=== design 1 ===
Figure 1. Metal 3 (design 1).
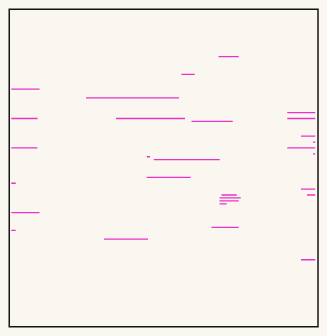

--- src/rtl/shift_seq_pkg.sv ---
// Shared types for the shift sequencer: FSM states, shift-stage codes, length clamp.
// No logic of its own; the coef helper keeps the reserved NOP code off the shift-stage bus.
package shift_seq_pkg;

  typedef enum logic [1:0] {
    IDLE = 2'd0,
    STEP = 2'd1,
    DONE = 2'd2
  } state_t;

  localparam logic [1:0] LEFT2 = 2'b00;
  localparam logic [1:0] LEFT4 = 2'b01;
  localparam logic [1:0] RIGHT = 2'b10;
  localparam logic [1:0] NOP   = 2'b11;

  function automatic int unsigned clamp_len(input int unsigned len, input int unsigned max_len);
    return (len > max_len) ? max_len : len;
  endfunction

  function automatic logic [1:0] safe_coef(input logic [1:0] code);
    case (code)
      LEFT2, LEFT4, RIGHT: return code;
      default:             return LEFT2;
    endcase
  endfunction

endpackage

--- src/rtl/shift_seq_ctrl_if.sv ---
// Job request, shift-stage and result signals of the shift sequencer.
// start_valid/start_ready handshake; sh_result is a combinational return from the shift stage.
interface shift_seq_ctrl_if #(
  parameter int SIZE  = 5,
  parameter int STEPS = 4,
  parameter int ACC_W = SIZE + 3
);
  localparam int LEN_W = $clog2(STEPS + 1);

  logic               start_valid;
  logic               start_ready;
  logic [SIZE-1:0]    op_in;
  logic [2*STEPS-1:0] cmd_in;
  logic [LEN_W-1:0]   len_in;
  logic [SIZE-1:0]    sh_data;
  logic [1:0]         sh_coef;
  logic [SIZE-1:0]    sh_result;
  logic [ACC_W-1:0]   acc_out;
  logic               done;
  logic               busy;

  modport master (
    output start_valid, op_in, cmd_in, len_in, sh_result,
    input  start_ready, sh_data, sh_coef, acc_out, done, busy
  );

  modport slave (
    input  start_valid, op_in, cmd_in, len_in, sh_result,
    output start_ready, sh_data, sh_coef, acc_out, done, busy
  );

endinterface

--- src/rtl/shift_seq_fsm.sv ---
// Sequencer control: IDLE/STEP/DONE with step counter; done arrives len+1 cycles after accept.
// start_ready only in IDLE, so requests during STEP/DONE are simply not taken.
module shift_seq_fsm
  import shift_seq_pkg::*;
#(
  parameter int STEPS = 4,
  parameter int LEN_W = $clog2(STEPS + 1)
) (
  input  logic             clk,
  input  logic             rst,
  input  logic             start_valid,
  input  logic [LEN_W-1:0] len_in,
  output logic             accept,
  output logic             step_en,
  output logic             enter_done,
  output logic             done,
  output logic             busy,
  output logic             start_ready
);

  state_t           state_q, state_d;
  logic [LEN_W-1:0] count_q, count_d;
  logic [LEN_W-1:0] len_q, len_d;
  logic [LEN_W-1:0] len_clamped;

  assign len_clamped = LEN_W'(clamp_len(int'(len_in), STEPS));

  always_ff @(posedge clk) begin
    if (rst) begin
      state_q <= IDLE;
      count_q <= '0;
      len_q   <= '0;
    end else begin
      state_q <= state_d;
      count_q <= count_d;
      len_q   <= len_d;
    end
  end

  always_comb begin
    state_d = state_q;
    count_d = count_q;
    len_d   = len_q;
    case (state_q)
      IDLE: begin
        if (start_valid) begin
          len_d   = len_clamped;
          count_d = '0;
          state_d = (len_clamped == '0) ? DONE : STEP;
        end
      end
      STEP: begin
        count_d = count_q + LEN_W'(1);
        // count_q+1 reaching len marks the final step of the job
        if (count_q + LEN_W'(1) == len_q) state_d = DONE;
      end
      DONE:    state_d = IDLE;
      default: state_d = IDLE;
    endcase
  end

  always_comb begin
    start_ready = (state_q == IDLE);
    accept      = (state_q == IDLE) && start_valid;
    step_en     = (state_q == STEP);
    done        = (state_q == DONE);
    busy        = (state_q == STEP) || (state_q == DONE);
    enter_done  = (state_d == DONE) && (state_q != DONE);
  end

endmodule

--- src/rtl/shift_seq_ctrl.sv ---
// Iterative scale-and-sum: drives one shift code per cycle, feeds results back, sums them.
// Done pulses len+1 cycles after accept; new jobs are taken only in IDLE.
module shift_seq_ctrl
  import shift_seq_pkg::*;
#(
  parameter int SIZE  = 5,
  parameter int STEPS = 4,
  parameter int ACC_W = SIZE + 3
) (
  input logic             clk,
  input logic             rst,
  shift_seq_ctrl_if.slave bus
);

  localparam int LEN_W = $clog2(STEPS + 1);

  logic               accept, step_en, enter_done;
  logic [SIZE-1:0]    work_q, work_d;
  logic [ACC_W-1:0]   acc_q, acc_d;
  logic [2*STEPS-1:0] cmd_q, cmd_d;
  logic [ACC_W-1:0]   acc_out_q, acc_out_d;
  logic [1:0]         code;

  shift_seq_fsm #(
    .STEPS (STEPS),
    .LEN_W (LEN_W)
  ) u_fsm (
    .clk         (clk),
    .rst         (rst),
    .start_valid (bus.start_valid),
    .len_in      (bus.len_in),
    .accept      (accept),
    .step_en     (step_en),
    .enter_done  (enter_done),
    .done        (bus.done),
    .busy        (bus.busy),
    .start_ready (bus.start_ready)
  );

  assign code = cmd_q[1:0];

  always_ff @(posedge clk) begin
    if (rst) begin
      work_q    <= '0;
      acc_q     <= '0;
      cmd_q     <= '0;
      acc_out_q <= '0;
    end else begin
      work_q    <= work_d;
      acc_q     <= acc_d;
      cmd_q     <= cmd_d;
      acc_out_q <= acc_out_d;
    end
  end

  always_comb begin
    work_d    = work_q;
    acc_d     = acc_q;
    cmd_d     = cmd_q;
    acc_out_d = acc_out_q;
    if (accept) begin
      work_d = bus.op_in;
      cmd_d  = bus.cmd_in;
      acc_d  = '0;
    end else if (step_en) begin
      cmd_d = cmd_q >> 2;
      // NOP code leaves operand and sum untouched but still consumes a step
      if (code != NOP) begin
        work_d = bus.sh_result;
        acc_d  = acc_q + ACC_W'(bus.sh_result);
      end
    end
    if (enter_done) acc_out_d = acc_d;
  end

  assign bus.sh_data = step_en ? work_q : '0;
  assign bus.sh_coef = step_en ? safe_coef(code) : LEFT2;
  assign bus.acc_out = acc_out_q;

endmodule

--- src/flat_wrapper.sv ---
// flat-port wrapper written by rule: the top's interface ports become plain ports
module shift_seq_ctrl_flat import shift_seq_pkg::*;
#(
  parameter int SIZE  = 5,
  parameter int STEPS = 4,
  parameter int ACC_W = SIZE + 3
)
  (clk, rst, bus_start_valid, bus_op_in, bus_cmd_in, bus_len_in, bus_sh_result, bus_start_ready, bus_sh_data, bus_sh_coef, bus_acc_out, bus_done, bus_busy);
  shift_seq_ctrl_if #(.SIZE(SIZE), .STEPS(STEPS), .ACC_W(ACC_W)) bus_i ();
  input logic clk;
  input logic rst;
  input wire logic [$bits(bus_i.start_valid)-1:0] bus_start_valid;
  input wire logic [$bits(bus_i.op_in)-1:0] bus_op_in;
  input wire logic [$bits(bus_i.cmd_in)-1:0] bus_cmd_in;
  input wire logic [$bits(bus_i.len_in)-1:0] bus_len_in;
  input wire logic [$bits(bus_i.sh_result)-1:0] bus_sh_result;
  output wire logic [$bits(bus_i.start_ready)-1:0] bus_start_ready;
  output wire logic [$bits(bus_i.sh_data)-1:0] bus_sh_data;
  output wire logic [$bits(bus_i.sh_coef)-1:0] bus_sh_coef;
  output wire logic [$bits(bus_i.acc_out)-1:0] bus_acc_out;
  output wire logic [$bits(bus_i.done)-1:0] bus_done;
  output wire logic [$bits(bus_i.busy)-1:0] bus_busy;
  assign bus_i.start_valid = bus_start_valid;
  assign bus_i.op_in = bus_op_in;
  assign bus_i.cmd_in = bus_cmd_in;
  assign bus_i.len_in = bus_len_in;
  assign bus_i.sh_result = bus_sh_result;
  assign bus_start_ready = bus_i.start_ready;
  assign bus_sh_data = bus_i.sh_data;
  assign bus_sh_coef = bus_i.sh_coef;
  assign bus_acc_out = bus_i.acc_out;
  assign bus_done = bus_i.done;
  assign bus_busy = bus_i.busy;
  shift_seq_ctrl #(.SIZE(SIZE), .STEPS(STEPS), .ACC_W(ACC_W)) u_core (.clk(clk), .rst(rst), .bus(bus_i));
endmodule
--- config.mk ---
export PLATFORM = sky130hd
export DESIGN_NAME = shift_seq_ctrl_flat
export DESIGN_NICKNAME = d
export VERILOG_FILES = /design/src/rtl/shift_seq_pkg.sv /design/src/rtl/shift_seq_ctrl_if.sv /design/src/rtl/shift_seq_fsm.sv /design/src/rtl/shift_seq_ctrl.sv /design/src/flat_wrapper.sv
export SDC_FILE = /design/constraint.sdc
export NUM_CORES = 1
export LEC_CHECK = 0
export CAP_MARGIN = 20
export CORE_AREA = 2 2 69 71
export DETAILED_ROUTE_END_ITERATION = 8
export DIE_AREA = 0 0 71 73
export GPL_ROUTABILITY_DRIVEN = 1
export GPL_TIMING_DRIVEN = 0
export PLACE_DENSITY = 0.73
export RECOVER_POWER = 100
export SLEW_MARGIN = 25
export SYNTH_ARGS = -nofsm -noshare
export SYNTH_HDL_FRONTEND = slang
export SYNTH_HIERARCHICAL = 1
export SYNTH_SLANG_ARGS = --single-unit
--- constraint.sdc ---
create_clock -name clk -period 4 [get_ports clk]
set_clock_uncertainty 0.05 [all_clocks]
set_input_delay 1 -clock clk [delete_from_list [all_inputs] [get_ports clk]]
set_output_delay 1 -clock clk [all_outputs]
set_load 0.03 [all_outputs]
=== design 2 ===
`config.mk`:
```
export PLATFORM = sky130hd
export DESIGN_NAME = serial_ripple_subtractor_flat
export DESIGN_NICKNAME = d
export VERILOG_FILES = /design/src/rtl/serial_ripple_subtractor_if.sv /design/src/rtl/serial_ripple_subtractor.sv /design/src/flat_wrapper.sv
export SDC_FILE = /design/constraint.sdc
export NUM_CORES = 1
export LEC_CHECK = 0
export ABC_AREA = 1
export ABC_CLOCK_PERIOD_IN_PS = 1300
export CORE_AREA = 4 4 52 54
export CTS_CLUSTER_SIZE = 40
export DETAILED_ROUTE_END_ITERATION = 8
export DIE_AREA = 0 0 56 58
export GPL_TIMING_DRIVEN = 0
export PLACE_DENSITY = 0.75
export SETUP_SLACK_MARGIN = 0.2
export SLEW_MARGIN = 30
export SYNTH_ARGS = -nofsm -noshare
export SYNTH_HDL_FRONTEND = slang
export SYNTH_SLANG_ARGS = --single-unit
```
`constraint.sdc`:
```
create_clock -name clk -period 1.3 [get_ports clk]
set_clock_uncertainty 0.1 [all_clocks]
set_input_delay 0.195 -clock clk [delete_from_list [all_inputs] [get_ports clk]]
set_output_delay 0.195 -clock clk [all_outputs]
set_load 0.03 [all_outputs]
```
`src/rtl/serial_ripple_subtractor_if.sv`:
```
// Start/busy/done handshake bundle for the bit-serial subtractor.
// The requester drives the operands and start; the subtractor returns status and the registered result.
interface serial_ripple_subtractor_if #(
  parameter int WIDTH = 4
) ();
  logic             start;
  logic [WIDTH-1:0] a;
  logic [WIDTH-1:0] b;
  logic             busy;
  logic             done;
  logic [WIDTH-1:0] diff;
  logic             borrow_out;

  modport master (
    output start, a, b,
    input  busy, done, diff, borrow_out
  );

  modport slave (
    input  start, a, b,
    output busy, done, diff, borrow_out
  );
endinterface

```
`src/rtl/serial_ripple_subtractor.sv`:
```
// Bit-serial A - B: one full-subtractor cell reused over WIDTH clocks, with the borrow kept in a flop.
// The result is registered on the last bit and held until the next operation finishes.
module serial_ripple_subtractor #(
  parameter int WIDTH = 4
) (
  input logic                    clk,
  input logic                    rst_n,
  serial_ripple_subtractor_if.slave bus
);

  localparam int            CW   = $clog2(WIDTH);
  localparam logic [CW-1:0] LAST = CW'(WIDTH - 1);

  typedef enum logic [1:0] {
    S_IDLE = 2'd0,
    S_RUN  = 2'd1,
    S_DONE = 2'd2
  } state_t;

  state_t           r_state;
  state_t           w_next;
  logic [WIDTH-1:0] r_a;
  logic [WIDTH-1:0] r_b;
  logic [WIDTH-1:0] r_work;
  logic [WIDTH-1:0] r_diff;
  logic             r_borrow;
  logic             r_borrow_out;
  logic [CW-1:0]    r_cnt;

  logic             w_ai;
  logic             w_bi;
  logic             w_d;
  logic             w_bout;
  logic             w_last;
  logic [WIDTH-1:0] w_work_next;

  // Full-subtractor cell on the operand LSBs.
  assign w_ai        = r_a[0];
  assign w_bi        = r_b[0];
  assign w_d         = w_ai ^ w_bi ^ r_borrow;
  assign w_bout      = (~w_ai & w_bi) | (~(w_ai ^ w_bi) & r_borrow);
  assign w_last      = (r_cnt == LAST);
  assign w_work_next = {w_d, r_work[WIDTH-1:1]};

  // NOTE: sequential state uses non-blocking assignments so every flop samples pre-edge values.
  always_ff @(posedge clk or negedge rst_n) begin
    if (!rst_n) begin
      r_state <= S_IDLE;
    end else begin
      r_state <= w_next;
    end
  end

  // NOTE: default assignment first so the combinational block never infers a latch.
  always_comb begin
    w_next = r_state;
    case (r_state)
      S_IDLE:  if (bus.start) w_next = S_RUN;
      S_RUN:   if (w_last)    w_next = S_DONE;
      S_DONE:                 w_next = S_IDLE;
      default:                w_next = S_IDLE;
    endcase
  end

  // NOTE: every datapath register is reset so an aborted operation leaves no stale result.
  always_ff @(posedge clk or negedge rst_n) begin
    if (!rst_n) begin
      r_a          <= '0;
      r_b          <= '0;
      r_work       <= '0;
      r_diff       <= '0;
      r_borrow     <= 1'b0;
      r_borrow_out <= 1'b0;
      r_cnt        <= '0;
    end else begin
      case (r_state)
        S_IDLE: begin
          if (bus.start) begin
            r_a      <= bus.a;
            r_b      <= bus.b;
            r_borrow <= 1'b0;
            r_cnt    <= '0;
          end
        end
        S_RUN: begin
          r_work   <= w_work_next;
          r_a      <= r_a >> 1;
          r_b      <= r_b >> 1;
          r_borrow <= w_bout;
          if (w_last) begin
            r_diff       <= w_work_next;
            r_borrow_out <= w_bout;
          end else begin
            r_cnt <= r_cnt + CW'(1);
          end
        end
        default: ;
      endcase
    end
  end

  // Status decodes only registered state, so there is no input-to-output path.
  always_comb begin
    bus.busy       = (r_state == S_RUN);
    bus.done       = (r_state == S_DONE);
    bus.diff       = r_diff;
    bus.borrow_out = r_borrow_out;
  end

endmodule

```
`src/flat_wrapper.sv`:
```
// flat-port wrapper written by rule: the top's interface ports become plain ports
module serial_ripple_subtractor_flat 
#(
  parameter int WIDTH = 4
)
  (clk, rst_n, bus_start, bus_a, bus_b, bus_busy, bus_done, bus_diff, bus_borrow_out);
  serial_ripple_subtractor_if #(.WIDTH(WIDTH)) bus_i ();
  input logic clk;
  input logic rst_n;
  input wire logic [$bits(bus_i.start)-1:0] bus_start;
  input wire logic [$bits(bus_i.a)-1:0] bus_a;
  input wire logic [$bits(bus_i.b)-1:0] bus_b;
  output wire logic [$bits(bus_i.busy)-1:0] bus_busy;
  output wire logic [$bits(bus_i.done)-1:0] bus_done;
  output wire logic [$bits(bus_i.diff)-1:0] bus_diff;
  output wire logic [$bits(bus_i.borrow_out)-1:0] bus_borrow_out;
  assign bus_i.start = bus_start;
  assign bus_i.a = bus_a;
  assign bus_i.b = bus_b;
  assign bus_busy = bus_i.busy;
  assign bus_done = bus_i.done;
  assign bus_diff = bus_i.diff;
  assign bus_borrow_out = bus_i.borrow_out;
  serial_ripple_subtractor #(.WIDTH(WIDTH)) u_core (.clk(clk), .rst_n(rst_n), .bus(bus_i));
endmodule
```
=== design 3 ===
**config.mk**
```make
export PLATFORM = sky130hd
export DESIGN_NAME = pc_trap_sequencer_flat
export DESIGN_NICKNAME = d
export VERILOG_FILES = /design/src/rtl/pc_trap_sequencer_if.sv /design/src/rtl/pc_trap_sequencer.sv /design/src/flat_wrapper.sv
export SDC_FILE = /design/constraint.sdc
export NUM_CORES = 1
export LEC_CHECK = 0
export ABC_AREA = 1
export CAP_MARGIN = 20
export CORE_MARGIN = 2
export CORE_UTILIZATION = 49
export DETAILED_ROUTE_END_ITERATION = 12
export PLACE_DENSITY = 0.83
export SLEW_MARGIN = 20
export SYNTH_ARGS = -nofsm -noshare
export SYNTH_HDL_FRONTEND = slang
export SYNTH_SLANG_ARGS = --single-unit
```
**constraint.sdc**
```tcl
create_clock -name clk -period 3.9 [get_ports clk]
set_clock_uncertainty 0.1 [all_clocks]
set_input_delay 0.975 -clock clk [delete_from_list [all_inputs] [get_ports clk]]
set_output_delay 0.975 -clock clk [all_outputs]
set_load 0.1 [all_outputs]
```
**src/rtl/pc_trap_sequencer_if.sv**
```systemverilog
// pc_trap_sequencer_if: groups the core/peripheral facing signals of the
// PC/trap sequencer. The core side (master) drives next-PC, trap requests,
// interrupt lines and mask writes; the sequencer (slave) returns the PC,
// trap status and the interrupt pending/mask registers.
interface pc_trap_sequencer_if #(
  parameter int XLEN  = 32,
  parameter int N_IRQ = 4
);
  localparam int IDW = (N_IRQ > 1) ? $clog2(N_IRQ) : 1;

  // core -> sequencer
  logic             stall;
  logic [XLEN-1:0]  pc_next_in;
  logic             exc_req;
  logic [3:0]       exc_code;
  logic             eret;
  logic [N_IRQ-1:0] irq;
  logic             irq_ack;
  logic [IDW-1:0]   ack_id;
  logic             mask_we;
  logic [N_IRQ-1:0] mask_wdata;

  // sequencer -> core
  logic [XLEN-1:0]  pc;
  logic             kernel;
  logic [XLEN-1:0]  epc;
  logic [7:0]       cause;
  logic [N_IRQ-1:0] irq_pending;
  logic [N_IRQ-1:0] irq_mask;
  logic             trap_taken;

  modport master (
    output stall, pc_next_in, exc_req, exc_code, eret, irq,
           irq_ack, ack_id, mask_we, mask_wdata,
    input  pc, kernel, epc, cause, irq_pending, irq_mask, trap_taken
  );

  modport slave (
    input  stall, pc_next_in, exc_req, exc_code, eret, irq,
           irq_ack, ack_id, mask_we, mask_wdata,
    output pc, kernel, epc, cause, irq_pending, irq_mask, trap_taken
  );
endinterface

```
**src/rtl/pc_trap_sequencer.sv**
```systemverilog
// pc_trap_sequencer: program counter register plus trap entry/return logic.
// Selects the next PC from the core next-PC, exceptions, kernel-space
// violations, illegal eret, maskable edge-captured interrupts and eret.
// Kernel mode is pc[XLEN-1] = 1; traps are only taken from user mode.
// Build option: define VECTORED_IRQ_EN to give each interrupt line its own
// vector (VEC_BASE + 16 + 4*k); otherwise all interrupts use VEC_BASE + 4.
module pc_trap_sequencer #(
  parameter int              XLEN     = 32,
  parameter int              N_IRQ    = 4,
  parameter logic [XLEN-1:0] RESET_PC = {XLEN{1'b0}},
  parameter logic [XLEN-1:0] VEC_BASE = {1'b1, {(XLEN-1){1'b0}}}
) (
  input logic                clk,
  input logic                reset,
  pc_trap_sequencer_if.slave bus
);

  localparam int IDW = (N_IRQ > 1) ? $clog2(N_IRQ) : 1;

  // Which source drives the PC this cycle, in priority order.
  typedef enum logic [2:0] {
    SEL_HOLD,
    SEL_EXC,
    SEL_KVIOL,
    SEL_BAD_ERET,
    SEL_IRQ,
    SEL_ERET,
    SEL_SEQ
  } sel_e;

  // architectural state
  logic [XLEN-1:0]  pc_r;
  logic [XLEN-1:0]  epc_r;
  logic [7:0]       cause_r;
  logic [N_IRQ-1:0] pending_r;
  logic [N_IRQ-1:0] mask_r;
  logic [N_IRQ-1:0] irq_prev_r;
  logic             trap_taken_r;

  // combinational next values
  logic [XLEN-1:0]  pc_next_s;
  logic [XLEN-1:0]  epc_next_s;
  logic [7:0]       cause_next_s;
  logic [N_IRQ-1:0] pending_next_s;
  logic [N_IRQ-1:0] mask_next_s;
  logic             trap_next_s;

  // decode helpers
  logic             user_s;
  logic [N_IRQ-1:0] rise_s;
  logic [N_IRQ-1:0] ack_hit_s;
  logic [N_IRQ-1:0] enabled_s;
  logic [IDW-1:0]   irq_idx_s;
  logic             irq_hit_s;
  logic [6:0]       irq_code_s;
  logic [XLEN-1:0]  exc_vec_s;
  logic [XLEN-1:0]  irq_vec_s;
  sel_e             sel_s;

  assign user_s     = ~pc_r[XLEN-1];
  assign rise_s     = bus.irq & ~irq_prev_r;
  assign enabled_s  = pending_r & mask_r;
  assign irq_code_s = 7'(irq_idx_s);
  assign exc_vec_s  = VEC_BASE + XLEN'(32'd8);

`ifdef VECTORED_IRQ_EN
  assign irq_vec_s = VEC_BASE + XLEN'(32'd16) + (XLEN'(irq_idx_s) << 2'd2);
`else
  assign irq_vec_s = VEC_BASE + XLEN'(32'd4);
`endif

  // Decode the acknowledge into a one-hot clear; out-of-range ids match nothing.
  always_comb begin
    ack_hit_s = {N_IRQ{1'b0}};
    for (int i = 0; i < N_IRQ; i++) begin
      ack_hit_s[i] = bus.irq_ack & (bus.ack_id == IDW'(i));
    end
  end

  // Pending update: a new rising edge beats a same-cycle acknowledge.
  always_comb begin
    pending_next_s = (pending_r & ~ack_hit_s) | rise_s;
  end

  // Mask register load; the new mask is seen by trap decisions a cycle later.
  always_comb begin
    if (bus.mask_we) begin
      mask_next_s = bus.mask_wdata;
    end else begin
      mask_next_s = mask_r;
    end
  end

  // Priority encoder: lowest enabled pending index wins.
  always_comb begin
    irq_idx_s = {IDW{1'b0}};
    irq_hit_s = |enabled_s;
    for (int i = N_IRQ - 1; i >= 0; i--) begin
      irq_idx_s = enabled_s[i] ? IDW'(i) : irq_idx_s;
    end
  end

  // Choose the PC source; traps only from user mode, nothing moves on stall.
  always_comb begin
    sel_s = SEL_SEQ;
    if (bus.stall) begin
      sel_s = SEL_HOLD;
    end else if (user_s && bus.exc_req) begin
      sel_s = SEL_EXC;
    end else if (user_s && bus.pc_next_in[XLEN-1] && !bus.eret) begin
      sel_s = SEL_KVIOL;
    end else if (user_s && bus.eret) begin
      sel_s = SEL_BAD_ERET;
    end else if (user_s && irq_hit_s) begin
      sel_s = SEL_IRQ;
    end else if (!user_s && bus.eret) begin
      sel_s = SEL_ERET;
    end else begin
      sel_s = SEL_SEQ;
    end
  end

  // Compute next PC/EPC/cause and the trap pulse for the selected source.
  always_comb begin
    pc_next_s    = pc_r;
    epc_next_s   = epc_r;
    cause_next_s = cause_r;
    trap_next_s  = 1'b0;
    case (sel_s)
      SEL_HOLD: begin
        pc_next_s = pc_r;
      end
      SEL_EXC: begin
        pc_next_s    = exc_vec_s;
        epc_next_s   = pc_r;
        cause_next_s = {4'b0000, bus.exc_code};
        trap_next_s  = 1'b1;
      end
      SEL_KVIOL: begin
        pc_next_s    = exc_vec_s;
        epc_next_s   = pc_r;
        cause_next_s = 8'h7F;
        trap_next_s  = 1'b1;
      end
      SEL_BAD_ERET: begin
        pc_next_s    = exc_vec_s;
        epc_next_s   = pc_r;
        cause_next_s = 8'h7E;
        trap_next_s  = 1'b1;
      end
      SEL_IRQ: begin
        // Resume at the instruction that would have run; the pending bit
        // stays set until the handler acknowledges it.
        pc_next_s    = irq_vec_s;
        epc_next_s   = bus.pc_next_in;
        cause_next_s = {1'b1, irq_code_s};
        trap_next_s  = 1'b1;
      end
      SEL_ERET: begin
        pc_next_s = epc_r;
      end
      SEL_SEQ: begin
        pc_next_s = bus.pc_next_in;
      end
      default: begin
        pc_next_s = pc_r;
      end
    endcase
  end

  // State register: synchronous reset, edge capture runs even while stalled.
  always_ff @(posedge clk) begin
    if (reset) begin
      pc_r         <= RESET_PC;
      epc_r        <= {XLEN{1'b0}};
      cause_r      <= 8'h00;
      pending_r    <= {N_IRQ{1'b0}};
      mask_r       <= {N_IRQ{1'b1}};
      irq_prev_r   <= {N_IRQ{1'b0}};
      trap_taken_r <= 1'b0;
    end else begin
      pc_r         <= pc_next_s;
      epc_r        <= epc_next_s;
      cause_r      <= cause_next_s;
      pending_r    <= pending_next_s;
      mask_r       <= mask_next_s;
      irq_prev_r   <= bus.irq;
      trap_taken_r <= trap_next_s;
    end
  end

  assign bus.pc          = pc_r;
  assign bus.kernel      = pc_r[XLEN-1];
  assign bus.epc         = epc_r;
  assign bus.cause       = cause_r;
  assign bus.irq_pending = pending_r;
  assign bus.irq_mask    = mask_r;
  assign bus.trap_taken  = trap_taken_r;

endmodule

```
**src/flat_wrapper.sv**
```systemverilog
// flat-port wrapper written by rule: the top's interface ports become plain ports
module pc_trap_sequencer_flat 
#(
  parameter int              XLEN     = 32,
  parameter int              N_IRQ    = 4,
  parameter logic [XLEN-1:0] RESET_PC = {XLEN{1'b0}},
  parameter logic [XLEN-1:0] VEC_BASE = {1'b1, {(XLEN-1){1'b0}}}
)
  (clk, reset, bus_stall, bus_pc_next_in, bus_exc_req, bus_exc_code, bus_eret, bus_irq, bus_irq_ack, bus_ack_id, bus_mask_we, bus_mask_wdata, bus_pc, bus_kernel, bus_epc, bus_cause, bus_irq_pending, bus_irq_mask, bus_trap_taken);
  pc_trap_sequencer_if #(.XLEN(XLEN), .N_IRQ(N_IRQ)) bus_i ();
  input logic clk;
  input logic reset;
  input wire logic [$bits(bus_i.stall)-1:0] bus_stall;
  input wire logic [$bits(bus_i.pc_next_in)-1:0] bus_pc_next_in;
  input wire logic [$bits(bus_i.exc_req)-1:0] bus_exc_req;
  input wire logic [$bits(bus_i.exc_code)-1:0] bus_exc_code;
  input wire logic [$bits(bus_i.eret)-1:0] bus_eret;
  input wire logic [$bits(bus_i.irq)-1:0] bus_irq;
  input wire logic [$bits(bus_i.irq_ack)-1:0] bus_irq_ack;
  input wire logic [$bits(bus_i.ack_id)-1:0] bus_ack_id;
  input wire logic [$bits(bus_i.mask_we)-1:0] bus_mask_we;
  input wire logic [$bits(bus_i.mask_wdata)-1:0] bus_mask_wdata;
  output wire logic [$bits(bus_i.pc)-1:0] bus_pc;
  output wire logic [$bits(bus_i.kernel)-1:0] bus_kernel;
  output wire logic [$bits(bus_i.epc)-1:0] bus_epc;
  output wire logic [$bits(bus_i.cause)-1:0] bus_cause;
  output wire logic [$bits(bus_i.irq_pending)-1:0] bus_irq_pending;
  output wire logic [$bits(bus_i.irq_mask)-1:0] bus_irq_mask;
  output wire logic [$bits(bus_i.trap_taken)-1:0] bus_trap_taken;
  assign bus_i.stall = bus_stall;
  assign bus_i.pc_next_in = bus_pc_next_in;
  assign bus_i.exc_req = bus_exc_req;
  assign bus_i.exc_code = bus_exc_code;
  assign bus_i.eret = bus_eret;
  assign bus_i.irq = bus_irq;
  assign bus_i.irq_ack = bus_irq_ack;
  assign bus_i.ack_id = bus_ack_id;
  assign bus_i.mask_we = bus_mask_we;
  assign bus_i.mask_wdata = bus_mask_wdata;
  assign bus_pc = bus_i.pc;
  assign bus_kernel = bus_i.kernel;
  assign bus_epc = bus_i.epc;
  assign bus_cause = bus_i.cause;
  assign bus_irq_pending = bus_i.irq_pending;
  assign bus_irq_mask = bus_i.irq_mask;
  assign bus_trap_taken = bus_i.trap_taken;
  pc_trap_sequencer #(.XLEN(XLEN), .N_IRQ(N_IRQ), .RESET_PC(RESET_PC), .VEC_BASE(VEC_BASE)) u_core (.clk(clk), .reset(reset), .bus(bus_i));
endmodule
```

==> screenshots <==
Clock network drawn from the DEF.
Scale bar: 20 um.
Plate I
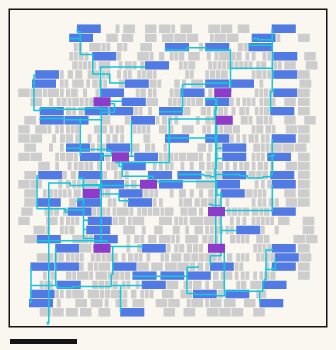
Plate II
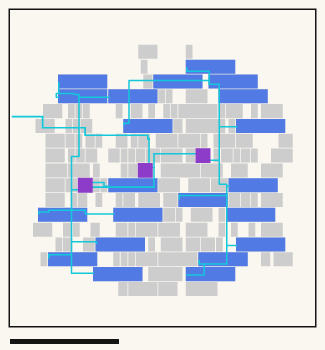
Plate III
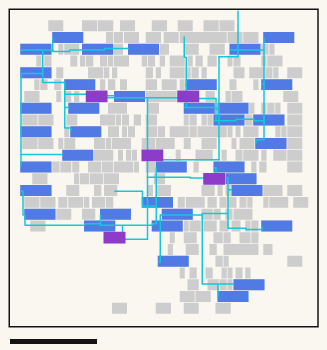
Design 1 is Plate III.
Design 2 is Plate II.
Design 3 is Plate I.

Figure 2. Cell area per tile (design 2).
The die is cut into 11 by 12 equal tiles; white is low, dark blue is high, 0 to 100% covered.
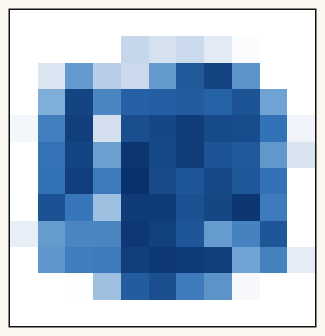
tiles over 75% full: 32%
nearly empty tiles: 35%
mean over tiles: 44%
densest ninth of the die: centre
fullest tile: 99%
emptiest ninth of the die: north-west

Figure 3. Placed standard cells (design 2).
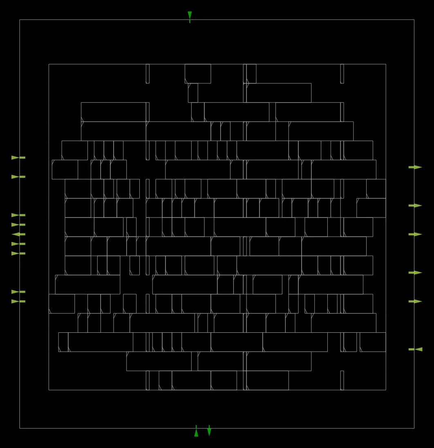
fillers: 171
Placement Rows: 17
core area: 0.002212 mm2

==> summary.txt, design 2 <==
Outcome - finished with violations
Failing checks - negative setup slack
Synth cell types - 16
Number of max-cap violations - 0
Fmax - 712.8 MHz
Tap cells - 28
Mean routed wirelength per cell - 12.76 um
Die Y - 58 um
CTS sink count - 21
Metal1 wirelength - 917 um
Count of pins over their slew limit - 0
Reg2Reg Depth - 6
Tmin final - 1.403 ns
Inverters - 13
Drt initial violations - 13
Worst EP arrival - 1.11 ns
Clock tree buffer depth - 2
Antenna violations before repair - 0
Dpl ws - -0.3728 ns
Kind of end point of the critical path - primary output
Number of global-route vias before repair - 833
Mapped Cells - 112
Part of the power in the clock network - 8.2%
Crit-path cells - inv_2 -> buf_6 -> nor2_4 -> buf_6
Combinational logic power - 2.34 mW
Clk_buf instances - 3
EDFF count, synth - 0
Cell area after layout - 0.001474 mm2
GRT Util Overall - 14.79%
Worst setup endpoint - bus_done
Setup TNS - -0.7326 ns
Clk root buf - clkbuf_4
CP startpoint kind - flip-flop
GRT overflow - 0
Drt drc - 0
Total chip power - 3.815 mW
Syn Nets - 125
Reg2reg end - u_core.r_a[0]$_DFFE_PN0P_
Final wirelength - 2258 um
Crit Reg-Reg Startpoint - u_core.r_state[0]$_DFFE_PN0P_
Final setup fails - 12
Die width - 56 um
Internal - 2.180 mW
CP required - 1.00 ns
Worst Path Max Fanout - 2
Logic pwr share - 61.4%
Layout Cells excl Fill - 177
Placer Congestion - 0.7877
Vias/cell - 4.887
Area leader share - 54.55%
Remaining antenna violation count - 0
Area grow syn2layout - 52.99%
Synthesized area - 963.4 um2
Worst Path Buf+Inv - 3
Setup WS post-layout - -0.1030 ns
Met2 WL - 1188 um
Antenna Diode Count - 0
Critical Path Source - u_core.r_state[1]$_DFFE_PN0P_
Worst min path class - in -> async
Yosys Chip Area - 963.4 um2
Logic area - 446.7 um2
Post-DP Area - 0.001176 mm2
Worst path slowest cell - dfrtp_1
Commonest Layout Cell - nand2_1
Fraction of area in registers - 35.65%
WS Path Type - reg -> out
## design 2: per-layer routing
metal	vias up	global-route usage (%)
met5	-	0
met4	0	2.034
li1	427	-
met1	411	17.30
met2	27	26.88
met3	0	5.122
## design 2: what timing repair did
action                     in CTS  in global routing
resized                        73                 20
gates cloned                    1                  0
hold buffers                    0                  1
pin swaps                       2                  7
buffers inserted               12                  2
setup endpoints to repair      46                 28
hold endpoints to repair        0                 21
## design 2: cells by family after synthesis
logic type / Yosys count / share of synthesized area, %
flops: 21 / 54.55
fa+ha+maj: 2 / 3.376
compound gates: 11 / 6.884
buf+inv: 16 / 7.792
simple gates: 62 / 27.40
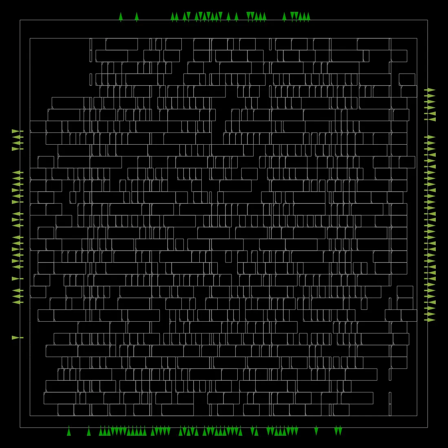
Figure 4: design 3, placed standard cells.
Layout Cells excl Fill: 833
tap cells: 102

Figure 5. I/O pins on the die edge (design 3).
Pins as bars across the die edge, other pins in grey.
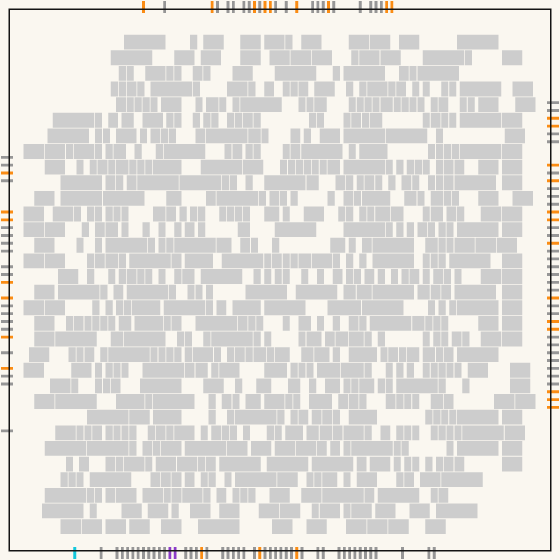
legend:
  orange:
    port: bus_epc
    pins: 32
    direction: output
    edge: 13 east, 9 north, 7 west, 3 south
  cyan:
    port: clk
    pins: 1
    direction: input
    edge: south
  purple:
    port: bus_ack_id
    pins: 2
    direction: input
    edge: south

==> summary.txt, design 3 <==
Outcome - finished, final reports clean
Worst path slowest cell - clkdlybuf4s50_1
Commonest Layout Cell - nand2_1
Combinational gate count - 438
Synth cell types - 23
Signal buf overhead - 25.76%
Area grow syn2layout - 37.84%
Drt drc - 0
Fin crit share - 80.19%
Non-clk bufs - 144
Yosys simple share - 41.28%
Comb area leader - simple AND/OR/NAND/NOR gates
Worst-Skew Late Latency - 0.36 ns
Top cells by area - dfxtp_1, nand2_1, nor2_1, nand3_1, nand4_1
Total chip power - 2.292 mW
Die area - 0.008833 mm2
Internal - 1.358 mW
Sequential cell area - 0.001662 mm2
Crit. path cell count - 12
Hold_buf cts - 0
Tool warnings - 26
Drt first pass iters - 5
Die width - 93.99 um
Seq Cell Count - 83
Post-CTS Setup Bufs - 0
I/O Buffers - 134
Most frequent cell after synthesis - nand2_1
Reg2reg setup slack - 1.48 ns
Worst EP arrival - 3.33 ns
Clock-cell share of area - 3.294%
Inverters - 50
Reg2Reg Depth - 13
Final hold viol count - 0
GRT Util Overall - 27.20%
# Cells Yosys - 612
Synth flops - 83
Logic area - 0.001901 mm2
Post-Synth AOI/OAI Area - 6.559%
Max-Slew Margin vs Limit - 31.49%
Logic pwr share - 33.6%
Top pwr grp - registers
Mapped Cells - 612
Seq group - 0.942 mW
Fa+ha+maj area frac - 0%
Cell area after layout - 0.005469 mm2
Post-Place Cells - 817
Slew @ Worst Pin - 1.025 ns
Sw power - 0.9337 mW
Antenna violations before repair - 0
CTS tree - built
Fraction of layout cells with a size suffix above 1 - 6.430%
FFs w/ async S/R, synth - 0%
Num CTS Buffers - 9
Switch share - 40.74%
Combinational logic power - 0.771 mW
Largest net degree at the start of global routing - 48
Post-synth top area cell - dfxtp_1
Comb/total area - 34.75%
Hold worst-path end - u_core.bus.epc[31]$_SDFFE_PP0P_
Dpl hpwl - 7958 um
Sequential share of power - 41.1%
-- design 3: sequential cells by signal, indices dropped and copies added (netlist names) --
signal / count
u_core.bus.epc: 32
u_core.irq_prev_r: 4
u_core.bus.pc: 32
u_core.bus.cause: 6
u_core.bus.irq_pending: 4
u_core.bus.trap_taken: 1
u_core.bus.irq_mask: 4
-- design 3: metal layers --
layer  share of wire, %  track usage (%)  vias to the layer above
li1                   -                -                     2150
met1                 42            35.15                     1962
met2                 47            45.83                      235
met3                8.8            3.852                       24
met4                2.0            10.63                        0
met5                  0                0                        -
Figure 6. Cell area per tile (design 1).
The die is cut into 7 by 7 equal tiles; white is low, dark blue is high, 0 to 100% covered.
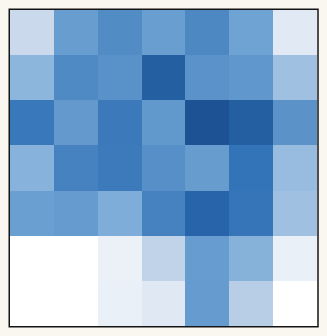
mean over tiles: 47%
emptiest ninth of the die: south-west
tiles over 75% full: 8.2%

Notes on Figure 1 above:
main direction: horizontal
share of all routed wire: 3.8%

==> summary.txt, design 1 <==
Outcome - finished, final reports clean
H-tree Lvls - 2
Worst Path Max Fanout - 10
Synthesized area - 0.001904 mm2
Clk slew on worst S/H paths - 0.08 ns
Met2 WL - 2042 um
Number of global-route vias before repair - 1614
Worst-Skew Late Latency - 0.29 ns
Final #Nets - 305
Slew @ Worst Pin - 0.5253 ns
Synth mux share - 4.731%
Inverters - 5
M2 GR Usage - 29.39%
CP required - 2.95 ns
# Cells Yosys - 223
Setup WS post-layout - 0.4373 ns
Antenna Diode Count - 0
Reg2Reg Depth - 9
Drt initial violations - 125
Fa+ha+maj area frac - 6.965%
Area grow syn2layout - 31.14%
Hold_buf cts - 0
Seq share, synth - 38.90%
Worst min path class - reg -> reg
Num CTS Buffers - 5
Final hold slack - 0.4123 ns
Crit Reg-Reg Startpoint - u_core/u_fsm/state_q[0]$_SDFF_PP0_
Final wirelength - 4263 um
Core area - 0.004536 mm2
Comb area leader - simple AND/OR/NAND/NOR gates
Synth cell types - 42
Initial Util - 41.99%
Drt first pass iters - 4
Clk_buf instances - 5
Mean routed wirelength per cell - 13.08 um
Post-Place Cells - 318
Signal buf overhead - 18.44%
WS Path Type - reg -> out
Ports - 42
GRT overflow - 0
Max-Slew Margin vs Limit - 64.98%
Tool warnings - 28
EDFF count, synth - 0
Commonest Layout Cell - dfxtp_1
FFs w/ async S/R, synth - 0%
Met3 Usage GRT - 3.729%
Post_cts resized - 0
Yosys Chip Area - 0.001904 mm2
Mapped Cells - 223
Clock tree buffer depth - 2
Final setup fails - 0
[design 1: worst max-delay path: stages, from the launching register on]
cell and delay, ns:
dfxtp_1 0.39, ha_1 0.35, buf_6 0.19, clkbuf_1 0.35, and3b_1 0.21, dlygate4sd3_1 0.73
[design 1: where the power goes]
part           internal (mW)  switching, mW
combinational         0.0884          0.116
sequential             0.388         0.0132
clock                  0.187          0.141
[design 1: flip-flops by register name, summed over array words and instances, names as in the netlist]
register	flops
u_core/work_q	5
u_core/u_fsm/state_q	2
u_core/u_fsm/len_q	3
u_core/cmd_q	8
u_core/u_fsm/count_q	3
u_core/acc_q	8
u_core/bus.acc_out	8

=== design 4 ===
Figure 7. Cell area per tile (design 4).
The die is cut into 6 by 6 equal tiles; white is low, dark blue is high, 0 to 100% covered.
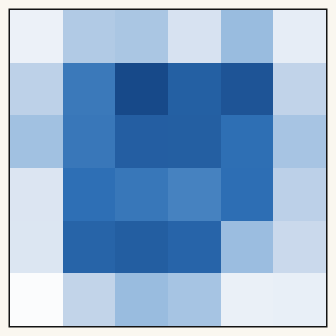

### src/rtl/dec3x8_seq.sv
// Sequenced 3-to-8 decoder: buffers 3-bit codes in a small FIFO and plays each one
// out as a registered one-hot strobe of PULSE_LEN cycles followed by GAP idle cycles.
module dec3x8_seq #(
  parameter int PULSE_LEN  = 4,
  parameter int GAP        = 1,
  parameter int FIFO_DEPTH = 2
) (
  input  logic       clk,
  input  logic       rst_n,
  input  logic [2:0] code_i,
  input  logic       valid_i,
  output logic       ready_o,
  input  logic       en,
  output logic [7:0] o,
  output logic       busy_o,
  output logic       done_o,
  output logic [2:0] level_o
);

  localparam int          AW           = (FIFO_DEPTH > 2) ? 2 : 1;
  localparam logic [AW-1:0] PTR_ONE    = 1;
  localparam logic [2:0]  DEPTH        = 3'(FIFO_DEPTH);
  localparam logic [7:0]  PULSE_RELOAD = 8'(PULSE_LEN - 1);
  localparam logic [7:0]  GAP_RELOAD   = 8'(GAP - 1);

  typedef enum logic [1:0] {S_IDLE, S_DRIVE, S_GAP} state_t;

  logic [2:0]    mem_q [FIFO_DEPTH];
  logic [AW-1:0] wrPtr_q, rdPtr_q;
  logic [2:0]    count_q, count_d;
  logic          push, pop, empty, loadOk;
  logic [7:0]    strobe;

  state_t        state_q, state_d;
  logic [7:0]    cnt_q, cnt_d;
  logic [7:0]    o_q, o_d;
  logic          done_q, done_d;

  assign empty   = (count_q == 3'd0);
  assign ready_o = (count_q != DEPTH);
  assign push    = valid_i && ready_o;
  assign loadOk  = !empty && en;
  assign strobe  = 8'd1 << mem_q[rdPtr_q];

  always_comb begin
    count_d = count_q;
    if (push && !pop)
      count_d = count_q + 3'd1;
    else if (!push && pop)
      count_d = count_q - 3'd1;
  end

  always_ff @(posedge clk or negedge rst_n) begin
    if (!rst_n) begin
      wrPtr_q <= '0;
      rdPtr_q <= '0;
      count_q <= '0;
    end else begin
      if (push) wrPtr_q <= wrPtr_q + PTR_ONE;
      if (pop)  rdPtr_q <= rdPtr_q + PTR_ONE;
      count_q <= count_d;
    end
  end

  // Storage needs no reset; occupancy is tracked by the pointers and count.
  always_ff @(posedge clk) begin
    if (push) mem_q[wrPtr_q] <= code_i;
  end

  always_comb begin
    state_d = state_q;
    cnt_d   = cnt_q;
    o_d     = o_q;
    done_d  = 1'b0;
    pop     = 1'b0;
    unique case (state_q)
      S_IDLE: begin
        if (loadOk) begin
          pop     = 1'b1;
          o_d     = strobe;
          cnt_d   = PULSE_RELOAD;
          state_d = S_DRIVE;
        end
      end
      S_DRIVE: begin
        if (cnt_q != 8'd0) begin
          cnt_d = cnt_q - 8'd1;
        end else begin
          o_d    = 8'd0;
          done_d = 1'b1;
          if (GAP > 0) begin
            cnt_d   = GAP_RELOAD;
            state_d = S_GAP;
          end else if (loadOk) begin
            // Back-to-back reload replaces the old bit outright, so o never goes multi-hot.
            pop   = 1'b1;
            o_d   = strobe;
            cnt_d = PULSE_RELOAD;
          end else begin
            state_d = S_IDLE;
          end
        end
      end
      S_GAP: begin
        if (cnt_q != 8'd0) begin
          cnt_d = cnt_q - 8'd1;
        end else if (loadOk) begin
          pop     = 1'b1;
          o_d     = strobe;
          cnt_d   = PULSE_RELOAD;
          state_d = S_DRIVE;
        end else begin
          state_d = S_IDLE;
        end
      end
      default: state_d = S_IDLE;
    endcase
  end

  always_ff @(posedge clk or negedge rst_n) begin
    if (!rst_n) begin
      state_q <= S_IDLE;
      cnt_q   <= 8'd0;
      o_q     <= 8'd0;
      done_q  <= 1'b0;
    end else begin
      state_q <= state_d;
      cnt_q   <= cnt_d;
      o_q     <= o_d;
      done_q  <= done_d;
    end
  end

  assign o       = o_q;
  assign done_o  = done_q;
  assign busy_o  = (state_q != S_IDLE);
  assign level_o = count_q;

endmodule

### config.mk
export PLATFORM = sky130hd
export DESIGN_NAME = dec3x8_seq
export DESIGN_NICKNAME = d
export VERILOG_FILES = /design/src/rtl/dec3x8_seq.sv
export SDC_FILE = /design/constraint.sdc
export NUM_CORES = 1
export LEC_CHECK = 0
export CAP_MARGIN = 20
export CORE_MARGIN = 5
export CORE_UTILIZATION = 57
export CTS_BUF_LIST = sky130_fd_sc_hd__clkbuf_4 sky130_fd_sc_hd__clkbuf_8
export CTS_CLUSTER_SIZE = 8
export DETAILED_ROUTE_END_ITERATION = 8
export PLACE_DENSITY_LB_ADDON = 0.2
export REMOVE_ABC_BUFFERS = 1
export SYNTH_ARGS = -nofsm -noshare
export SYNTH_HDL_FRONTEND = slang
export SYNTH_SLANG_ARGS = --single-unit
### constraint.sdc
create_clock -name clk -period 3.65 [get_ports clk]
set_clock_uncertainty 0.2 [all_clocks]
set_input_delay 0.73 -clock clk [delete_from_list [all_inputs] [get_ports clk]]
set_output_delay 0.73 -clock clk [all_outputs]
set_load 0.03 [all_outputs]
=== design 5 ===
`src/rtl/lut_layer_if.sv`:
```
// Handshake and LUT-bank bus between a folded layer sequencer and its neighbours.
// The slave side is the sequencer; the master side is upstream/downstream logic and the LUT bank.
interface lut_layer_if #(
   parameter int NUM_NEURONS = 16,
   parameter int FAN_IN      = 8
);
   localparam int SEL_W = $clog2(NUM_NEURONS);

   logic                          in_valid;
   logic                          in_ready;
   logic [NUM_NEURONS*FAN_IN-1:0] in_data;
   logic                          lut_en;
   logic [SEL_W-1:0]              lut_sel;
   logic [FAN_IN-1:0]             lut_addr;
   logic                          lut_q;
   logic                          out_valid;
   logic                          out_ready;
   logic [NUM_NEURONS-1:0]        out_data;

   modport master (
      output in_valid, in_data, lut_q, out_ready,
      input  in_ready, lut_en, lut_sel, lut_addr, out_valid, out_data
   );

   modport slave (
      input  in_valid, in_data, lut_q, out_ready,
      output in_ready, lut_en, lut_sel, lut_addr, out_valid, out_data
   );
endinterface

```
`src/rtl/lut_layer_sequencer.sv`:
```
// Folds one shared neuron LUT bank across a whole layer: one lookup per cycle,
// results gathered into the layer output vector.
//
// state   | meaning
// IDLE    | waiting for an input frame, in_ready high
// ISSUE   | one lookup per cycle, neuron 0..N-1
// DRAIN   | waiting for the last LUT_LAT results to return
// DONE    | output vector valid, held until out_ready
module lut_layer_sequencer #(
   parameter int NUM_NEURONS = 16,
   parameter int FAN_IN      = 8,
   parameter int LUT_LAT     = 1
) (
   input  logic        clk,
   input  logic        rst_n,
   lut_layer_if.slave  bus,
   output logic        busy,
   output logic [15:0] frame_cnt
);
   localparam int SEL_W = $clog2(NUM_NEURONS);
   localparam logic [SEL_W-1:0] LAST_SEL   = SEL_W'(NUM_NEURONS - 1);
   localparam logic [1:0]       DRAIN_INIT = 2'(LUT_LAT > 0 ? LUT_LAT - 1 : 0);

   typedef enum logic [1:0] {S_IDLE, S_ISSUE, S_DRAIN, S_DONE} state_t;

   state_t                        state_q;
   logic [NUM_NEURONS*FAN_IN-1:0] frame_q;
   logic                          lut_en_q;
   logic [SEL_W-1:0]              lut_sel_q;
   logic [FAN_IN-1:0]             lut_addr_q;
   logic                          out_valid_q;
   logic [NUM_NEURONS-1:0]        out_data_q;
   logic [15:0]                   frame_cnt_q;
   logic [1:0]                    drain_q;
   logic                          cap_vld;
   logic [SEL_W-1:0]              cap_idx;
   logic [SEL_W-1:0]              sel_nxt;

   assign sel_nxt = lut_sel_q + 1'b1;

   // Tag each lookup with its neuron index so the result lands in the right bit.
   if (LUT_LAT == 0) begin : g_cap_comb
      assign cap_vld = lut_en_q;
      assign cap_idx = lut_sel_q;
   end else begin : g_cap_pipe
      logic [LUT_LAT-1:0] vld_q;
      logic [SEL_W-1:0]   idx_q [LUT_LAT];

      always_ff @(posedge clk or negedge rst_n) begin
         if (!rst_n) begin
            vld_q <= '0;
            for (int j = 0; j < LUT_LAT; j++) idx_q[j] <= '0;
         end else begin
            vld_q[0] <= lut_en_q;
            idx_q[0] <= lut_sel_q;
            for (int j = 1; j < LUT_LAT; j++) begin
               vld_q[j] <= vld_q[j-1];
               idx_q[j] <= idx_q[j-1];
            end
         end
      end

      assign cap_vld = vld_q[LUT_LAT-1];
      assign cap_idx = idx_q[LUT_LAT-1];
   end

   always_ff @(posedge clk or negedge rst_n) begin
      if (!rst_n) begin
         state_q     <= S_IDLE;
         frame_q     <= '0;
         lut_en_q    <= 1'b0;
         lut_sel_q   <= '0;
         lut_addr_q  <= '0;
         out_valid_q <= 1'b0;
         out_data_q  <= '0;
         frame_cnt_q <= '0;
         drain_q     <= '0;
      end else begin
         if (cap_vld) out_data_q[cap_idx] <= bus.lut_q;
         case (state_q)
            S_IDLE: begin
               if (bus.in_valid) begin
                  frame_q    <= bus.in_data;
                  lut_en_q   <= 1'b1;
                  lut_sel_q  <= '0;
                  lut_addr_q <= bus.in_data[FAN_IN-1:0];
                  out_data_q <= '0;
                  state_q    <= S_ISSUE;
               end
            end
            S_ISSUE: begin
               if (lut_sel_q == LAST_SEL) begin
                  lut_en_q <= 1'b0;
                  drain_q  <= DRAIN_INIT;
                  if (LUT_LAT == 0) begin
                     out_valid_q <= 1'b1;
                     state_q     <= S_DONE;
                  end else begin
                     state_q <= S_DRAIN;
                  end
               end else begin
                  lut_sel_q  <= sel_nxt;
                  lut_addr_q <= frame_q[sel_nxt*FAN_IN +: FAN_IN];
               end
            end
            S_DRAIN: begin
               if (drain_q == 2'd0) begin
                  out_valid_q <= 1'b1;
                  state_q     <= S_DONE;
               end else begin
                  drain_q <= drain_q - 1'b1;
               end
            end
            S_DONE: begin
               if (bus.out_ready) begin
                  out_valid_q <= 1'b0;
                  frame_cnt_q <= frame_cnt_q + 16'd1;
                  state_q     <= S_IDLE;
               end
            end
            default: state_q <= S_IDLE;
         endcase
      end
   end

   assign bus.in_ready  = (state_q == S_IDLE);
   assign bus.lut_en    = lut_en_q;
   assign bus.lut_sel   = lut_sel_q;
   assign bus.lut_addr  = lut_addr_q;
   assign bus.out_valid = out_valid_q;
   assign bus.out_data  = out_data_q;
   assign busy          = (state_q != S_IDLE);
   assign frame_cnt     = frame_cnt_q;
endmodule

```
`src/flat_wrapper.sv`:
```
// flat-port wrapper written by rule: the top's interface ports become plain ports
module lut_layer_sequencer_flat 
#(
   parameter int NUM_NEURONS = 16,
   parameter int FAN_IN      = 8,
   parameter int LUT_LAT     = 1
)
  (clk, rst_n, busy, frame_cnt, bus_in_valid, bus_in_data, bus_lut_q, bus_out_ready, bus_in_ready, bus_lut_en, bus_lut_sel, bus_lut_addr, bus_out_valid, bus_out_data);
  lut_layer_if #(.NUM_NEURONS(NUM_NEURONS), .FAN_IN(FAN_IN)) bus_i ();
  input  logic clk;
  input  logic rst_n;
  output logic busy;
  output logic [15:0] frame_cnt;
  input wire logic [$bits(bus_i.in_valid)-1:0] bus_in_valid;
  input wire logic [$bits(bus_i.in_data)-1:0] bus_in_data;
  input wire logic [$bits(bus_i.lut_q)-1:0] bus_lut_q;
  input wire logic [$bits(bus_i.out_ready)-1:0] bus_out_ready;
  output wire logic [$bits(bus_i.in_ready)-1:0] bus_in_ready;
  output wire logic [$bits(bus_i.lut_en)-1:0] bus_lut_en;
  output wire logic [$bits(bus_i.lut_sel)-1:0] bus_lut_sel;
  output wire logic [$bits(bus_i.lut_addr)-1:0] bus_lut_addr;
  output wire logic [$bits(bus_i.out_valid)-1:0] bus_out_valid;
  output wire logic [$bits(bus_i.out_data)-1:0] bus_out_data;
  assign bus_i.in_valid = bus_in_valid;
  assign bus_i.in_data = bus_in_data;
  assign bus_i.lut_q = bus_lut_q;
  assign bus_i.out_ready = bus_out_ready;
  assign bus_in_ready = bus_i.in_ready;
  assign bus_lut_en = bus_i.lut_en;
  assign bus_lut_sel = bus_i.lut_sel;
  assign bus_lut_addr = bus_i.lut_addr;
  assign bus_out_valid = bus_i.out_valid;
  assign bus_out_data = bus_i.out_data;
  lut_layer_sequencer #(.NUM_NEURONS(NUM_NEURONS), .FAN_IN(FAN_IN), .LUT_LAT(LUT_LAT)) u_core (.clk(clk), .rst_n(rst_n), .bus(bus_i), .busy(busy), .frame_cnt(frame_cnt));
endmodule
```
`config.mk`:
```
export PLATFORM = sky130hd
export DESIGN_NAME = lut_layer_sequencer_flat
export DESIGN_NICKNAME = d
export VERILOG_FILES = /design/src/rtl/lut_layer_if.sv /design/src/rtl/lut_layer_sequencer.sv /design/src/flat_wrapper.sv
export SDC_FILE = /design/constraint.sdc
export NUM_CORES = 1
export LEC_CHECK = 0
export CAP_MARGIN = 20
export CELL_PAD_IN_SITES_DETAIL_PLACEMENT = 1
export CELL_PAD_IN_SITES_GLOBAL_PLACEMENT = 2
export CORE_MARGIN = 2
export CORE_UTILIZATION = 31
export DETAILED_ROUTE_END_ITERATION = 16
export PLACE_DENSITY_LB_ADDON = 0.1
export SYNTH_ARGS = -nofsm -noshare
export SYNTH_HDL_FRONTEND = slang
export SYNTH_SLANG_ARGS = --single-unit
export TNS_END_PERCENT = 10
```
`constraint.sdc`:
```
create_clock -name clk -period 2.9 [get_ports clk]
set_clock_uncertainty 0.2 [all_clocks]
set_input_delay 0.58 -clock clk [delete_from_list [all_inputs] [get_ports clk]]
set_output_delay 0.58 -clock clk [all_outputs]
set_load 0.1 [all_outputs]
```
=== design 6 ===
<file path="src/rtl/bomb_timer.sv">
// Countdown bomb timer with BCD seconds, level-based load time,
// strike penalties, pause and expiry.
module bomb_timer #(
   parameter int TICK_DIV    = 50000000,
   parameter int LEVEL_W     = 8,
   parameter int PENALTY_SEC = 10,
   parameter int MIN_SEC     = 30
) (
   input  logic               clk,
   input  logic               rst_n,
   input  logic [LEVEL_W-1:0] game_level,
   input  logic               load,
   input  logic               start,
   input  logic               pause,
   input  logic               strike,
   output logic [3:0]         value_three,
   output logic [3:0]         value_two,
   output logic [3:0]         value_one,
   output logic               running,
   output logic               expired,
   output logic               tick
);

   localparam int DIV_W = (TICK_DIV > 2) ? $clog2(TICK_DIV) : 1;
   localparam logic [DIV_W-1:0] DIV_LAST = DIV_W'(TICK_DIV - 1);
   localparam int PEN1 = PENALTY_SEC + 1;

   localparam logic [11:0] PEN_BCD = {
      4'(PENALTY_SEC / 100),
      4'((PENALTY_SEC / 10) % 10),
      4'(PENALTY_SEC % 10)};
   localparam logic [11:0] PEN1_BCD = {
      4'((PEN1 / 100) % 10),
      4'((PEN1 / 10) % 10),
      4'(PEN1 % 10)};
   localparam logic PEN1_SAT = (PEN1 > 999);
   localparam logic [11:0] MIN_BCD = {
      4'(MIN_SEC / 100),
      4'((MIN_SEC / 10) % 10),
      4'(MIN_SEC % 10)};

   typedef enum logic [2:0] {
      IDLE,
      LOADED,
      RUNNING,
      PAUSED,
      EXPIRED
   } state_t;

   state_t           state, n_state;
   logic [11:0]      dig, n_dig;
   logic [DIV_W-1:0] div, n_div;
   logic             n_tick;
   logic             wrap;
   logic             sub_en;
   logic             sub_sat;
   logic [11:0]      sub_b;
   logic [12:0]      diff;
   logic [11:0]      sub_res;

   // Digit-wise BCD subtract; bit 12 is the final borrow (underflow).
   function automatic logic [12:0] bcd_sub(
      input logic [11:0] a,
      input logic [11:0] b
   );
      logic [11:0] r;
      logic        bw;
      logic [4:0]  d;
      bw = 1'b0;
      r  = '0;
      for (int i = 0; i < 3; i++) begin
         d = {1'b0, a[4*i +: 4]} - {1'b0, b[4*i +: 4]} - {4'b0, bw};
         if (d[4]) begin
            d  = d + 5'd10;
            bw = 1'b1;
         end else begin
            bw = 1'b0;
         end
         r[4*i +: 4] = d[3:0];
      end
      return {bw, r};
   endfunction

   function automatic logic [11:0] level_bcd(
      input logic [LEVEL_W-1:0] lv
   );
      logic [LEVEL_W+3:0] lx;
      logic [11:0]        v;
      lx = {4'b0, lv};
      case (lx)
         (LEVEL_W+4)'(0):  v = 12'h200;
         (LEVEL_W+4)'(1):  v = 12'h150;
         (LEVEL_W+4)'(2):  v = 12'h100;
         (LEVEL_W+4)'(3):  v = 12'h090;
         (LEVEL_W+4)'(4):  v = 12'h080;
         (LEVEL_W+4)'(5):  v = 12'h070;
         (LEVEL_W+4)'(6):  v = 12'h060;
         (LEVEL_W+4)'(7):  v = 12'h050;
         (LEVEL_W+4)'(8):  v = 12'h045;
         (LEVEL_W+4)'(9):  v = 12'h040;
         (LEVEL_W+4)'(10): v = 12'h035;
         default:          v = MIN_BCD;
      endcase
      return v;
   endfunction

   assign wrap = (div == DIV_LAST);

   // Strike on a wrap edge folds the one-second decrement into the penalty.
   always_comb begin
      sub_en  = 1'b0;
      sub_sat = 1'b0;
      sub_b   = '0;
      if (state == RUNNING) begin
         if (strike && wrap) begin
            sub_en  = 1'b1;
            sub_b   = PEN1_BCD;
            sub_sat = PEN1_SAT;
         end else if (strike) begin
            sub_en = 1'b1;
            sub_b  = PEN_BCD;
         end else if (wrap) begin
            sub_en = 1'b1;
            sub_b  = 12'h001;
         end
      end else if (state == PAUSED && strike) begin
         sub_en = 1'b1;
         sub_b  = PEN_BCD;
      end
   end

   assign diff    = bcd_sub(dig, sub_b);
   assign sub_res = (sub_sat || diff[12]) ? 12'h000 : diff[11:0];

   always_comb begin
      n_state = state;
      n_dig   = dig;
      n_div   = div;
      n_tick  = 1'b0;
      if (load) begin
         n_state = LOADED;
         n_dig   = level_bcd(game_level);
         n_div   = '0;
      end else begin
         unique case (state)
            IDLE: begin
            end
            LOADED: begin
               if (start)
                  n_state = (dig == 12'h000) ? EXPIRED : RUNNING;
            end
            RUNNING: begin
               n_div  = wrap ? '0 : div + 1'b1;
               n_tick = wrap;
               if (sub_en)
                  n_dig = sub_res;
               if (sub_en && sub_res == 12'h000)
                  n_state = EXPIRED;
               else if (pause)
                  n_state = PAUSED;
            end
            PAUSED: begin
               if (sub_en)
                  n_dig = sub_res;
               if (sub_en && sub_res == 12'h000)
                  n_state = EXPIRED;
               else if (!pause)
                  n_state = RUNNING;
            end
            EXPIRED: begin
               n_dig = 12'h000;
            end
            default: begin
               n_state = IDLE;
               n_dig   = 12'h000;
               n_div   = '0;
            end
         endcase
      end
   end

   always_ff @(posedge clk or negedge rst_n) begin
      if (!rst_n) begin
         state   <= IDLE;
         dig     <= '0;
         div     <= '0;
         tick    <= 1'b0;
         running <= 1'b0;
         expired <= 1'b0;
      end else begin
         state   <= n_state;
         dig     <= n_dig;
         div     <= n_div;
         tick    <= n_tick;
         running <= (n_state == RUNNING);
         expired <= (n_state == EXPIRED);
      end
   end

   assign value_three = dig[11:8];
   assign value_two   = dig[7:4];
   assign value_one   = dig[3:0];

endmodule
</file>
<file path="config.mk">
export PLATFORM = sky130hd
export DESIGN_NAME = bomb_timer
export DESIGN_NICKNAME = d
export VERILOG_FILES = /design/src/rtl/bomb_timer.sv
export SDC_FILE = /design/constraint.sdc
export NUM_CORES = 1
export LEC_CHECK = 0
export CAP_MARGIN = 15
export CORE_UTILIZATION = 40
export CTS_CLUSTER_DIAMETER = 40
export DETAILED_ROUTE_END_ITERATION = 8
export PLACE_DENSITY_LB_ADDON = 0.08
export SETUP_SLACK_MARGIN = 0.5
export SLEW_MARGIN = 40
export SYNTH_ARGS = -nofsm -noshare
export SYNTH_HDL_FRONTEND = slang
export SYNTH_SLANG_ARGS = --single-unit
</file>
<file path="constraint.sdc">
create_clock -name clk -period 15.3 [get_ports clk]
set_clock_uncertainty 0.1 [all_clocks]
set_input_delay 2.295 -clock clk [delete_from_list [all_inputs] [get_ports clk]]
set_output_delay 2.295 -clock clk [all_outputs]
set_load 0.02 [all_outputs]
</file>
=== design 7 ===
$ cat config.mk
export PLATFORM = sky130hd
export DESIGN_NAME = down_counter_timer
export DESIGN_NICKNAME = d
export VERILOG_FILES = /design/src/rtl/down_counter_timer.sv
export SDC_FILE = /design/constraint.sdc
export NUM_CORES = 1
export LEC_CHECK = 0
export CORE_UTILIZATION = 40
export CTS_CLUSTER_DIAMETER = 30
export DETAILED_ROUTE_END_ITERATION = 7
export DONT_BUFFER_PORTS = 1
export GPL_ROUTABILITY_DRIVEN = 0
export PLACE_DENSITY = 0.6
export SLEW_MARGIN = 25
export SYNTH_ARGS = -nofsm -noshare
export SYNTH_HDL_FRONTEND = slang
export SYNTH_SLANG_ARGS = --single-unit
$ cat constraint.sdc
create_clock -name clock -period 4.2 [get_ports clock]
set_clock_uncertainty 0.05 [all_clocks]
set_input_delay 0.42 -clock clock [delete_from_list [all_inputs] [get_ports clock]]
set_output_delay 0.42 -clock clock [all_outputs]
set_load 0.05 [all_outputs]
$ cat src/rtl/down_counter_timer.sv
// Loadable down-counter/timer with one-cycle expiry pulse and optional periodic auto-reload.
// Latency: done rises N enabled edges after the load edge; all outputs except zero are registered.
// No backpressure: enable gates counting, and load overrides everything except reset.
//
// Ports:
//   clock        rising-edge system clock
//   reset        asynchronous, active-low reset
//   enable       decrement one per clock while in RUN
//   load         single-cycle strobe that captures load_value and (re)starts the timer
//   load_value   start/reload count N (N == 0 loads and stays idle)
//   auto_reload  1 = periodic, 0 = one-shot; sampled only on the terminal cycle
//   counter_out  current count
//   busy         high while in RUN
//   done         one-cycle pulse on expiry
//   zero         combinational (counter_out == 0)
//   irq_clear    (DOWN_COUNTER_IRQ_EN only) clears the sticky irq flag
//   irq          (DOWN_COUNTER_IRQ_EN only) sticky flag set by any done pulse
//
// Build option: define DOWN_COUNTER_IRQ_EN to add the sticky interrupt flag.

module down_counter_timer #(
    parameter int WIDTH = 4
) (
    input  logic             clock,
    input  logic             reset,
    input  logic             enable,
    input  logic             load,
    input  logic [WIDTH-1:0] load_value,
    input  logic             auto_reload,
`ifdef DOWN_COUNTER_IRQ_EN
    input  logic             irq_clear,
    output logic             irq,
`endif
    output logic [WIDTH-1:0] counter_out,
    output logic             busy,
    output logic             done,
    output logic             zero
);

    typedef enum logic {
        IDLE = 1'b0,
        RUN  = 1'b1
    } state_t;

    state_t           r_state;
    state_t           w_state_nxt;
    logic [WIDTH-1:0] r_count;
    logic [WIDTH-1:0] w_count_nxt;
    logic [WIDTH-1:0] r_reload;
    logic [WIDTH-1:0] w_reload_nxt;
    logic             r_busy;
    logic             w_busy_nxt;
    logic             r_done;
    logic             w_done_nxt;
    logic             w_terminal;

    // Terminal cycle: the enabled edge that takes the count from 1 to expiry.
    // Anything at or below 1 in RUN is treated as terminal so the count can
    // never wrap to all-ones.
    assign w_terminal = (r_state == RUN) && enable && (r_count <= WIDTH'(1));

    // State and datapath registers
    always_ff @(posedge clock or negedge reset) begin
        if (!reset) begin
            r_state  <= IDLE;
            r_count  <= '0;
            r_reload <= '0;
            r_busy   <= 1'b0;
            r_done   <= 1'b0;
        end else begin
            r_state  <= w_state_nxt;
            r_count  <= w_count_nxt;
            r_reload <= w_reload_nxt;
            r_busy   <= w_busy_nxt;
            r_done   <= w_done_nxt;
        end
    end

    // Next-state and next-output logic
    always_comb begin
        w_state_nxt  = r_state;
        w_count_nxt  = r_count;
        w_reload_nxt = r_reload;
        w_done_nxt   = 1'b0;

        if (load) begin
            // A load restarts the timer even on a terminal cycle; no done.
            w_count_nxt  = load_value;
            w_reload_nxt = load_value;
            w_state_nxt  = (load_value != '0) ? RUN : IDLE;
        end else begin
            case (r_state)
                RUN: begin
                    if (enable) begin
                        if (w_terminal) begin
                            w_done_nxt = 1'b1;
                            if (auto_reload) begin
                                w_count_nxt = r_reload;
                                w_state_nxt = RUN;
                            end else begin
                                w_count_nxt = '0;
                                w_state_nxt = IDLE;
                            end
                        end else begin
                            w_count_nxt = r_count - WIDTH'(1);
                        end
                    end
                end
                default: begin
                    // IDLE ignores enable and holds the count.
                    w_state_nxt = IDLE;
                end
            endcase
        end

        // busy is registered and tracks the state being entered.
        w_busy_nxt = (w_state_nxt == RUN);
    end

`ifdef DOWN_COUNTER_IRQ_EN
    logic r_irq;

    // Set is taken from the same next-value that drives done, so irq rises
    // together with done; set beats a simultaneous clear.
    always_ff @(posedge clock or negedge reset) begin
        if (!reset) begin
            r_irq <= 1'b0;
        end else if (w_done_nxt) begin
            r_irq <= 1'b1;
        end else if (irq_clear) begin
            r_irq <= 1'b0;
        end
    end

    assign irq = r_irq;
`endif

    assign counter_out = r_count;
    assign busy        = r_busy;
    assign done        = r_done;
    assign zero        = (r_count == '0);

endmodule

Figure 8. I/O pins on the die edge (design 4).
Pins as bars across the die edge, other pins in grey.
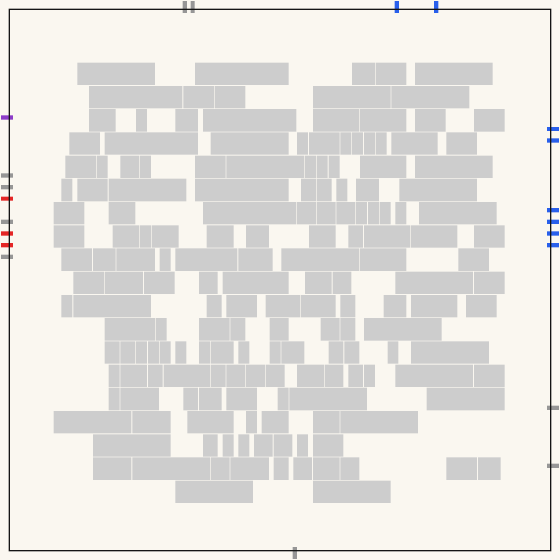
legend:
  red:
    port: level_o
    pins: 3
    direction: output
    edge: west
  purple:
    port: clk
    pins: 1
    direction: input
    edge: west
  blue:
    port: o
    pins: 8
    direction: output
    edge: 6 east, 2 north

## Picture notes: Figure 7
fullest tile: 90%
densest ninth of the die: centre
nearly empty tiles: 2.8%
mean over tiles: 47%

==> summary.txt, design 4 <==
Clock-cell share of area - 2.822%
Top Layout Cells - dfrtp_1, nor2_1, clkdlybuf4s50_1
Crit. path cell count - 9
CP top delay family - adder cells
Clk root buf - clkbuf_4
Synthesized area - 0.001615 mm2
Clock tree buffer depth - 2
Commonest Layout Cell - dfrtp_1
Setup TNS - 0 ns
Yosys Chip Area - 0.001615 mm2
Seq share, synth - 48.33%
Initial Util - 59.08%
Cell area after layout - 0.001907 mm2
Worst setup endpoint - level_o[1]$_DFFE_PN0P_
Outcome - finished, final reports clean
Number of global-route vias before repair - 1215
M2 GR Usage - 26.03%
Met3 Usage GRT - 6.394%
Post-synth top area cell - dfrtp_1
Placement Rows - 19
Clock Power - 0.189 mW
Tool warnings - 28
Total chip power - 1.651 mW
Logic area - 792.0 um2
Hold worst-path end - wrPtr_q$_DFFE_PN0P_
Reg2reg setup slack - 0.66 ns
# Cells Yosys - 144
Clk_buf instances - 6
Signal buf overhead - 10.89%
P per Cell Area - 865.7 mW/mm2
Top cells by area - dfrtp_1, edfxtp_1, mux2_4, nor2_1, ha_1
Via count - 1164
Final hold viol count - 0
Sequential cell area - 780.7 um2
Max-Slew Margin vs Limit - 50.50%
Area leader share - 37.18%
Mapped Cells - 144
Top pwr grp - combinational cells
Seq Cell Count - 30
Die width - 63.24 um
Area grow syn2layout - 18.05%
Post-Place Cells - 194
Post_cts resized - 0
design 4: kinds of logic after synthesis:
logic type,synth area share (%)
simple gates,15.72
buf+inv,2.633
compound gates,14.64
mux,10.07
xor+xnor,2.712
fa+ha+maj,5.887
flops,48.33
design 4: cell usage after synthesis (3+ instances only):
cell,number
o2bb2ai_1,4
inv_1,9
mux2_4,8
nor2_1,22
a21oi_1,5
ha_1,6
nand2b_1,5
edfxtp_1,6
xnor2_1,3
dfrtp_1,24
o21ai_0,9
nand2_1,5
o22ai_1,3
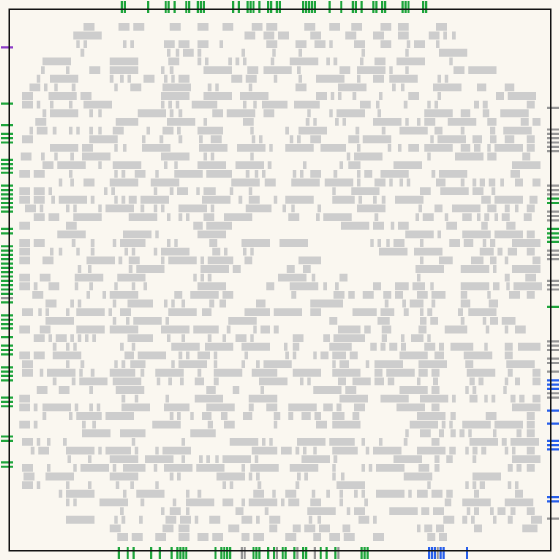
Figure 9: design 5, I/O pins on the die edge.
Pins as bars across the die edge, other pins in grey.
legend:
  blue:
    port: bus_out_data
    pins: 16
    direction: output
    edge: 10 east, 6 south
  green:
    port: bus_in_data
    pins: 128
    direction: input
    edge: 50 west, 40 north, 31 south, 7 east
  purple:
    port: clk
    pins: 1
    direction: input
    edge: west

Figure 10. Metal 3 (design 5).
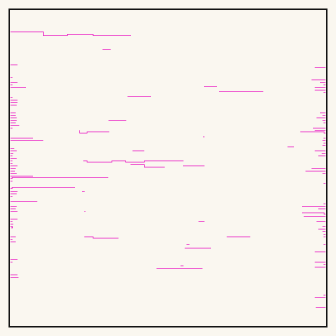
longest straight run: 51.5 um
share of all routed wire: 3.0%
nets with wire on the layer: 106
main direction: horizontal
wire length on this layer: 749 um

==> summary.txt, design 5 <==
Outcome - finished, final reports clean
Syn avg cell area - 9.701 um2
Worst path slowest cell - dfrtp_1
Tmin final - 2.440 ns
Clk root buf - clkbuf_16
Layout Cells excl Fill - 1402
Yosys Chip Area - 0.008527 mm2
Reg2reg end - u_core.bus.lut_addr[2]$_DFFE_PN0P_
M2 GR Usage - 28.50%
Post-synth top area cell - dfrtp_1
Dpl hpwl - 17070 um
Antenna violations before repair - 0
Setup TNS - 0 ns
Total chip power - 11.97 mW
Xor/xnor share - 2.025%
P per Cell Area - 1071 mW/mm2
Crit Reg-Reg Startpoint - u_core.bus.lut_sel[0]$_DFFE_PN0P_
Fmax - 409.9 MHz
==> design 5: cell type report <==
| class | instances | area [um2] |
|---|---|---|
| inverters | 13 | 48.80 |
| fillers | 3038 | 15770 |
| flip-flops and latches | 183 | 4583 |
| clock buffers | 19 | 442.9 |
| repair buffers | 199 | 1943 |
| clock inverters | 12 | 111.4 |
| well taps | 341 | 426.7 |
| multi-input cells | 635 | 3625 |
==> design 5: report_power, final <==
| group | switching (mW) | internal, mW |
|---|---|---|
| clock | 1.11 | 1.15 |
| combinational | 3.51 | 2.02 |
| sequential | 0.612 | 3.57 |
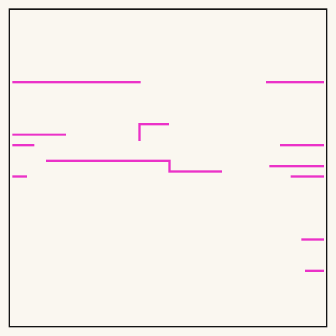
Figure 11: design 7, metal 3.
longest straight run: 16.3 um
main direction: horizontal
wire length on this layer: 85.0 um

==> summary.txt, design 7 <==
P per Cell Area - 413.1 mW/mm2
I/O Buffers - 0
Vias/cell - 5.959
Synth flops - 10
Most frequent cell after synthesis - dfrtp_1
Setup TNS - 0 ns
Die Y - 40.99 um
Seq share, synth - 41.15%
Syn avg cell area - 10.67 um2
Area leader share - 41.15%
WS Path Type - reg -> out
Post-Place Cells - 69
Combinational logic power - 0.0533 mW
Max-Slew Margin vs Limit - 44.56%
Hold worst-path end - counter_out[0]$_DFFE_PN0P_
Yosys Chip Area - 608.1 um2
M2 GR Usage - 30.47%
Sequential share of power - 55.5%
Clock tree buffer depth - 2
GRT overflow - 0
Post-synth top area cell - dfrtp_1
Yosys simple share - 20.58%
Worst-Skew Late Latency - 0.26 ns
Number of global-route vias before repair - 461
GRT Util Overall - 18.86%
Outcome - finished, final reports clean
WHS Path Cells - 1
Logic pwr share - 20.3%
Mapped Cells - 57
Antenna violations before repair - 0
Tmin final - 2.349 ns
Dpl ws - 2.118 ns
Count of pins over their slew limit - 0
Synth mux share - 9.259%
Area grow syn2layout - 4.321%
Top cells by area - dfrtp_1, mux2_2, ha_1, buf_6, nand2_1
Post-layout util - 46.99%
Post-CTS Setup Bufs - 0
CTS sink count - 10
Clk slew on worst S/H paths - 0.06 ns
Final hold slack - 0.1831 ns
H-tree Lvls - 1
CP top delay family - simple AND/OR/NAND/NOR gates
Final hold viol count - 0
HP Start - load
Setup WS post-layout - 1.851 ns
RSZ-0062 raised after global routing - no
Via count - 435
Placement Rows - 13
Initial Util - 45.04%
Reg2Reg Depth - 6
Reg2reg end - counter_out[1]$_DFFE_PN0P_
First-pass GRT wire length - 1973 um
Sw power - 0.09738 mW
Slew @ Worst Pin - 0.8279 ns
Slowest stage delay, CP - 0.67 ns
Pleak - 0.2587 nW
[design 7: final cells by class]
class                   instances  area (um2)
well taps                      15       18.77
multi-input cells              41       321.6
flip-flops and latches         10       250.2
clock buffers                   3       22.52
inverters                       3       11.26
fillers                       136       715.7
repair buffers                  1       10.01
[design 7: cell families (layout without fill, tap and decap cells)]
family                     Yosys count  in the layout
buffers and inverters                6              7
AOI/OAI and AO/OA                   11             11
muxes                                5              5
DFF                                 10             10
adders and majority gates            3              3
and+or+nand+nor                     20             20
xor gates and xnor gates             2              2
Figure 12. I/O pins on the die edge (design 6).
Pins as bars across the die edge, other pins in grey.
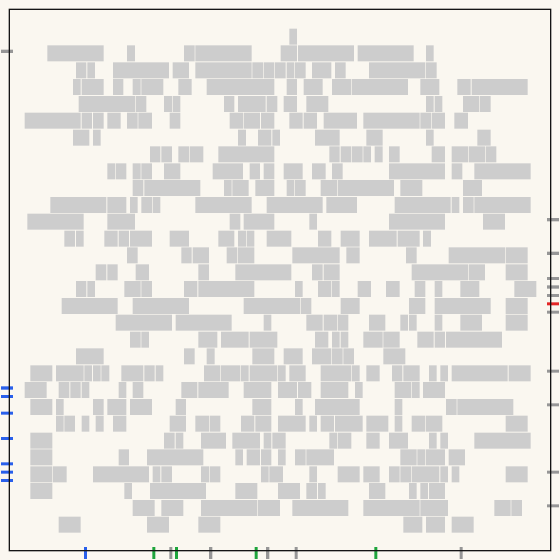
legend:
  red:
    port: strike
    pins: 1
    direction: input
    edge: east
  green:
    port: value_two
    pins: 4
    direction: output
    edge: south
  blue:
    port: game_level
    pins: 8
    direction: input
    edge: 7 west, 1 south
all pins by edge: 11 east, 10 south, 8 west

==> summary.txt, design 6 <==
Outcome - finished, final reports clean
Die width - 87.26 um
Vias/cell - 5.517
Die Y - 87.26 um
Main flop type - dfrtp_1
Logic area - 0.001698 mm2
Fin crit share - 38.97%
Seq share, synth - 37.87%
Synth cell types - 60
# Cells Yosys - 342
Biggest regs - div: 26 flops, dig: 12 flops, state: 3 flops
Layout Cells excl Fill - 464
Core area - 0.006907 mm2
Post-Place Cells - 456
Met3 wire length - 339 um
Antenna Diode Count - 0
CP startpoint kind - flip-flop
Seq group - 0.145 mW
Reg2reg end - state[2]$_DFF_PN0_
Slowest stage delay, CP - 0.71 ns
Mapped Cells - 342
Drt initial violations - 144
Clk_buf instances - 5
M2 GR Usage - 28.20%
Count of pins over their slew limit - 0
Kind of end point of the critical path - flip-flop
CTS tree - built
Switch share - 36.50%
Yosys simple share - 26.03%
## design 6: cell usage in the layout, fill, tap and decap left out, drive strengths merged, types with 2 or more instances in the layout
master,instances
dfrtp,44
nand2,35
o21ai,35
nor2,27
clkdlybuf4s50,27
a21oi,23
inv,18
ha,14
nand3,12
o31ai,12
nand4,11
nor3,9
nor2b,8
nor4,7
and3,6
xor2,5
xnor2,5
clkbuf,5
buf,5
nand2b,4
a22oi,4
mux2i,4
nor3b,3
nand3b,3
o21a,3
and4,3
and2,3
or4,2
o211a,2
a22o,2
a21boi,2
clkinv,2
nor4b,2

==> notes/layouts.md <==
Pictures saved along the way, in no particular order.

Cell area per tile.
panel A
The die is cut into 17 by 17 equal tiles; white is low, dark blue is high, 0 to 100% covered.
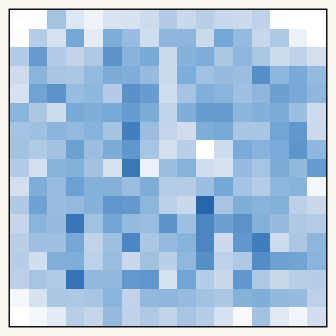
panel B
The die is cut into 8 by 8 equal tiles; white is low, dark blue is high, 0 to 100% covered.
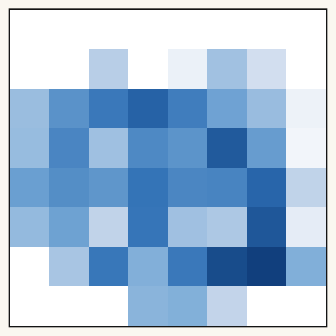
panel C
The die is cut into 9 by 9 equal tiles; white is low, dark blue is high, 0 to 100% covered.
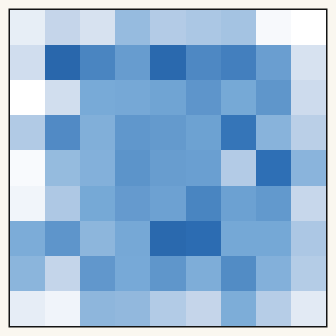
panel C -> design 6
panel A -> design 5
panel B -> design 7


=== design 8 ===
Figure 13. I/O pins on the die edge (design 8).
Pins as bars across the die edge, other pins in grey.
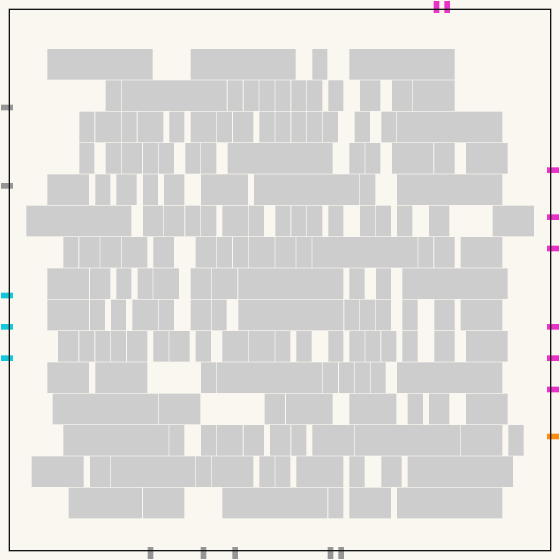

$ cat src/rtl/demux8x1_deser.sv
// Serial-to-byte demultiplexer: steers each accepted bit into asm[bit_idx], emits completed bytes.
// Latency: byte visible the edge the 8th bit is accepted; a held byte appears on the consume edge.
// Backpressure: one byte of skid (HOLD); in_ready drops only while a completed byte waits in HOLD.
module demux8x1_deser #(
  parameter bit LSB_FIRST = 1'b1
) (
  input  logic       clk,
  input  logic       rst,
  input  logic       in_bit,
  input  logic       in_valid,
  output logic       in_ready,
  input  logic       flush,
  output logic [7:0] out_data,
  output logic       out_valid,
  input  logic       out_ready,
  output logic [2:0] bit_idx
);

  localparam logic [2:0] IDX_START = LSB_FIRST ? 3'd0 : 3'd7;
  localparam logic [2:0] IDX_FINAL = LSB_FIRST ? 3'd7 : 3'd0;

  typedef enum logic {
    COLLECT = 1'b0,
    HOLD    = 1'b1
  } state_t;

  state_t     state;
  state_t     state_nxt;
  logic [7:0] asm_reg;
  logic [7:0] asm_with_bit;
  logic       accept;
  logic       consume;
  logic       slot_free;
  logic       final_bit;
  logic       load_from_collect;
  logic       load_from_hold;

  // Handshake qualifiers and the byte as it would look with the current bit steered in.
  always_comb begin
    asm_with_bit          = asm_reg;
    asm_with_bit[bit_idx] = in_bit;
    accept                = in_valid && in_ready;
    consume               = out_valid && out_ready;
    slot_free             = !out_valid || out_ready;
    final_bit             = (bit_idx == IDX_FINAL);
    // flush wins over both ways of loading the output register
    load_from_collect     = accept && final_bit && slot_free && !flush;
    load_from_hold        = (state == HOLD) && consume && !flush;
  end

  // State register.
  always_ff @(posedge clk or posedge rst) begin
    if (rst) begin
      state <= COLLECT;
    end else begin
      state <= state_nxt;
    end
  end

  // Next-state: park in HOLD when a byte completes but the output slot is still occupied.
  always_comb begin
    state_nxt = state;
    case (state)
      COLLECT: begin
        if (!flush && accept && final_bit && !slot_free) begin
          state_nxt = HOLD;
        end
      end
      HOLD: begin
        if (flush || consume) begin
          state_nxt = COLLECT;
        end
      end
      default: state_nxt = COLLECT;
    endcase
  end

  // Output decode: in_ready is a pure function of state, so no path from in_valid/out_ready.
  always_comb begin
    in_ready = (state == COLLECT);
  end

  // Assembly register and steering index; flush discards the partial byte and any in-flight bit.
  always_ff @(posedge clk or posedge rst) begin
    if (rst) begin
      asm_reg <= 8'h00;
      bit_idx <= IDX_START;
    end else if (flush) begin
      asm_reg <= 8'h00;
      bit_idx <= IDX_START;
    end else if (accept) begin
      asm_reg <= asm_with_bit;
      if (final_bit) begin
        bit_idx <= IDX_START;
      end else if (LSB_FIRST) begin
        bit_idx <= bit_idx + 3'd1;
      end else begin
        bit_idx <= bit_idx - 3'd1;
      end
    end
  end

  // Output register: load a fresh byte, otherwise drop valid on consume; data holds its last value.
  always_ff @(posedge clk or posedge rst) begin
    if (rst) begin
      out_data  <= 8'h00;
      out_valid <= 1'b0;
    end else if (load_from_collect) begin
      out_data  <= asm_with_bit;
      out_valid <= 1'b1;
    end else if (load_from_hold) begin
      out_data  <= asm_reg;
      out_valid <= 1'b1;
    end else if (consume) begin
      out_valid <= 1'b0;
    end
  end

endmodule

$ cat config.mk
export PLATFORM = sky130hd
export DESIGN_NAME = demux8x1_deser
export DESIGN_NICKNAME = d
export VERILOG_FILES = /design/src/rtl/demux8x1_deser.sv
export SDC_FILE = /design/constraint.sdc
export NUM_CORES = 1
export LEC_CHECK = 0
export ABC_AREA = 1
export CAP_MARGIN = 0
export CORE_UTILIZATION = 59
export CTS_BUF_LIST = sky130_fd_sc_hd__clkbuf_2
export DETAILED_ROUTE_END_ITERATION = 8
export PLACE_DENSITY = 0.95
export SYNTH_ARGS = -nofsm -noshare
export SYNTH_HDL_FRONTEND = slang
export SYNTH_SLANG_ARGS = --single-unit
$ cat constraint.sdc
create_clock -name clk -period 2.5 [get_ports clk]
set_input_delay 0.5 -clock clk [delete_from_list [all_inputs] [get_ports clk]]
set_output_delay 0.5 -clock clk [all_outputs]
set_load 0.05 [all_outputs]
=== design 9 ===
--- src/rtl/tm1640_display_ctrl_if.sv ---
// Host/driver-side signal bundle for tm1640_display_ctrl.
// The master side is the host plus driver; the slave side is the frame scheduler.
interface tm1640_display_ctrl_if;
    logic       wr_en;
    logic [3:0] wr_addr;
    logic [7:0] wr_data;
    logic       commit;
    logic       bright_we;
    logic [2:0] bright;
    logic       disp_on;
    logic       busy;
    logic       ack_err;
    logic       drv_tvalid;
    logic [7:0] drv_tdata;
    logic [7:0] drv_sendBytes;
    logic [7:0] drv_cmd1;
    logic [7:0] drv_cmd2;
    logic [7:0] drv_cmd3;
    logic       drv_done;

    modport master (
        output wr_en, wr_addr, wr_data, commit, bright_we, bright, disp_on, drv_done,
        input  busy, ack_err, drv_tvalid, drv_tdata, drv_sendBytes, drv_cmd1, drv_cmd2, drv_cmd3
    );

    modport slave (
        input  wr_en, wr_addr, wr_data, commit, bright_we, bright, disp_on, drv_done,
        output busy, ack_err, drv_tvalid, drv_tdata, drv_sendBytes, drv_cmd1, drv_cmd2, drv_cmd3
    );
endinterface

--- src/rtl/tm1640_display_ctrl.sv ---
// Frame scheduler for the TM1640 driver: shadow/active display buffers, request
// arbitration, and the cmd1/cmd2/16-byte/cmd3 stream with done handshake.
module tm1640_display_ctrl #(
    parameter int unsigned REFRESH_CYCLES = 1_000_000,
    parameter int unsigned ACK_TIMEOUT    = 8,
    parameter logic [2:0]  DEF_BRIGHT     = 3'd7
) (
    input  logic                  clk,
    input  logic                  rst_n,
    tm1640_display_ctrl_if.slave  bus
);
    typedef enum logic [2:0] {S_IDLE, S_LOAD, S_STREAM, S_ACK, S_DONE, S_GAP} state_t;

    localparam logic [31:0] REF_LAST = 32'(REFRESH_CYCLES - 1);
    localparam logic [15:0] ACK_LAST = 16'(ACK_TIMEOUT - 1);

    state_t      r_state, w_next;
    logic [15:0] r_cnt, w_cnt_next;
    logic [7:0]  r_shadow [16];
    logic [7:0]  r_active [16];
    logic [2:0]  r_bright, r_bright_act;
    logic        r_disp_on, r_disp_on_act;
    logic        r_pend_commit, r_pend_bright, r_pend_refresh;
    logic [31:0] r_refresh_cnt;
    logic        r_ack_err;
    logic        w_refresh_hit, w_req, w_set_err;

    assign w_refresh_hit = (REFRESH_CYCLES != 0) && (r_refresh_cnt == REF_LAST);
    // Raw events join the flags so a request in an idle cycle reaches LOAD next cycle.
    assign w_req = r_pend_commit | r_pend_bright | r_pend_refresh
                 | bus.commit | bus.bright_we | w_refresh_hit;

    always_comb begin
        w_next     = r_state;
        w_cnt_next = r_cnt;
        w_set_err  = 1'b0;
        unique case (r_state)
            S_IDLE: if (bus.drv_done && w_req) w_next = S_LOAD;
            S_LOAD: begin
                w_next     = S_STREAM;
                w_cnt_next = '0;
            end
            S_STREAM: begin
                if (r_cnt == 16'd15) begin
                    w_next     = S_ACK;
                    w_cnt_next = '0;
                end else begin
                    w_cnt_next = r_cnt + 16'd1;
                end
            end
            S_ACK: begin
                if (!bus.drv_done) begin
                    w_next     = S_DONE;
                    w_cnt_next = '0;
                end else if (r_cnt >= ACK_LAST) begin
                    w_next     = S_GAP;
                    w_cnt_next = '0;
                    w_set_err  = 1'b1;
                end else begin
                    w_cnt_next = r_cnt + 16'd1;
                end
            end
            S_DONE: begin
                if (bus.drv_done) begin
                    w_next     = S_GAP;
                    w_cnt_next = '0;
                end
            end
            S_GAP: begin
                if (r_cnt == 16'd1) begin
                    w_next     = S_IDLE;
                    w_cnt_next = '0;
                end else begin
                    w_cnt_next = r_cnt + 16'd1;
                end
            end
            default: w_next = S_IDLE;
        endcase
    end

    always_comb begin
        bus.busy          = (r_state != S_IDLE);
        bus.ack_err       = r_ack_err;
        bus.drv_tvalid    = (r_state == S_STREAM);
        bus.drv_tdata     = (r_state == S_STREAM) ? r_active[r_cnt[3:0]] : '0;
        bus.drv_sendBytes = 8'd16;
        bus.drv_cmd1      = 8'h40;
        bus.drv_cmd2      = 8'hC0;
        bus.drv_cmd3      = {4'b1000, r_disp_on_act, r_bright_act};
    end

    always_ff @(posedge clk or negedge rst_n) begin
        if (!rst_n) begin
            r_state <= S_IDLE;
            r_cnt   <= '0;
        end else begin
            r_state <= w_next;
            r_cnt   <= w_cnt_next;
        end
    end

    always_ff @(posedge clk or negedge rst_n) begin
        if (!rst_n) begin
            r_refresh_cnt <= '0;
        end else if (REFRESH_CYCLES == 0 || w_refresh_hit) begin
            r_refresh_cnt <= '0;
        end else begin
            r_refresh_cnt <= r_refresh_cnt + 32'd1;
        end
    end

    // Set wins over the LOAD clear so a request landing on LOAD still gets a frame.
    always_ff @(posedge clk or negedge rst_n) begin
        if (!rst_n) begin
            r_pend_commit  <= 1'b0;
            r_pend_bright  <= 1'b0;
            r_pend_refresh <= 1'b0;
        end else if (r_state == S_LOAD) begin
            r_pend_commit  <= bus.commit;
            r_pend_bright  <= bus.bright_we;
            r_pend_refresh <= w_refresh_hit;
        end else begin
            r_pend_commit  <= r_pend_commit  | bus.commit;
            r_pend_bright  <= r_pend_bright  | bus.bright_we;
            r_pend_refresh <= r_pend_refresh | w_refresh_hit;
        end
    end

    always_ff @(posedge clk or negedge rst_n) begin
        if (!rst_n) begin
            r_bright  <= DEF_BRIGHT;
            r_disp_on <= 1'b1;
        end else if (bus.bright_we) begin
            r_bright  <= bus.bright;
            r_disp_on <= bus.disp_on;
        end
    end

    always_ff @(posedge clk or negedge rst_n) begin
        if (!rst_n) begin
            for (int unsigned i = 0; i < 16; i++) r_shadow[i] <= '0;
        end else if (bus.wr_en) begin
            r_shadow[bus.wr_addr] <= bus.wr_data;
        end
    end

    // A shadow write landing in the LOAD cycle is forwarded into the active copy.
    always_ff @(posedge clk or negedge rst_n) begin
        if (!rst_n) begin
            for (int unsigned i = 0; i < 16; i++) r_active[i] <= '0;
            r_bright_act  <= DEF_BRIGHT;
            r_disp_on_act <= 1'b1;
        end else if (r_state == S_LOAD) begin
            for (int unsigned i = 0; i < 16; i++) begin
                r_active[i] <= (bus.wr_en && (bus.wr_addr == 4'(i))) ? bus.wr_data : r_shadow[i];
            end
            r_bright_act  <= r_bright;
            r_disp_on_act <= r_disp_on;
        end
    end

    always_ff @(posedge clk or negedge rst_n) begin
        if (!rst_n) begin
            r_ack_err <= 1'b0;
        end else if (w_set_err) begin
            r_ack_err <= 1'b1;
        end else if (bus.commit) begin
            r_ack_err <= 1'b0;
        end
    end
endmodule

--- src/flat_wrapper.sv ---
// flat-port wrapper written by rule: the top's interface ports become plain ports
module tm1640_display_ctrl_flat 
#(
    parameter int unsigned REFRESH_CYCLES = 1_000_000,
    parameter int unsigned ACK_TIMEOUT    = 8,
    parameter logic [2:0]  DEF_BRIGHT     = 3'd7
)
  (clk, rst_n, bus_wr_en, bus_wr_addr, bus_wr_data, bus_commit, bus_bright_we, bus_bright, bus_disp_on, bus_drv_done, bus_busy, bus_ack_err, bus_drv_tvalid, bus_drv_tdata, bus_drv_sendBytes, bus_drv_cmd1, bus_drv_cmd2, bus_drv_cmd3);
  tm1640_display_ctrl_if bus_i ();
  input  logic clk;
  input  logic rst_n;
  input wire logic [$bits(bus_i.wr_en)-1:0] bus_wr_en;
  input wire logic [$bits(bus_i.wr_addr)-1:0] bus_wr_addr;
  input wire logic [$bits(bus_i.wr_data)-1:0] bus_wr_data;
  input wire logic [$bits(bus_i.commit)-1:0] bus_commit;
  input wire logic [$bits(bus_i.bright_we)-1:0] bus_bright_we;
  input wire logic [$bits(bus_i.bright)-1:0] bus_bright;
  input wire logic [$bits(bus_i.disp_on)-1:0] bus_disp_on;
  input wire logic [$bits(bus_i.drv_done)-1:0] bus_drv_done;
  output wire logic [$bits(bus_i.busy)-1:0] bus_busy;
  output wire logic [$bits(bus_i.ack_err)-1:0] bus_ack_err;
  output wire logic [$bits(bus_i.drv_tvalid)-1:0] bus_drv_tvalid;
  output wire logic [$bits(bus_i.drv_tdata)-1:0] bus_drv_tdata;
  output wire logic [$bits(bus_i.drv_sendBytes)-1:0] bus_drv_sendBytes;
  output wire logic [$bits(bus_i.drv_cmd1)-1:0] bus_drv_cmd1;
  output wire logic [$bits(bus_i.drv_cmd2)-1:0] bus_drv_cmd2;
  output wire logic [$bits(bus_i.drv_cmd3)-1:0] bus_drv_cmd3;
  assign bus_i.wr_en = bus_wr_en;
  assign bus_i.wr_addr = bus_wr_addr;
  assign bus_i.wr_data = bus_wr_data;
  assign bus_i.commit = bus_commit;
  assign bus_i.bright_we = bus_bright_we;
  assign bus_i.bright = bus_bright;
  assign bus_i.disp_on = bus_disp_on;
  assign bus_i.drv_done = bus_drv_done;
  assign bus_busy = bus_i.busy;
  assign bus_ack_err = bus_i.ack_err;
  assign bus_drv_tvalid = bus_i.drv_tvalid;
  assign bus_drv_tdata = bus_i.drv_tdata;
  assign bus_drv_sendBytes = bus_i.drv_sendBytes;
  assign bus_drv_cmd1 = bus_i.drv_cmd1;
  assign bus_drv_cmd2 = bus_i.drv_cmd2;
  assign bus_drv_cmd3 = bus_i.drv_cmd3;
  tm1640_display_ctrl #(.REFRESH_CYCLES(REFRESH_CYCLES), .ACK_TIMEOUT(ACK_TIMEOUT), .DEF_BRIGHT(DEF_BRIGHT)) u_core (.clk(clk), .rst_n(rst_n), .bus(bus_i));
endmodule
--- config.mk ---
export PLATFORM = sky130hd
export DESIGN_NAME = tm1640_display_ctrl_flat
export DESIGN_NICKNAME = d
export VERILOG_FILES = /design/src/rtl/tm1640_display_ctrl_if.sv /design/src/rtl/tm1640_display_ctrl.sv /design/src/flat_wrapper.sv
export SDC_FILE = /design/constraint.sdc
export NUM_CORES = 1
export LEC_CHECK = 0
export ABC_AREA = 1
export CAP_MARGIN = 20
export CORE_MARGIN = 1
export CORE_UTILIZATION = 42
export CTS_CLUSTER_SIZE = 30
export DETAILED_ROUTE_END_ITERATION = 6
export PLACE_DENSITY = 0.71
export SLEW_MARGIN = 20
export SYNTH_ARGS = -nofsm -noshare
export SYNTH_HDL_FRONTEND = slang
export SYNTH_SLANG_ARGS = --single-unit
--- constraint.sdc ---
create_clock -name clk -period 2.5 [get_ports clk]
set_clock_uncertainty 0.05 [all_clocks]
set_input_delay 0.75 -clock clk [delete_from_list [all_inputs] [get_ports clk]]
set_output_delay 0.75 -clock clk [all_outputs]
set_load 0.01 [all_outputs]
=== design 10 ===
[config.mk]
export PLATFORM = sky130hd
export DESIGN_NAME = muldiv_sequencer
export DESIGN_NICKNAME = d
export VERILOG_FILES = /design/src/rtl/muldiv_sequencer.sv
export SDC_FILE = /design/constraint.sdc
export NUM_CORES = 1
export LEC_CHECK = 0
export ABC_CLOCK_PERIOD_IN_PS = 4600
export CORE_ASPECT_RATIO = 0.6
export CORE_MARGIN = 2
export CORE_UTILIZATION = 25
export CTS_CLUSTER_SIZE = 14
export DETAILED_ROUTE_END_ITERATION = 10
export GPL_TIMING_DRIVEN = 0
export PLACE_DENSITY_LB_ADDON = 0.1
export SLEW_MARGIN = 10
export SYNTH_ARGS = -nofsm -noshare
export SYNTH_HDL_FRONTEND = slang
export SYNTH_SLANG_ARGS = --single-unit
[constraint.sdc]
create_clock -name clk -period 4.6 [get_ports clk]
set_clock_uncertainty 0.1 [all_clocks]
set_input_delay 1.15 -clock clk [delete_from_list [all_inputs] [get_ports clk]]
set_output_delay 1.15 -clock clk [all_outputs]
set_load 0.02 [all_outputs]
[src/rtl/muldiv_sequencer.sv]
// Multi-cycle unsigned multiply/divide sequencer for the EX stage.
// Radix-2 shift-add multiply and restoring divide, one bit per clock.
module muldiv_sequencer #(
    parameter int WIDTH = 16
) (
    input  logic             clk,
    input  logic             rst,
    input  logic             start,
    input  logic             op,
    input  logic [WIDTH-1:0] op_a,
    input  logic [WIDTH-1:0] op_b,
    input  logic             flush,
    output logic             busy,
    output logic             stall,
    output logic             done,
    output logic [WIDTH-1:0] result_lo,
    output logic [WIDTH-1:0] result_hi,
    output logic             div_by_zero
);

    localparam int CW = $clog2(WIDTH + 1);

    typedef enum logic [1:0] {
        S_IDLE,
        S_RUN,
        S_DONE
    } state_t;

    state_t           r_state;
    state_t           w_state_nxt;
    logic [CW-1:0]    r_cnt;
    logic             r_op;
    logic [WIDTH-1:0] r_a;
    logic [WIDTH-1:0] r_hi;
    logic [WIDTH-1:0] r_lo;
    logic             r_busy;
    logic             r_dbz;
    logic [WIDTH-1:0] r_res_lo;
    logic [WIDTH-1:0] r_res_hi;

    logic             w_go;
    logic             w_dbz_req;
    logic             w_last;
    logic             w_stall;
    logic [WIDTH:0]   w_sum;
    logic [WIDTH-1:0] w_mhi;
    logic [WIDTH-1:0] w_mlo;
    logic [WIDTH:0]   w_shf;
    logic [WIDTH-1:0] w_diff;
    logic             w_ge;
    logic [WIDTH-1:0] w_dhi;
    logic [WIDTH-1:0] w_dlo;
    logic [WIDTH-1:0] w_hi_nxt;
    logic [WIDTH-1:0] w_lo_nxt;

    assign w_go      = (r_state == S_IDLE) && start && !flush;
    assign w_dbz_req = op && (op_b == '0);
    assign w_last    = (r_cnt == CW'(1));

    // Multiply: {hi,lo} holds partial product and remaining multiplier bits.
    assign w_sum = {1'b0, r_hi} + {1'b0, r_a};
    assign w_mhi = r_lo[0] ? w_sum[WIDTH:1]
                           : {1'b0, r_hi[WIDTH-1:1]};
    assign w_mlo = {(r_lo[0] ? w_sum[0] : r_hi[0]),
                    r_lo[WIDTH-1:1]};

    // Divide: hi is the partial remainder, lo shifts dividend out, quotient in.
    assign w_shf  = {r_hi, r_lo[WIDTH-1]};
    assign w_ge   = (w_shf >= {1'b0, r_a});
    assign w_diff = w_shf[WIDTH-1:0] - r_a;
    assign w_dhi  = w_ge ? w_diff : w_shf[WIDTH-1:0];
    assign w_dlo  = {r_lo[WIDTH-2:0], w_ge};

    assign w_hi_nxt = r_op ? w_dhi : w_mhi;
    assign w_lo_nxt = r_op ? w_dlo : w_mlo;

    always_ff @(posedge clk) begin
        if (rst) begin
            r_state <= S_IDLE;
        end else begin
            r_state <= w_state_nxt;
        end
    end

    always_comb begin
        w_state_nxt = r_state;
        w_stall     = 1'b0;
        unique case (r_state)
            S_IDLE: begin
                if (start && !flush) begin
                    w_stall     = 1'b1;
                    w_state_nxt = w_dbz_req ? S_DONE : S_RUN;
                end
            end
            S_RUN: begin
                w_stall = 1'b1;
                if (flush) begin
                    w_state_nxt = S_IDLE;
                end else if (w_last) begin
                    w_state_nxt = S_DONE;
                end
            end
            S_DONE: begin
                w_state_nxt = S_IDLE;
            end
            default: begin
                w_state_nxt = S_IDLE;
            end
        endcase
    end

    always_ff @(posedge clk) begin
        if (rst) begin
            r_cnt    <= '0;
            r_op     <= 1'b0;
            r_a      <= '0;
            r_hi     <= '0;
            r_lo     <= '0;
            r_busy   <= 1'b0;
            r_dbz    <= 1'b0;
            r_res_lo <= '0;
            r_res_hi <= '0;
        end else begin
            r_busy <= (w_state_nxt == S_RUN);
            if (w_go) begin
                r_op <= op;
                if (w_dbz_req) begin
                    r_res_lo <= '1;
                    r_res_hi <= op_a;
                    r_dbz    <= 1'b1;
                end else begin
                    r_a   <= op ? op_b : op_a;
                    r_lo  <= op ? op_a : op_b;
                    r_hi  <= '0;
                    r_cnt <= CW'(WIDTH);
                end
            end else if (r_state == S_RUN) begin
                if (flush) begin
                    r_cnt <= '0;
                end else begin
                    r_hi  <= w_hi_nxt;
                    r_lo  <= w_lo_nxt;
                    r_cnt <= r_cnt - CW'(1);
                    if (w_last) begin
                        r_res_hi <= w_hi_nxt;
                        r_res_lo <= w_lo_nxt;
                        r_dbz    <= 1'b0;
                    end
                end
            end
        end
    end

    assign busy        = r_busy;
    assign stall       = w_stall;
    assign done        = (r_state == S_DONE);
    assign result_lo   = r_res_lo;
    assign result_hi   = r_res_hi;
    assign div_by_zero = r_dbz;

endmodule

=== design 11 ===
`src/rtl/regfile_write_arbiter_pkg.sv`:
```
// regfile_pkg: shared constants, requester ids and FSM states for the register-file write arbiter.
package regfile_pkg;
  localparam int ADDR_W = 5;
  localparam int DATA_W = 32;
  localparam logic REQ_ALU = 1'b0;
  localparam logic REQ_LOAD = 1'b1;
  typedef enum logic {ST_INIT, ST_RUN} state_t;
endpackage

```
`src/rtl/regfile_write_arbiter_if.sv`:
```
// regfile_write_arbiter_if: two writeback request channels plus the register-file write port.
interface regfile_write_arbiter_if #(
  parameter int ADDR_W = regfile_pkg::ADDR_W,
  parameter int DATA_W = regfile_pkg::DATA_W
);
  logic req0_valid;
  logic [ADDR_W-1:0] req0_reg;
  logic [DATA_W-1:0] req0_data;
  logic req0_ready;
  logic req1_valid;
  logic [ADDR_W-1:0] req1_reg;
  logic [DATA_W-1:0] req1_data;
  logic req1_ready;
  logic [ADDR_W-1:0] write_reg;
  logic [DATA_W-1:0] write_data;
  logic reg_write;
  logic grant_id;
  logic init_done;
  modport master (
    output req0_valid, req0_reg, req0_data, req1_valid, req1_reg, req1_data,
    input req0_ready, req1_ready, write_reg, write_data, reg_write, grant_id, init_done
  );
  modport slave (
    input req0_valid, req0_reg, req0_data, req1_valid, req1_reg, req1_data,
    output req0_ready, req1_ready, write_reg, write_data, reg_write, grant_id, init_done
  );
endinterface

```
`src/rtl/regfile_write_arbiter_rr.sv`:
```
// rr_arbiter2: two-way round-robin arbiter; ptr names the requester favoured on a tie.
module rr_arbiter2
  import regfile_pkg::*;
(
  input  logic       clk,
  input  logic       reset,
  input  logic       en,
  input  logic [1:0] valid,
  output logic [1:0] grant
);
  logic ptr;
  assign grant[0] = en & valid[0] & (~valid[1] | (ptr == REQ_ALU));
  assign grant[1] = en & valid[1] & (~valid[0] | (ptr == REQ_LOAD));
  always_ff @(posedge clk or negedge reset)
    if (!reset) ptr <= REQ_ALU;
    else if (grant[0]) ptr <= REQ_LOAD;
    else if (grant[1]) ptr <= REQ_ALU;
endmodule

```
`src/rtl/regfile_write_arbiter.sv`:
```
// regfile_write_arbiter: zero-fills x1..x(N-1) after reset, then round-robin shares the
// register-file write port between ALU and load writeback with one cycle of latency.
module regfile_write_arbiter
  import regfile_pkg::*;
#(
  parameter int NUM_REGS = 32,
  parameter bit INIT_ON_RESET = 1'b1
) (
  input logic clk,
  input logic reset,
  regfile_write_arbiter_if.slave bus
);
  localparam logic [ADDR_W-1:0] LAST = ADDR_W'(NUM_REGS - 1);
  state_t state, state_d;
  logic [ADDR_W-1:0] init_cnt;
  logic [1:0] grant;
  logic [ADDR_W-1:0] acc_reg;
  logic [DATA_W-1:0] acc_data;
  logic [ADDR_W-1:0] write_reg;
  logic [DATA_W-1:0] write_data;
  logic reg_write, grant_id, init_done;
  rr_arbiter2 u_arb (
    .clk(clk),
    .reset(reset),
    .en(state == ST_RUN),
    .valid({bus.req1_valid, bus.req0_valid}),
    .grant(grant)
  );
  assign acc_reg = grant[1] ? bus.req1_reg : bus.req0_reg;
  assign acc_data = grant[1] ? bus.req1_data : bus.req0_data;
  always_comb begin
    state_d = state;
    if (state == ST_INIT && init_cnt == LAST) state_d = ST_RUN;
  end
  always_ff @(posedge clk or negedge reset)
    if (!reset) state <= INIT_ON_RESET ? ST_INIT : ST_RUN;
    else state <= state_d;
  always_ff @(posedge clk or negedge reset)
    if (!reset) begin
      reg_write <= 1'b0;
      write_reg <= '0;
      write_data <= '0;
      grant_id <= REQ_ALU;
      init_done <= !INIT_ON_RESET;
      init_cnt <= ADDR_W'(1);
    end else if (state == ST_INIT) begin
      reg_write <= 1'b1;
      write_reg <= init_cnt;
      write_data <= '0;
      grant_id <= REQ_ALU;
      init_cnt <= init_cnt + 1'b1;
      init_done <= init_cnt == LAST;
    end else begin
      // x0 writes consume the grant but never reach the port
      reg_write <= (|grant) && acc_reg != '0;
      if ((|grant) && acc_reg != '0) begin
        write_reg <= acc_reg;
        write_data <= acc_data;
        grant_id <= grant[1] ? REQ_LOAD : REQ_ALU;
      end
    end
  assign bus.req0_ready = grant[0];
  assign bus.req1_ready = grant[1];
  assign bus.write_reg = write_reg;
  assign bus.write_data = write_data;
  assign bus.reg_write = reg_write;
  assign bus.grant_id = grant_id;
  assign bus.init_done = init_done;
endmodule

```
`src/flat_wrapper.sv`:
```
// flat-port wrapper written by rule: the top's interface ports become plain ports
module regfile_write_arbiter_flat import regfile_pkg::*;
#(
  parameter int NUM_REGS = 32,
  parameter bit INIT_ON_RESET = 1'b1
)
  (clk, reset, bus_req0_valid, bus_req0_reg, bus_req0_data, bus_req1_valid, bus_req1_reg, bus_req1_data, bus_req0_ready, bus_req1_ready, bus_write_reg, bus_write_data, bus_reg_write, bus_grant_id, bus_init_done);
  regfile_write_arbiter_if bus_i ();
  input logic clk;
  input logic reset;
  input wire logic [$bits(bus_i.req0_valid)-1:0] bus_req0_valid;
  input wire logic [$bits(bus_i.req0_reg)-1:0] bus_req0_reg;
  input wire logic [$bits(bus_i.req0_data)-1:0] bus_req0_data;
  input wire logic [$bits(bus_i.req1_valid)-1:0] bus_req1_valid;
  input wire logic [$bits(bus_i.req1_reg)-1:0] bus_req1_reg;
  input wire logic [$bits(bus_i.req1_data)-1:0] bus_req1_data;
  output wire logic [$bits(bus_i.req0_ready)-1:0] bus_req0_ready;
  output wire logic [$bits(bus_i.req1_ready)-1:0] bus_req1_ready;
  output wire logic [$bits(bus_i.write_reg)-1:0] bus_write_reg;
  output wire logic [$bits(bus_i.write_data)-1:0] bus_write_data;
  output wire logic [$bits(bus_i.reg_write)-1:0] bus_reg_write;
  output wire logic [$bits(bus_i.grant_id)-1:0] bus_grant_id;
  output wire logic [$bits(bus_i.init_done)-1:0] bus_init_done;
  assign bus_i.req0_valid = bus_req0_valid;
  assign bus_i.req0_reg = bus_req0_reg;
  assign bus_i.req0_data = bus_req0_data;
  assign bus_i.req1_valid = bus_req1_valid;
  assign bus_i.req1_reg = bus_req1_reg;
  assign bus_i.req1_data = bus_req1_data;
  assign bus_req0_ready = bus_i.req0_ready;
  assign bus_req1_ready = bus_i.req1_ready;
  assign bus_write_reg = bus_i.write_reg;
  assign bus_write_data = bus_i.write_data;
  assign bus_reg_write = bus_i.reg_write;
  assign bus_grant_id = bus_i.grant_id;
  assign bus_init_done = bus_i.init_done;
  regfile_write_arbiter #(.NUM_REGS(NUM_REGS), .INIT_ON_RESET(INIT_ON_RESET)) u_core (.clk(clk), .reset(reset), .bus(bus_i));
endmodule
```
`config.mk`:
```
export PLATFORM = sky130hd
export DESIGN_NAME = regfile_write_arbiter_flat
export DESIGN_NICKNAME = d
export VERILOG_FILES = /design/src/rtl/regfile_write_arbiter_pkg.sv /design/src/rtl/regfile_write_arbiter_if.sv /design/src/rtl/regfile_write_arbiter_rr.sv /design/src/rtl/regfile_write_arbiter.sv /design/src/flat_wrapper.sv
export SDC_FILE = /design/constraint.sdc
export NUM_CORES = 1
export LEC_CHECK = 0
export CAP_MARGIN = 20
export CELL_PAD_IN_SITES_DETAIL_PLACEMENT = 1
export CELL_PAD_IN_SITES_GLOBAL_PLACEMENT = 1
export CORE_MARGIN = 1
export CORE_UTILIZATION = 30
export CTS_BUF_LIST = sky130_fd_sc_hd__clkbuf_4
export CTS_CLUSTER_SIZE = 25
export DETAILED_ROUTE_END_ITERATION = 10
export GPL_TIMING_DRIVEN = 0
export PLACE_DENSITY = 0.79
export REMOVE_ABC_BUFFERS = 1
export SLEW_MARGIN = 10
export SYNTH_ARGS = -nofsm -noshare
export SYNTH_HDL_FRONTEND = slang
export SYNTH_HIERARCHICAL = 1
export SYNTH_SLANG_ARGS = --single-unit
```
`constraint.sdc`:
```
create_clock -name clk -period 5.02 [get_ports clk]
set_clock_uncertainty 0.05 [all_clocks]
set_input_delay 1.004 -clock clk [delete_from_list [all_inputs] [get_ports clk]]
set_output_delay 1.004 -clock clk [all_outputs]
set_load 0.01 [all_outputs]
```

## Gallery

Clock network drawn from the DEF.
(a)
Scale bar: 50 um.
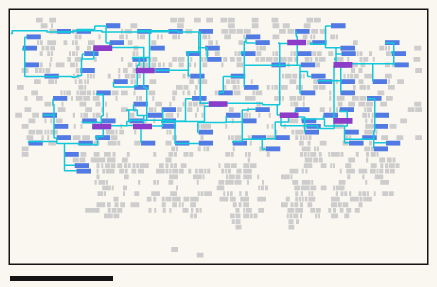
(b)
Scale bar: 50 um.
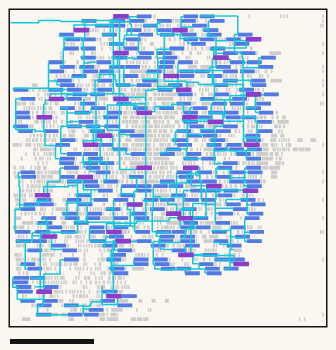
(c)
Scale bar: 10 um.
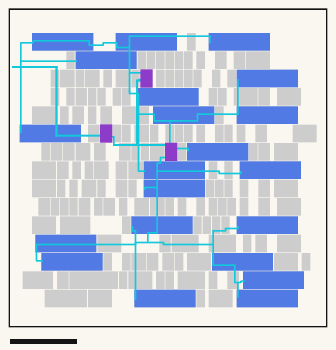
(d)
Scale bar: 20 um.
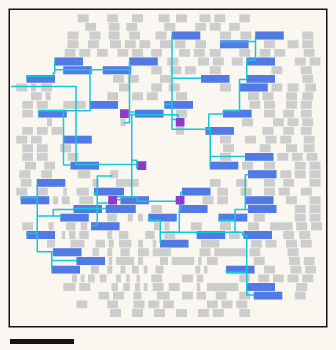
| picture | from |
|---|---|
| (a) | design 10 |
| (c) | design 8 |
| (b) | design 9 |
| (d) | design 11 |
Of these, largest die: (b)
Of these, fewest sequential cells: (c)

Figure 14. I/O pins on the die edge (design 10).
Pins as bars across the die edge, other pins in grey.
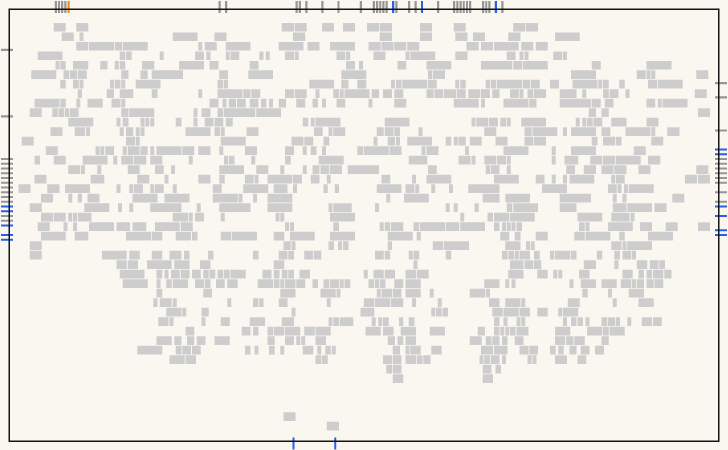
legend:
  blue:
    port: result_hi
    pins: 16
    direction: output
    edge: 6 east, 5 west, 3 north, 2 south
  orange:
    port: rst
    pins: 1
    direction: input
    edge: north

==> summary.txt, design 10 <==
Outcome - finished, final reports clean
Fraction of layout cells with a size suffix above 1 - 6.404%
Clock Power - 0.723 mW
Worst path slowest cell - clkdlybuf4s50_1
GRT overflow - 0
Worst-Skew Late Latency - 0.35 ns
Initial Util - 25.55%
Post-synth top area cell - dfxtp_1
Met2 WL - 8982 um
First-pass GRT wire length - 35170 um
Hold_buf cts - 0
Setup TNS - 0 ns
Area leader share - 30.41%
FFs w/ async S/R, synth - 0%
GR peak layer - met1
Layout Cells excl Fill - 1127
Top pwr grp - registers
Dpl ws - 0.1077 ns
Largest net degree at the start of global routing - 14
Remaining antenna violation count - 0
CTS sink count - 90
Mapped Cells - 726
Number of global-route vias before repair - 5689
Fmax - 237.2 MHz
M2 GR Usage - 25.49%
Synth cell count leaders - nor2_1, dfxtp_1, a211oi_1
I/O Buffers - 70
Met3 Usage GRT - 3.611%
Num CTS Buffers - 9
Total chip power - 1.990 mW
WS Path Type - in -> out
# Cells Yosys - 726
Clk root buf - clkbuf_16
Switch share - 30.63%
Synth flops - 90
Count of pins over their slew limit - 0
Top Metal Used - met4
design 10: cell type report:
cell class	count	area share, %
Multi-Input combinational cell	564	52.43
Clock buffer	14	3.749
Inverter	30	1.541
Clock inverter	2	0.1369
Tap cell	315	5.392
Timing Repair Buffer	70	9.586
Sequential cell	90	24.65
Buffer	42	2.516
design 10: cells by family (layout without fill, tap and decap cells):
family	Yosys count	in the layout	share of synthesized area, %
AOI/OAI and AO/OA	259	259	31.04
and+or+nand+nor	209	209	15.92
DFF	90	90	30.41
buffers and inverters	72	158	5.004
muxes	42	42	7.116
adders and majority gates	36	36	7.855
xor gates and xnor gates	18	18	2.660
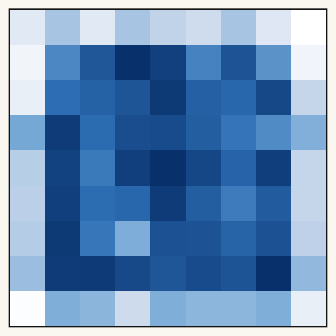
Figure 15: design 8, cell area per tile.
The die is cut into 9 by 9 equal tiles; white is low, dark blue is high, 0 to 100% covered.
fullest tile: 100%
tiles over 75% full: 49%
mean over tiles: 62%
densest ninth of the die: centre
nearly empty tiles: 2.5%

About Figure 13:
legend:
  cyan:
    port: bit_idx
    pins: 3
    direction: output
    edge: west
  magenta:
    port: out_data
    pins: 8
    direction: output
    edge: 6 east, 2 north
  orange:
    port: rst
    pins: 1
    direction: input
    edge: east
all pins by edge: 7 east, 5 west, 5 south, 2 north

==> summary.txt, design 8 <==
Via count - 1037
Reg2reg end - out_data[5]$_DFFE_PP0P_
Crit Reg-Reg Startpoint - bit_idx[0]$_DFFE_PP0P_
Final #Nets - 183
Worst setup endpoint - bit_idx[0]
Met3 wire length - 128 um
Max-Slew Margin vs Limit - 48.05%
Num CTS Buffers - 3
Drt first pass iters - 4
Clk root buf - clkbuf_2
Seq group - 0.362 mW
WHS Path Cells - 2
Remaining antenna violation count - 0
CP top delay family - buffers and inverters
Clk_buf instances - 4
CTS sink count - 21
Worst-Skew Late Latency - 0.32 ns
Slowest stage delay, CP - 0.88 ns
Fraction of layout cells with a size suffix above 1 - 8.621%
Critical Path Source - bit_idx[0]$_DFFE_PP0P_
Crit. path cell count - 1
Fillers - 143
Warnings, synthesis - 0
Area leader share - 44.21%
Outcome - finished, final reports clean
Non-clk bufs - 18
Hold worst-path end - out_data[5]$_DFFE_PP0P_
Seq share, synth - 44.21%
Synth cell types - 17
Synth cell count leaders - nand2_1, dfrtp_1, nand3_1
Inverters - 19
Number of max-cap violations - 0
Drt drc - 0
Pleak - 0.6802 nW
Vias/cell - 5.211
P per Cell Area - 435.3 mW/mm2
Top cell category - logic gates
Largest net degree at the start of global routing - 22
Dpl hpwl - 1755 um
Mean routed wirelength per cell - 11.66 um
Final setup fails - 0
Top Layout Cells - nand2_1, dfrtp_1, nand3_1
Post-layout util - 77.08%
Syn avg cell area - 7.571 um2
Mapped Cells - 157
Top Metal Used - met4
M2 GR Usage - 40.28%
Clk_skew - 0.006949 ns
design 8: per-stage QoR:
stage	area (um2)	instances	hold slack [ns]	setup slack, ns
6_report	1389	199	0.5303	0.1971
5_1_grt	1389	199	0.5566	0.1341
4_1_cts	1389	199	0.5354	0.1987
3_5_place_dp	1369	195	0.4927	0.5855
3_3_place_gp	1369	195	0.4886	0.6260
2_1_floorplan	1189	157	0.4765	0.7886
design 8: logic make-up after synthesis:
kind of cell	share of synthesized area [%]
adders and majority gates	2.105
buffers and inverters	8.631
and+or+nand+nor	38.32
DFF	44.21
AOI/OAI and AO/OA	6.737
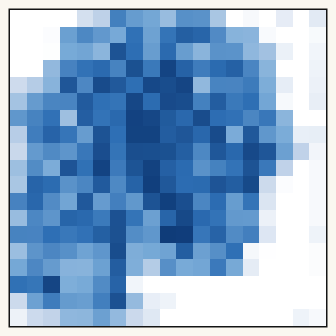
Figure 16: design 9, cell area per tile.
The die is cut into 19 by 19 equal tiles; white is low, dark blue is high, 0 to 100% covered.
tiles over 75% full: 25%
mean over tiles: 48%
densest ninth of the die: centre
nearly empty tiles: 19%
emptiest ninth of the die: south-east
fullest tile: 95%

==> summary.txt, design 9 <==
Final setup fails - 8
Antenna violations before repair - 0
Worst setup endpoint - bus_drv_tdata[1]
Setup WS post-layout - -0.5046 ns
Comb/total area - 32.79%
Failing checks - negative setup slack
Post-Synth AOI/OAI Area - 12.43%
Top Layout Cells - nand2_1, dfrtp_1, nor2_1
Top pwr grp - registers
Biggest regs - u_core.r_active: 128 flops, u_core.r_shadow: 128 flops, u_core.r_refresh_cnt: 32 flops
Post-CTS Setup Bufs - 5
Drt drc - 0
Fillers - 3018
Setup TNS - -3.763 ns
Antenna Diode Count - 0
Clock Power - 4.95 mW
Drt initial violations - 1188
Placer Congestion - 0.8970
Non-clk bufs - 133
Via count - 11.89k
Main flop type - dfrtp_1
Clock-cell share of area - 6.102%
Sw power - 6.794 mW
Outcome - finished with violations
-- design 9: through the flow --
| stage | worst slack, ns | power [mW] |
|---|---|---|
| floorplan | 0.2595 | 10.49 |
| global placement | -0.4782 | 12.36 |
| detailed placement | -0.4926 | 12.51 |
| CTS | -0.5059 | 18.54 |
| global route | -0.6068 | 19.91 |
| finish | -0.5046 | 18.89 |
-- design 9: routing by layer --
metal / global-route usage, % / vias up / share of wire [%]
met5: 0 / - / 0
met4: 8.161 / 0 / 3.4
met3: 3.865 / 99 / 7.1
met2: 34.74 / 455 / 45
met1: 31.05 / 5734 / 44
li1: - / 5605 / -
Figure 17. Placed standard cells (design 11).
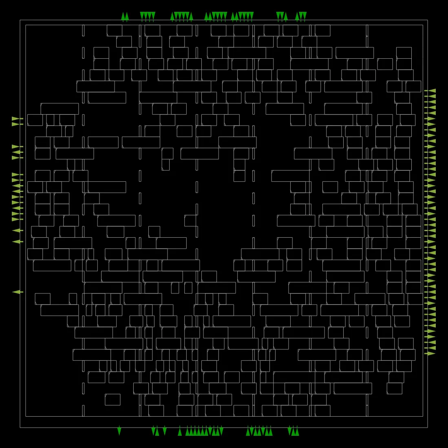
core area: 0.009196 mm2
Layout Cells excl Fill: 452
post-layout util: 44.64%
fillers: 1003
Placement Rows: 35

==> summary.txt, design 11 <==
Outcome - finished, final reports clean
Mapped Cells - 229
Area grow syn2layout - 45.05%
Number of global-route vias before repair - 2444
Clk_buf instances - 7
Seq Cell Count - 47
Hold worst-path end - u_core/init_cnt[3]$_DFFE_PN0N_
Ports - 120
Metal1 wirelength - 3176 um
Die Y - 99.13 um
Dpl ws - 1.282 ns
Fraction of area in registers - 28.71%
Tmin final - 3.714 ns
First-pass GRT wire length - 12390 um
Combinational logic power - 0.397 mW
==> design 11: cells in the mapped netlist, drive strengths merged <==
master	number
nor2b	3
mux2i	34
and3	2
o211a	32
ha	2
a21boi	1
a211oi	2
clkbuf	8
o32ai	2
nand4b	1
nand3	32
inv	2
dfstp	1
nor4	1
dfrtp	46
dlygate4sd1	3
mux2	3
a21oi	10
or2	1
nand2b	2
buf	10
and2	1
or3	1
xnor2	3
nor3b	2
o21ai	8
a21o	1
nor2	5
or4	1
nand2	6
nor3	3


==> gallery <==
I/O pins on the die edge.
Pins as bars across the die edge, other pins in grey.
shot_01.png
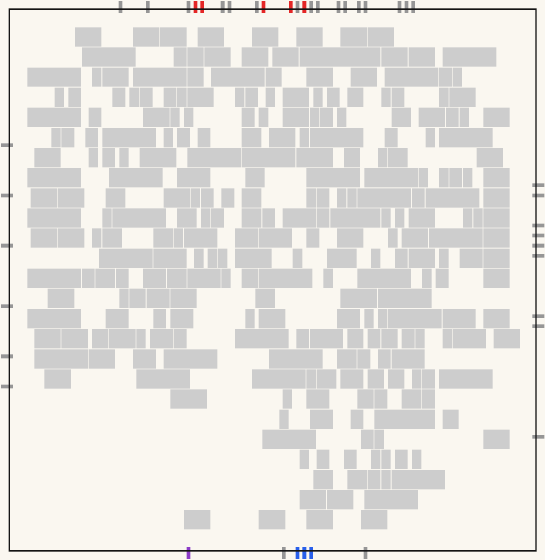
shot_02.png
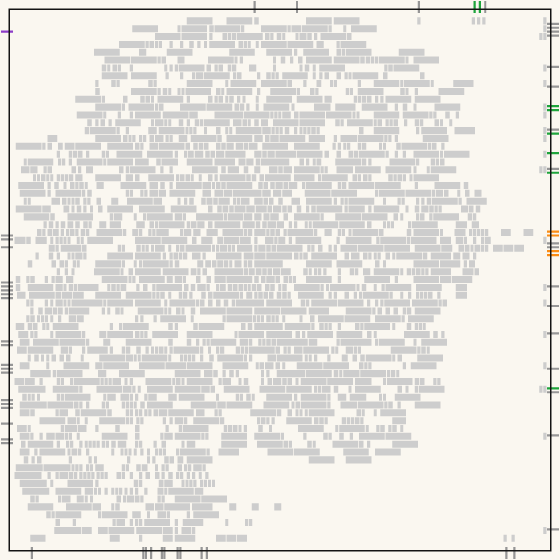
shot_03.png
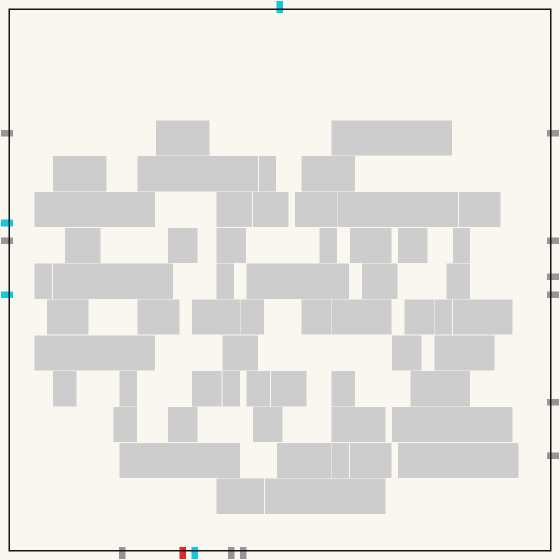
shot_04.png
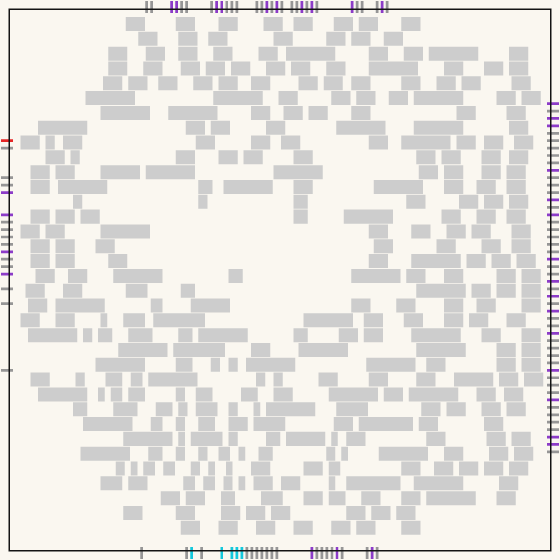
shot_05.png
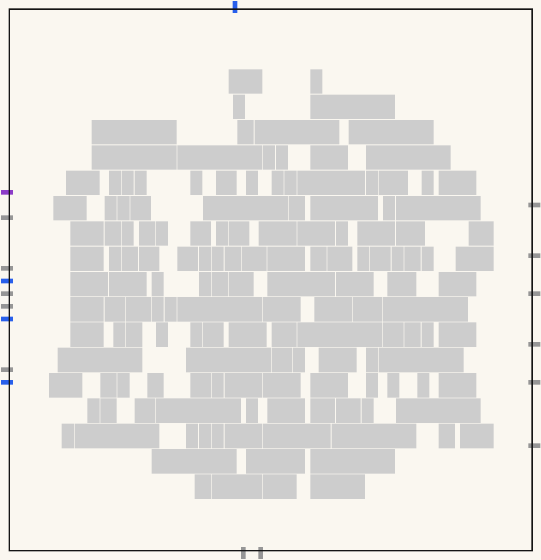
shot_01.png: design 1
shot_05.png: design 2
shot_03.png: design 7
shot_02.png: design 9
shot_04.png: design 11
Of these, most pins: shot_04.png


==> layout pictures side by side <==
Clock network drawn from the DEF.
picture 1
Scale bar: 20 um.
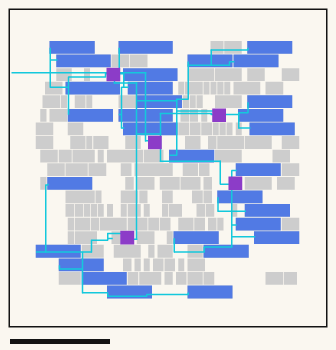
picture 2
Scale bar: 50 um.
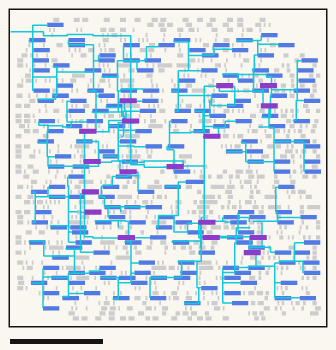
picture 3
Scale bar: 10 um.
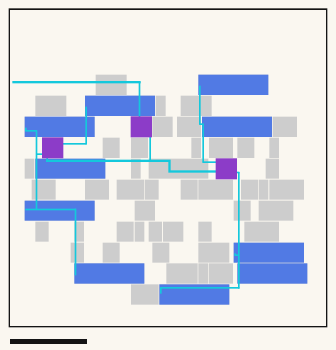
picture 4
Scale bar: 20 um.
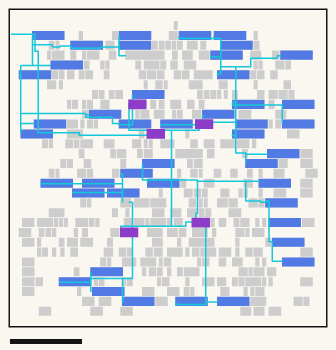
picture 1: design 4
picture 4: design 6
picture 2: design 5
picture 3: design 7

No activity file was given, so power comes from the tool's default toggle rates.
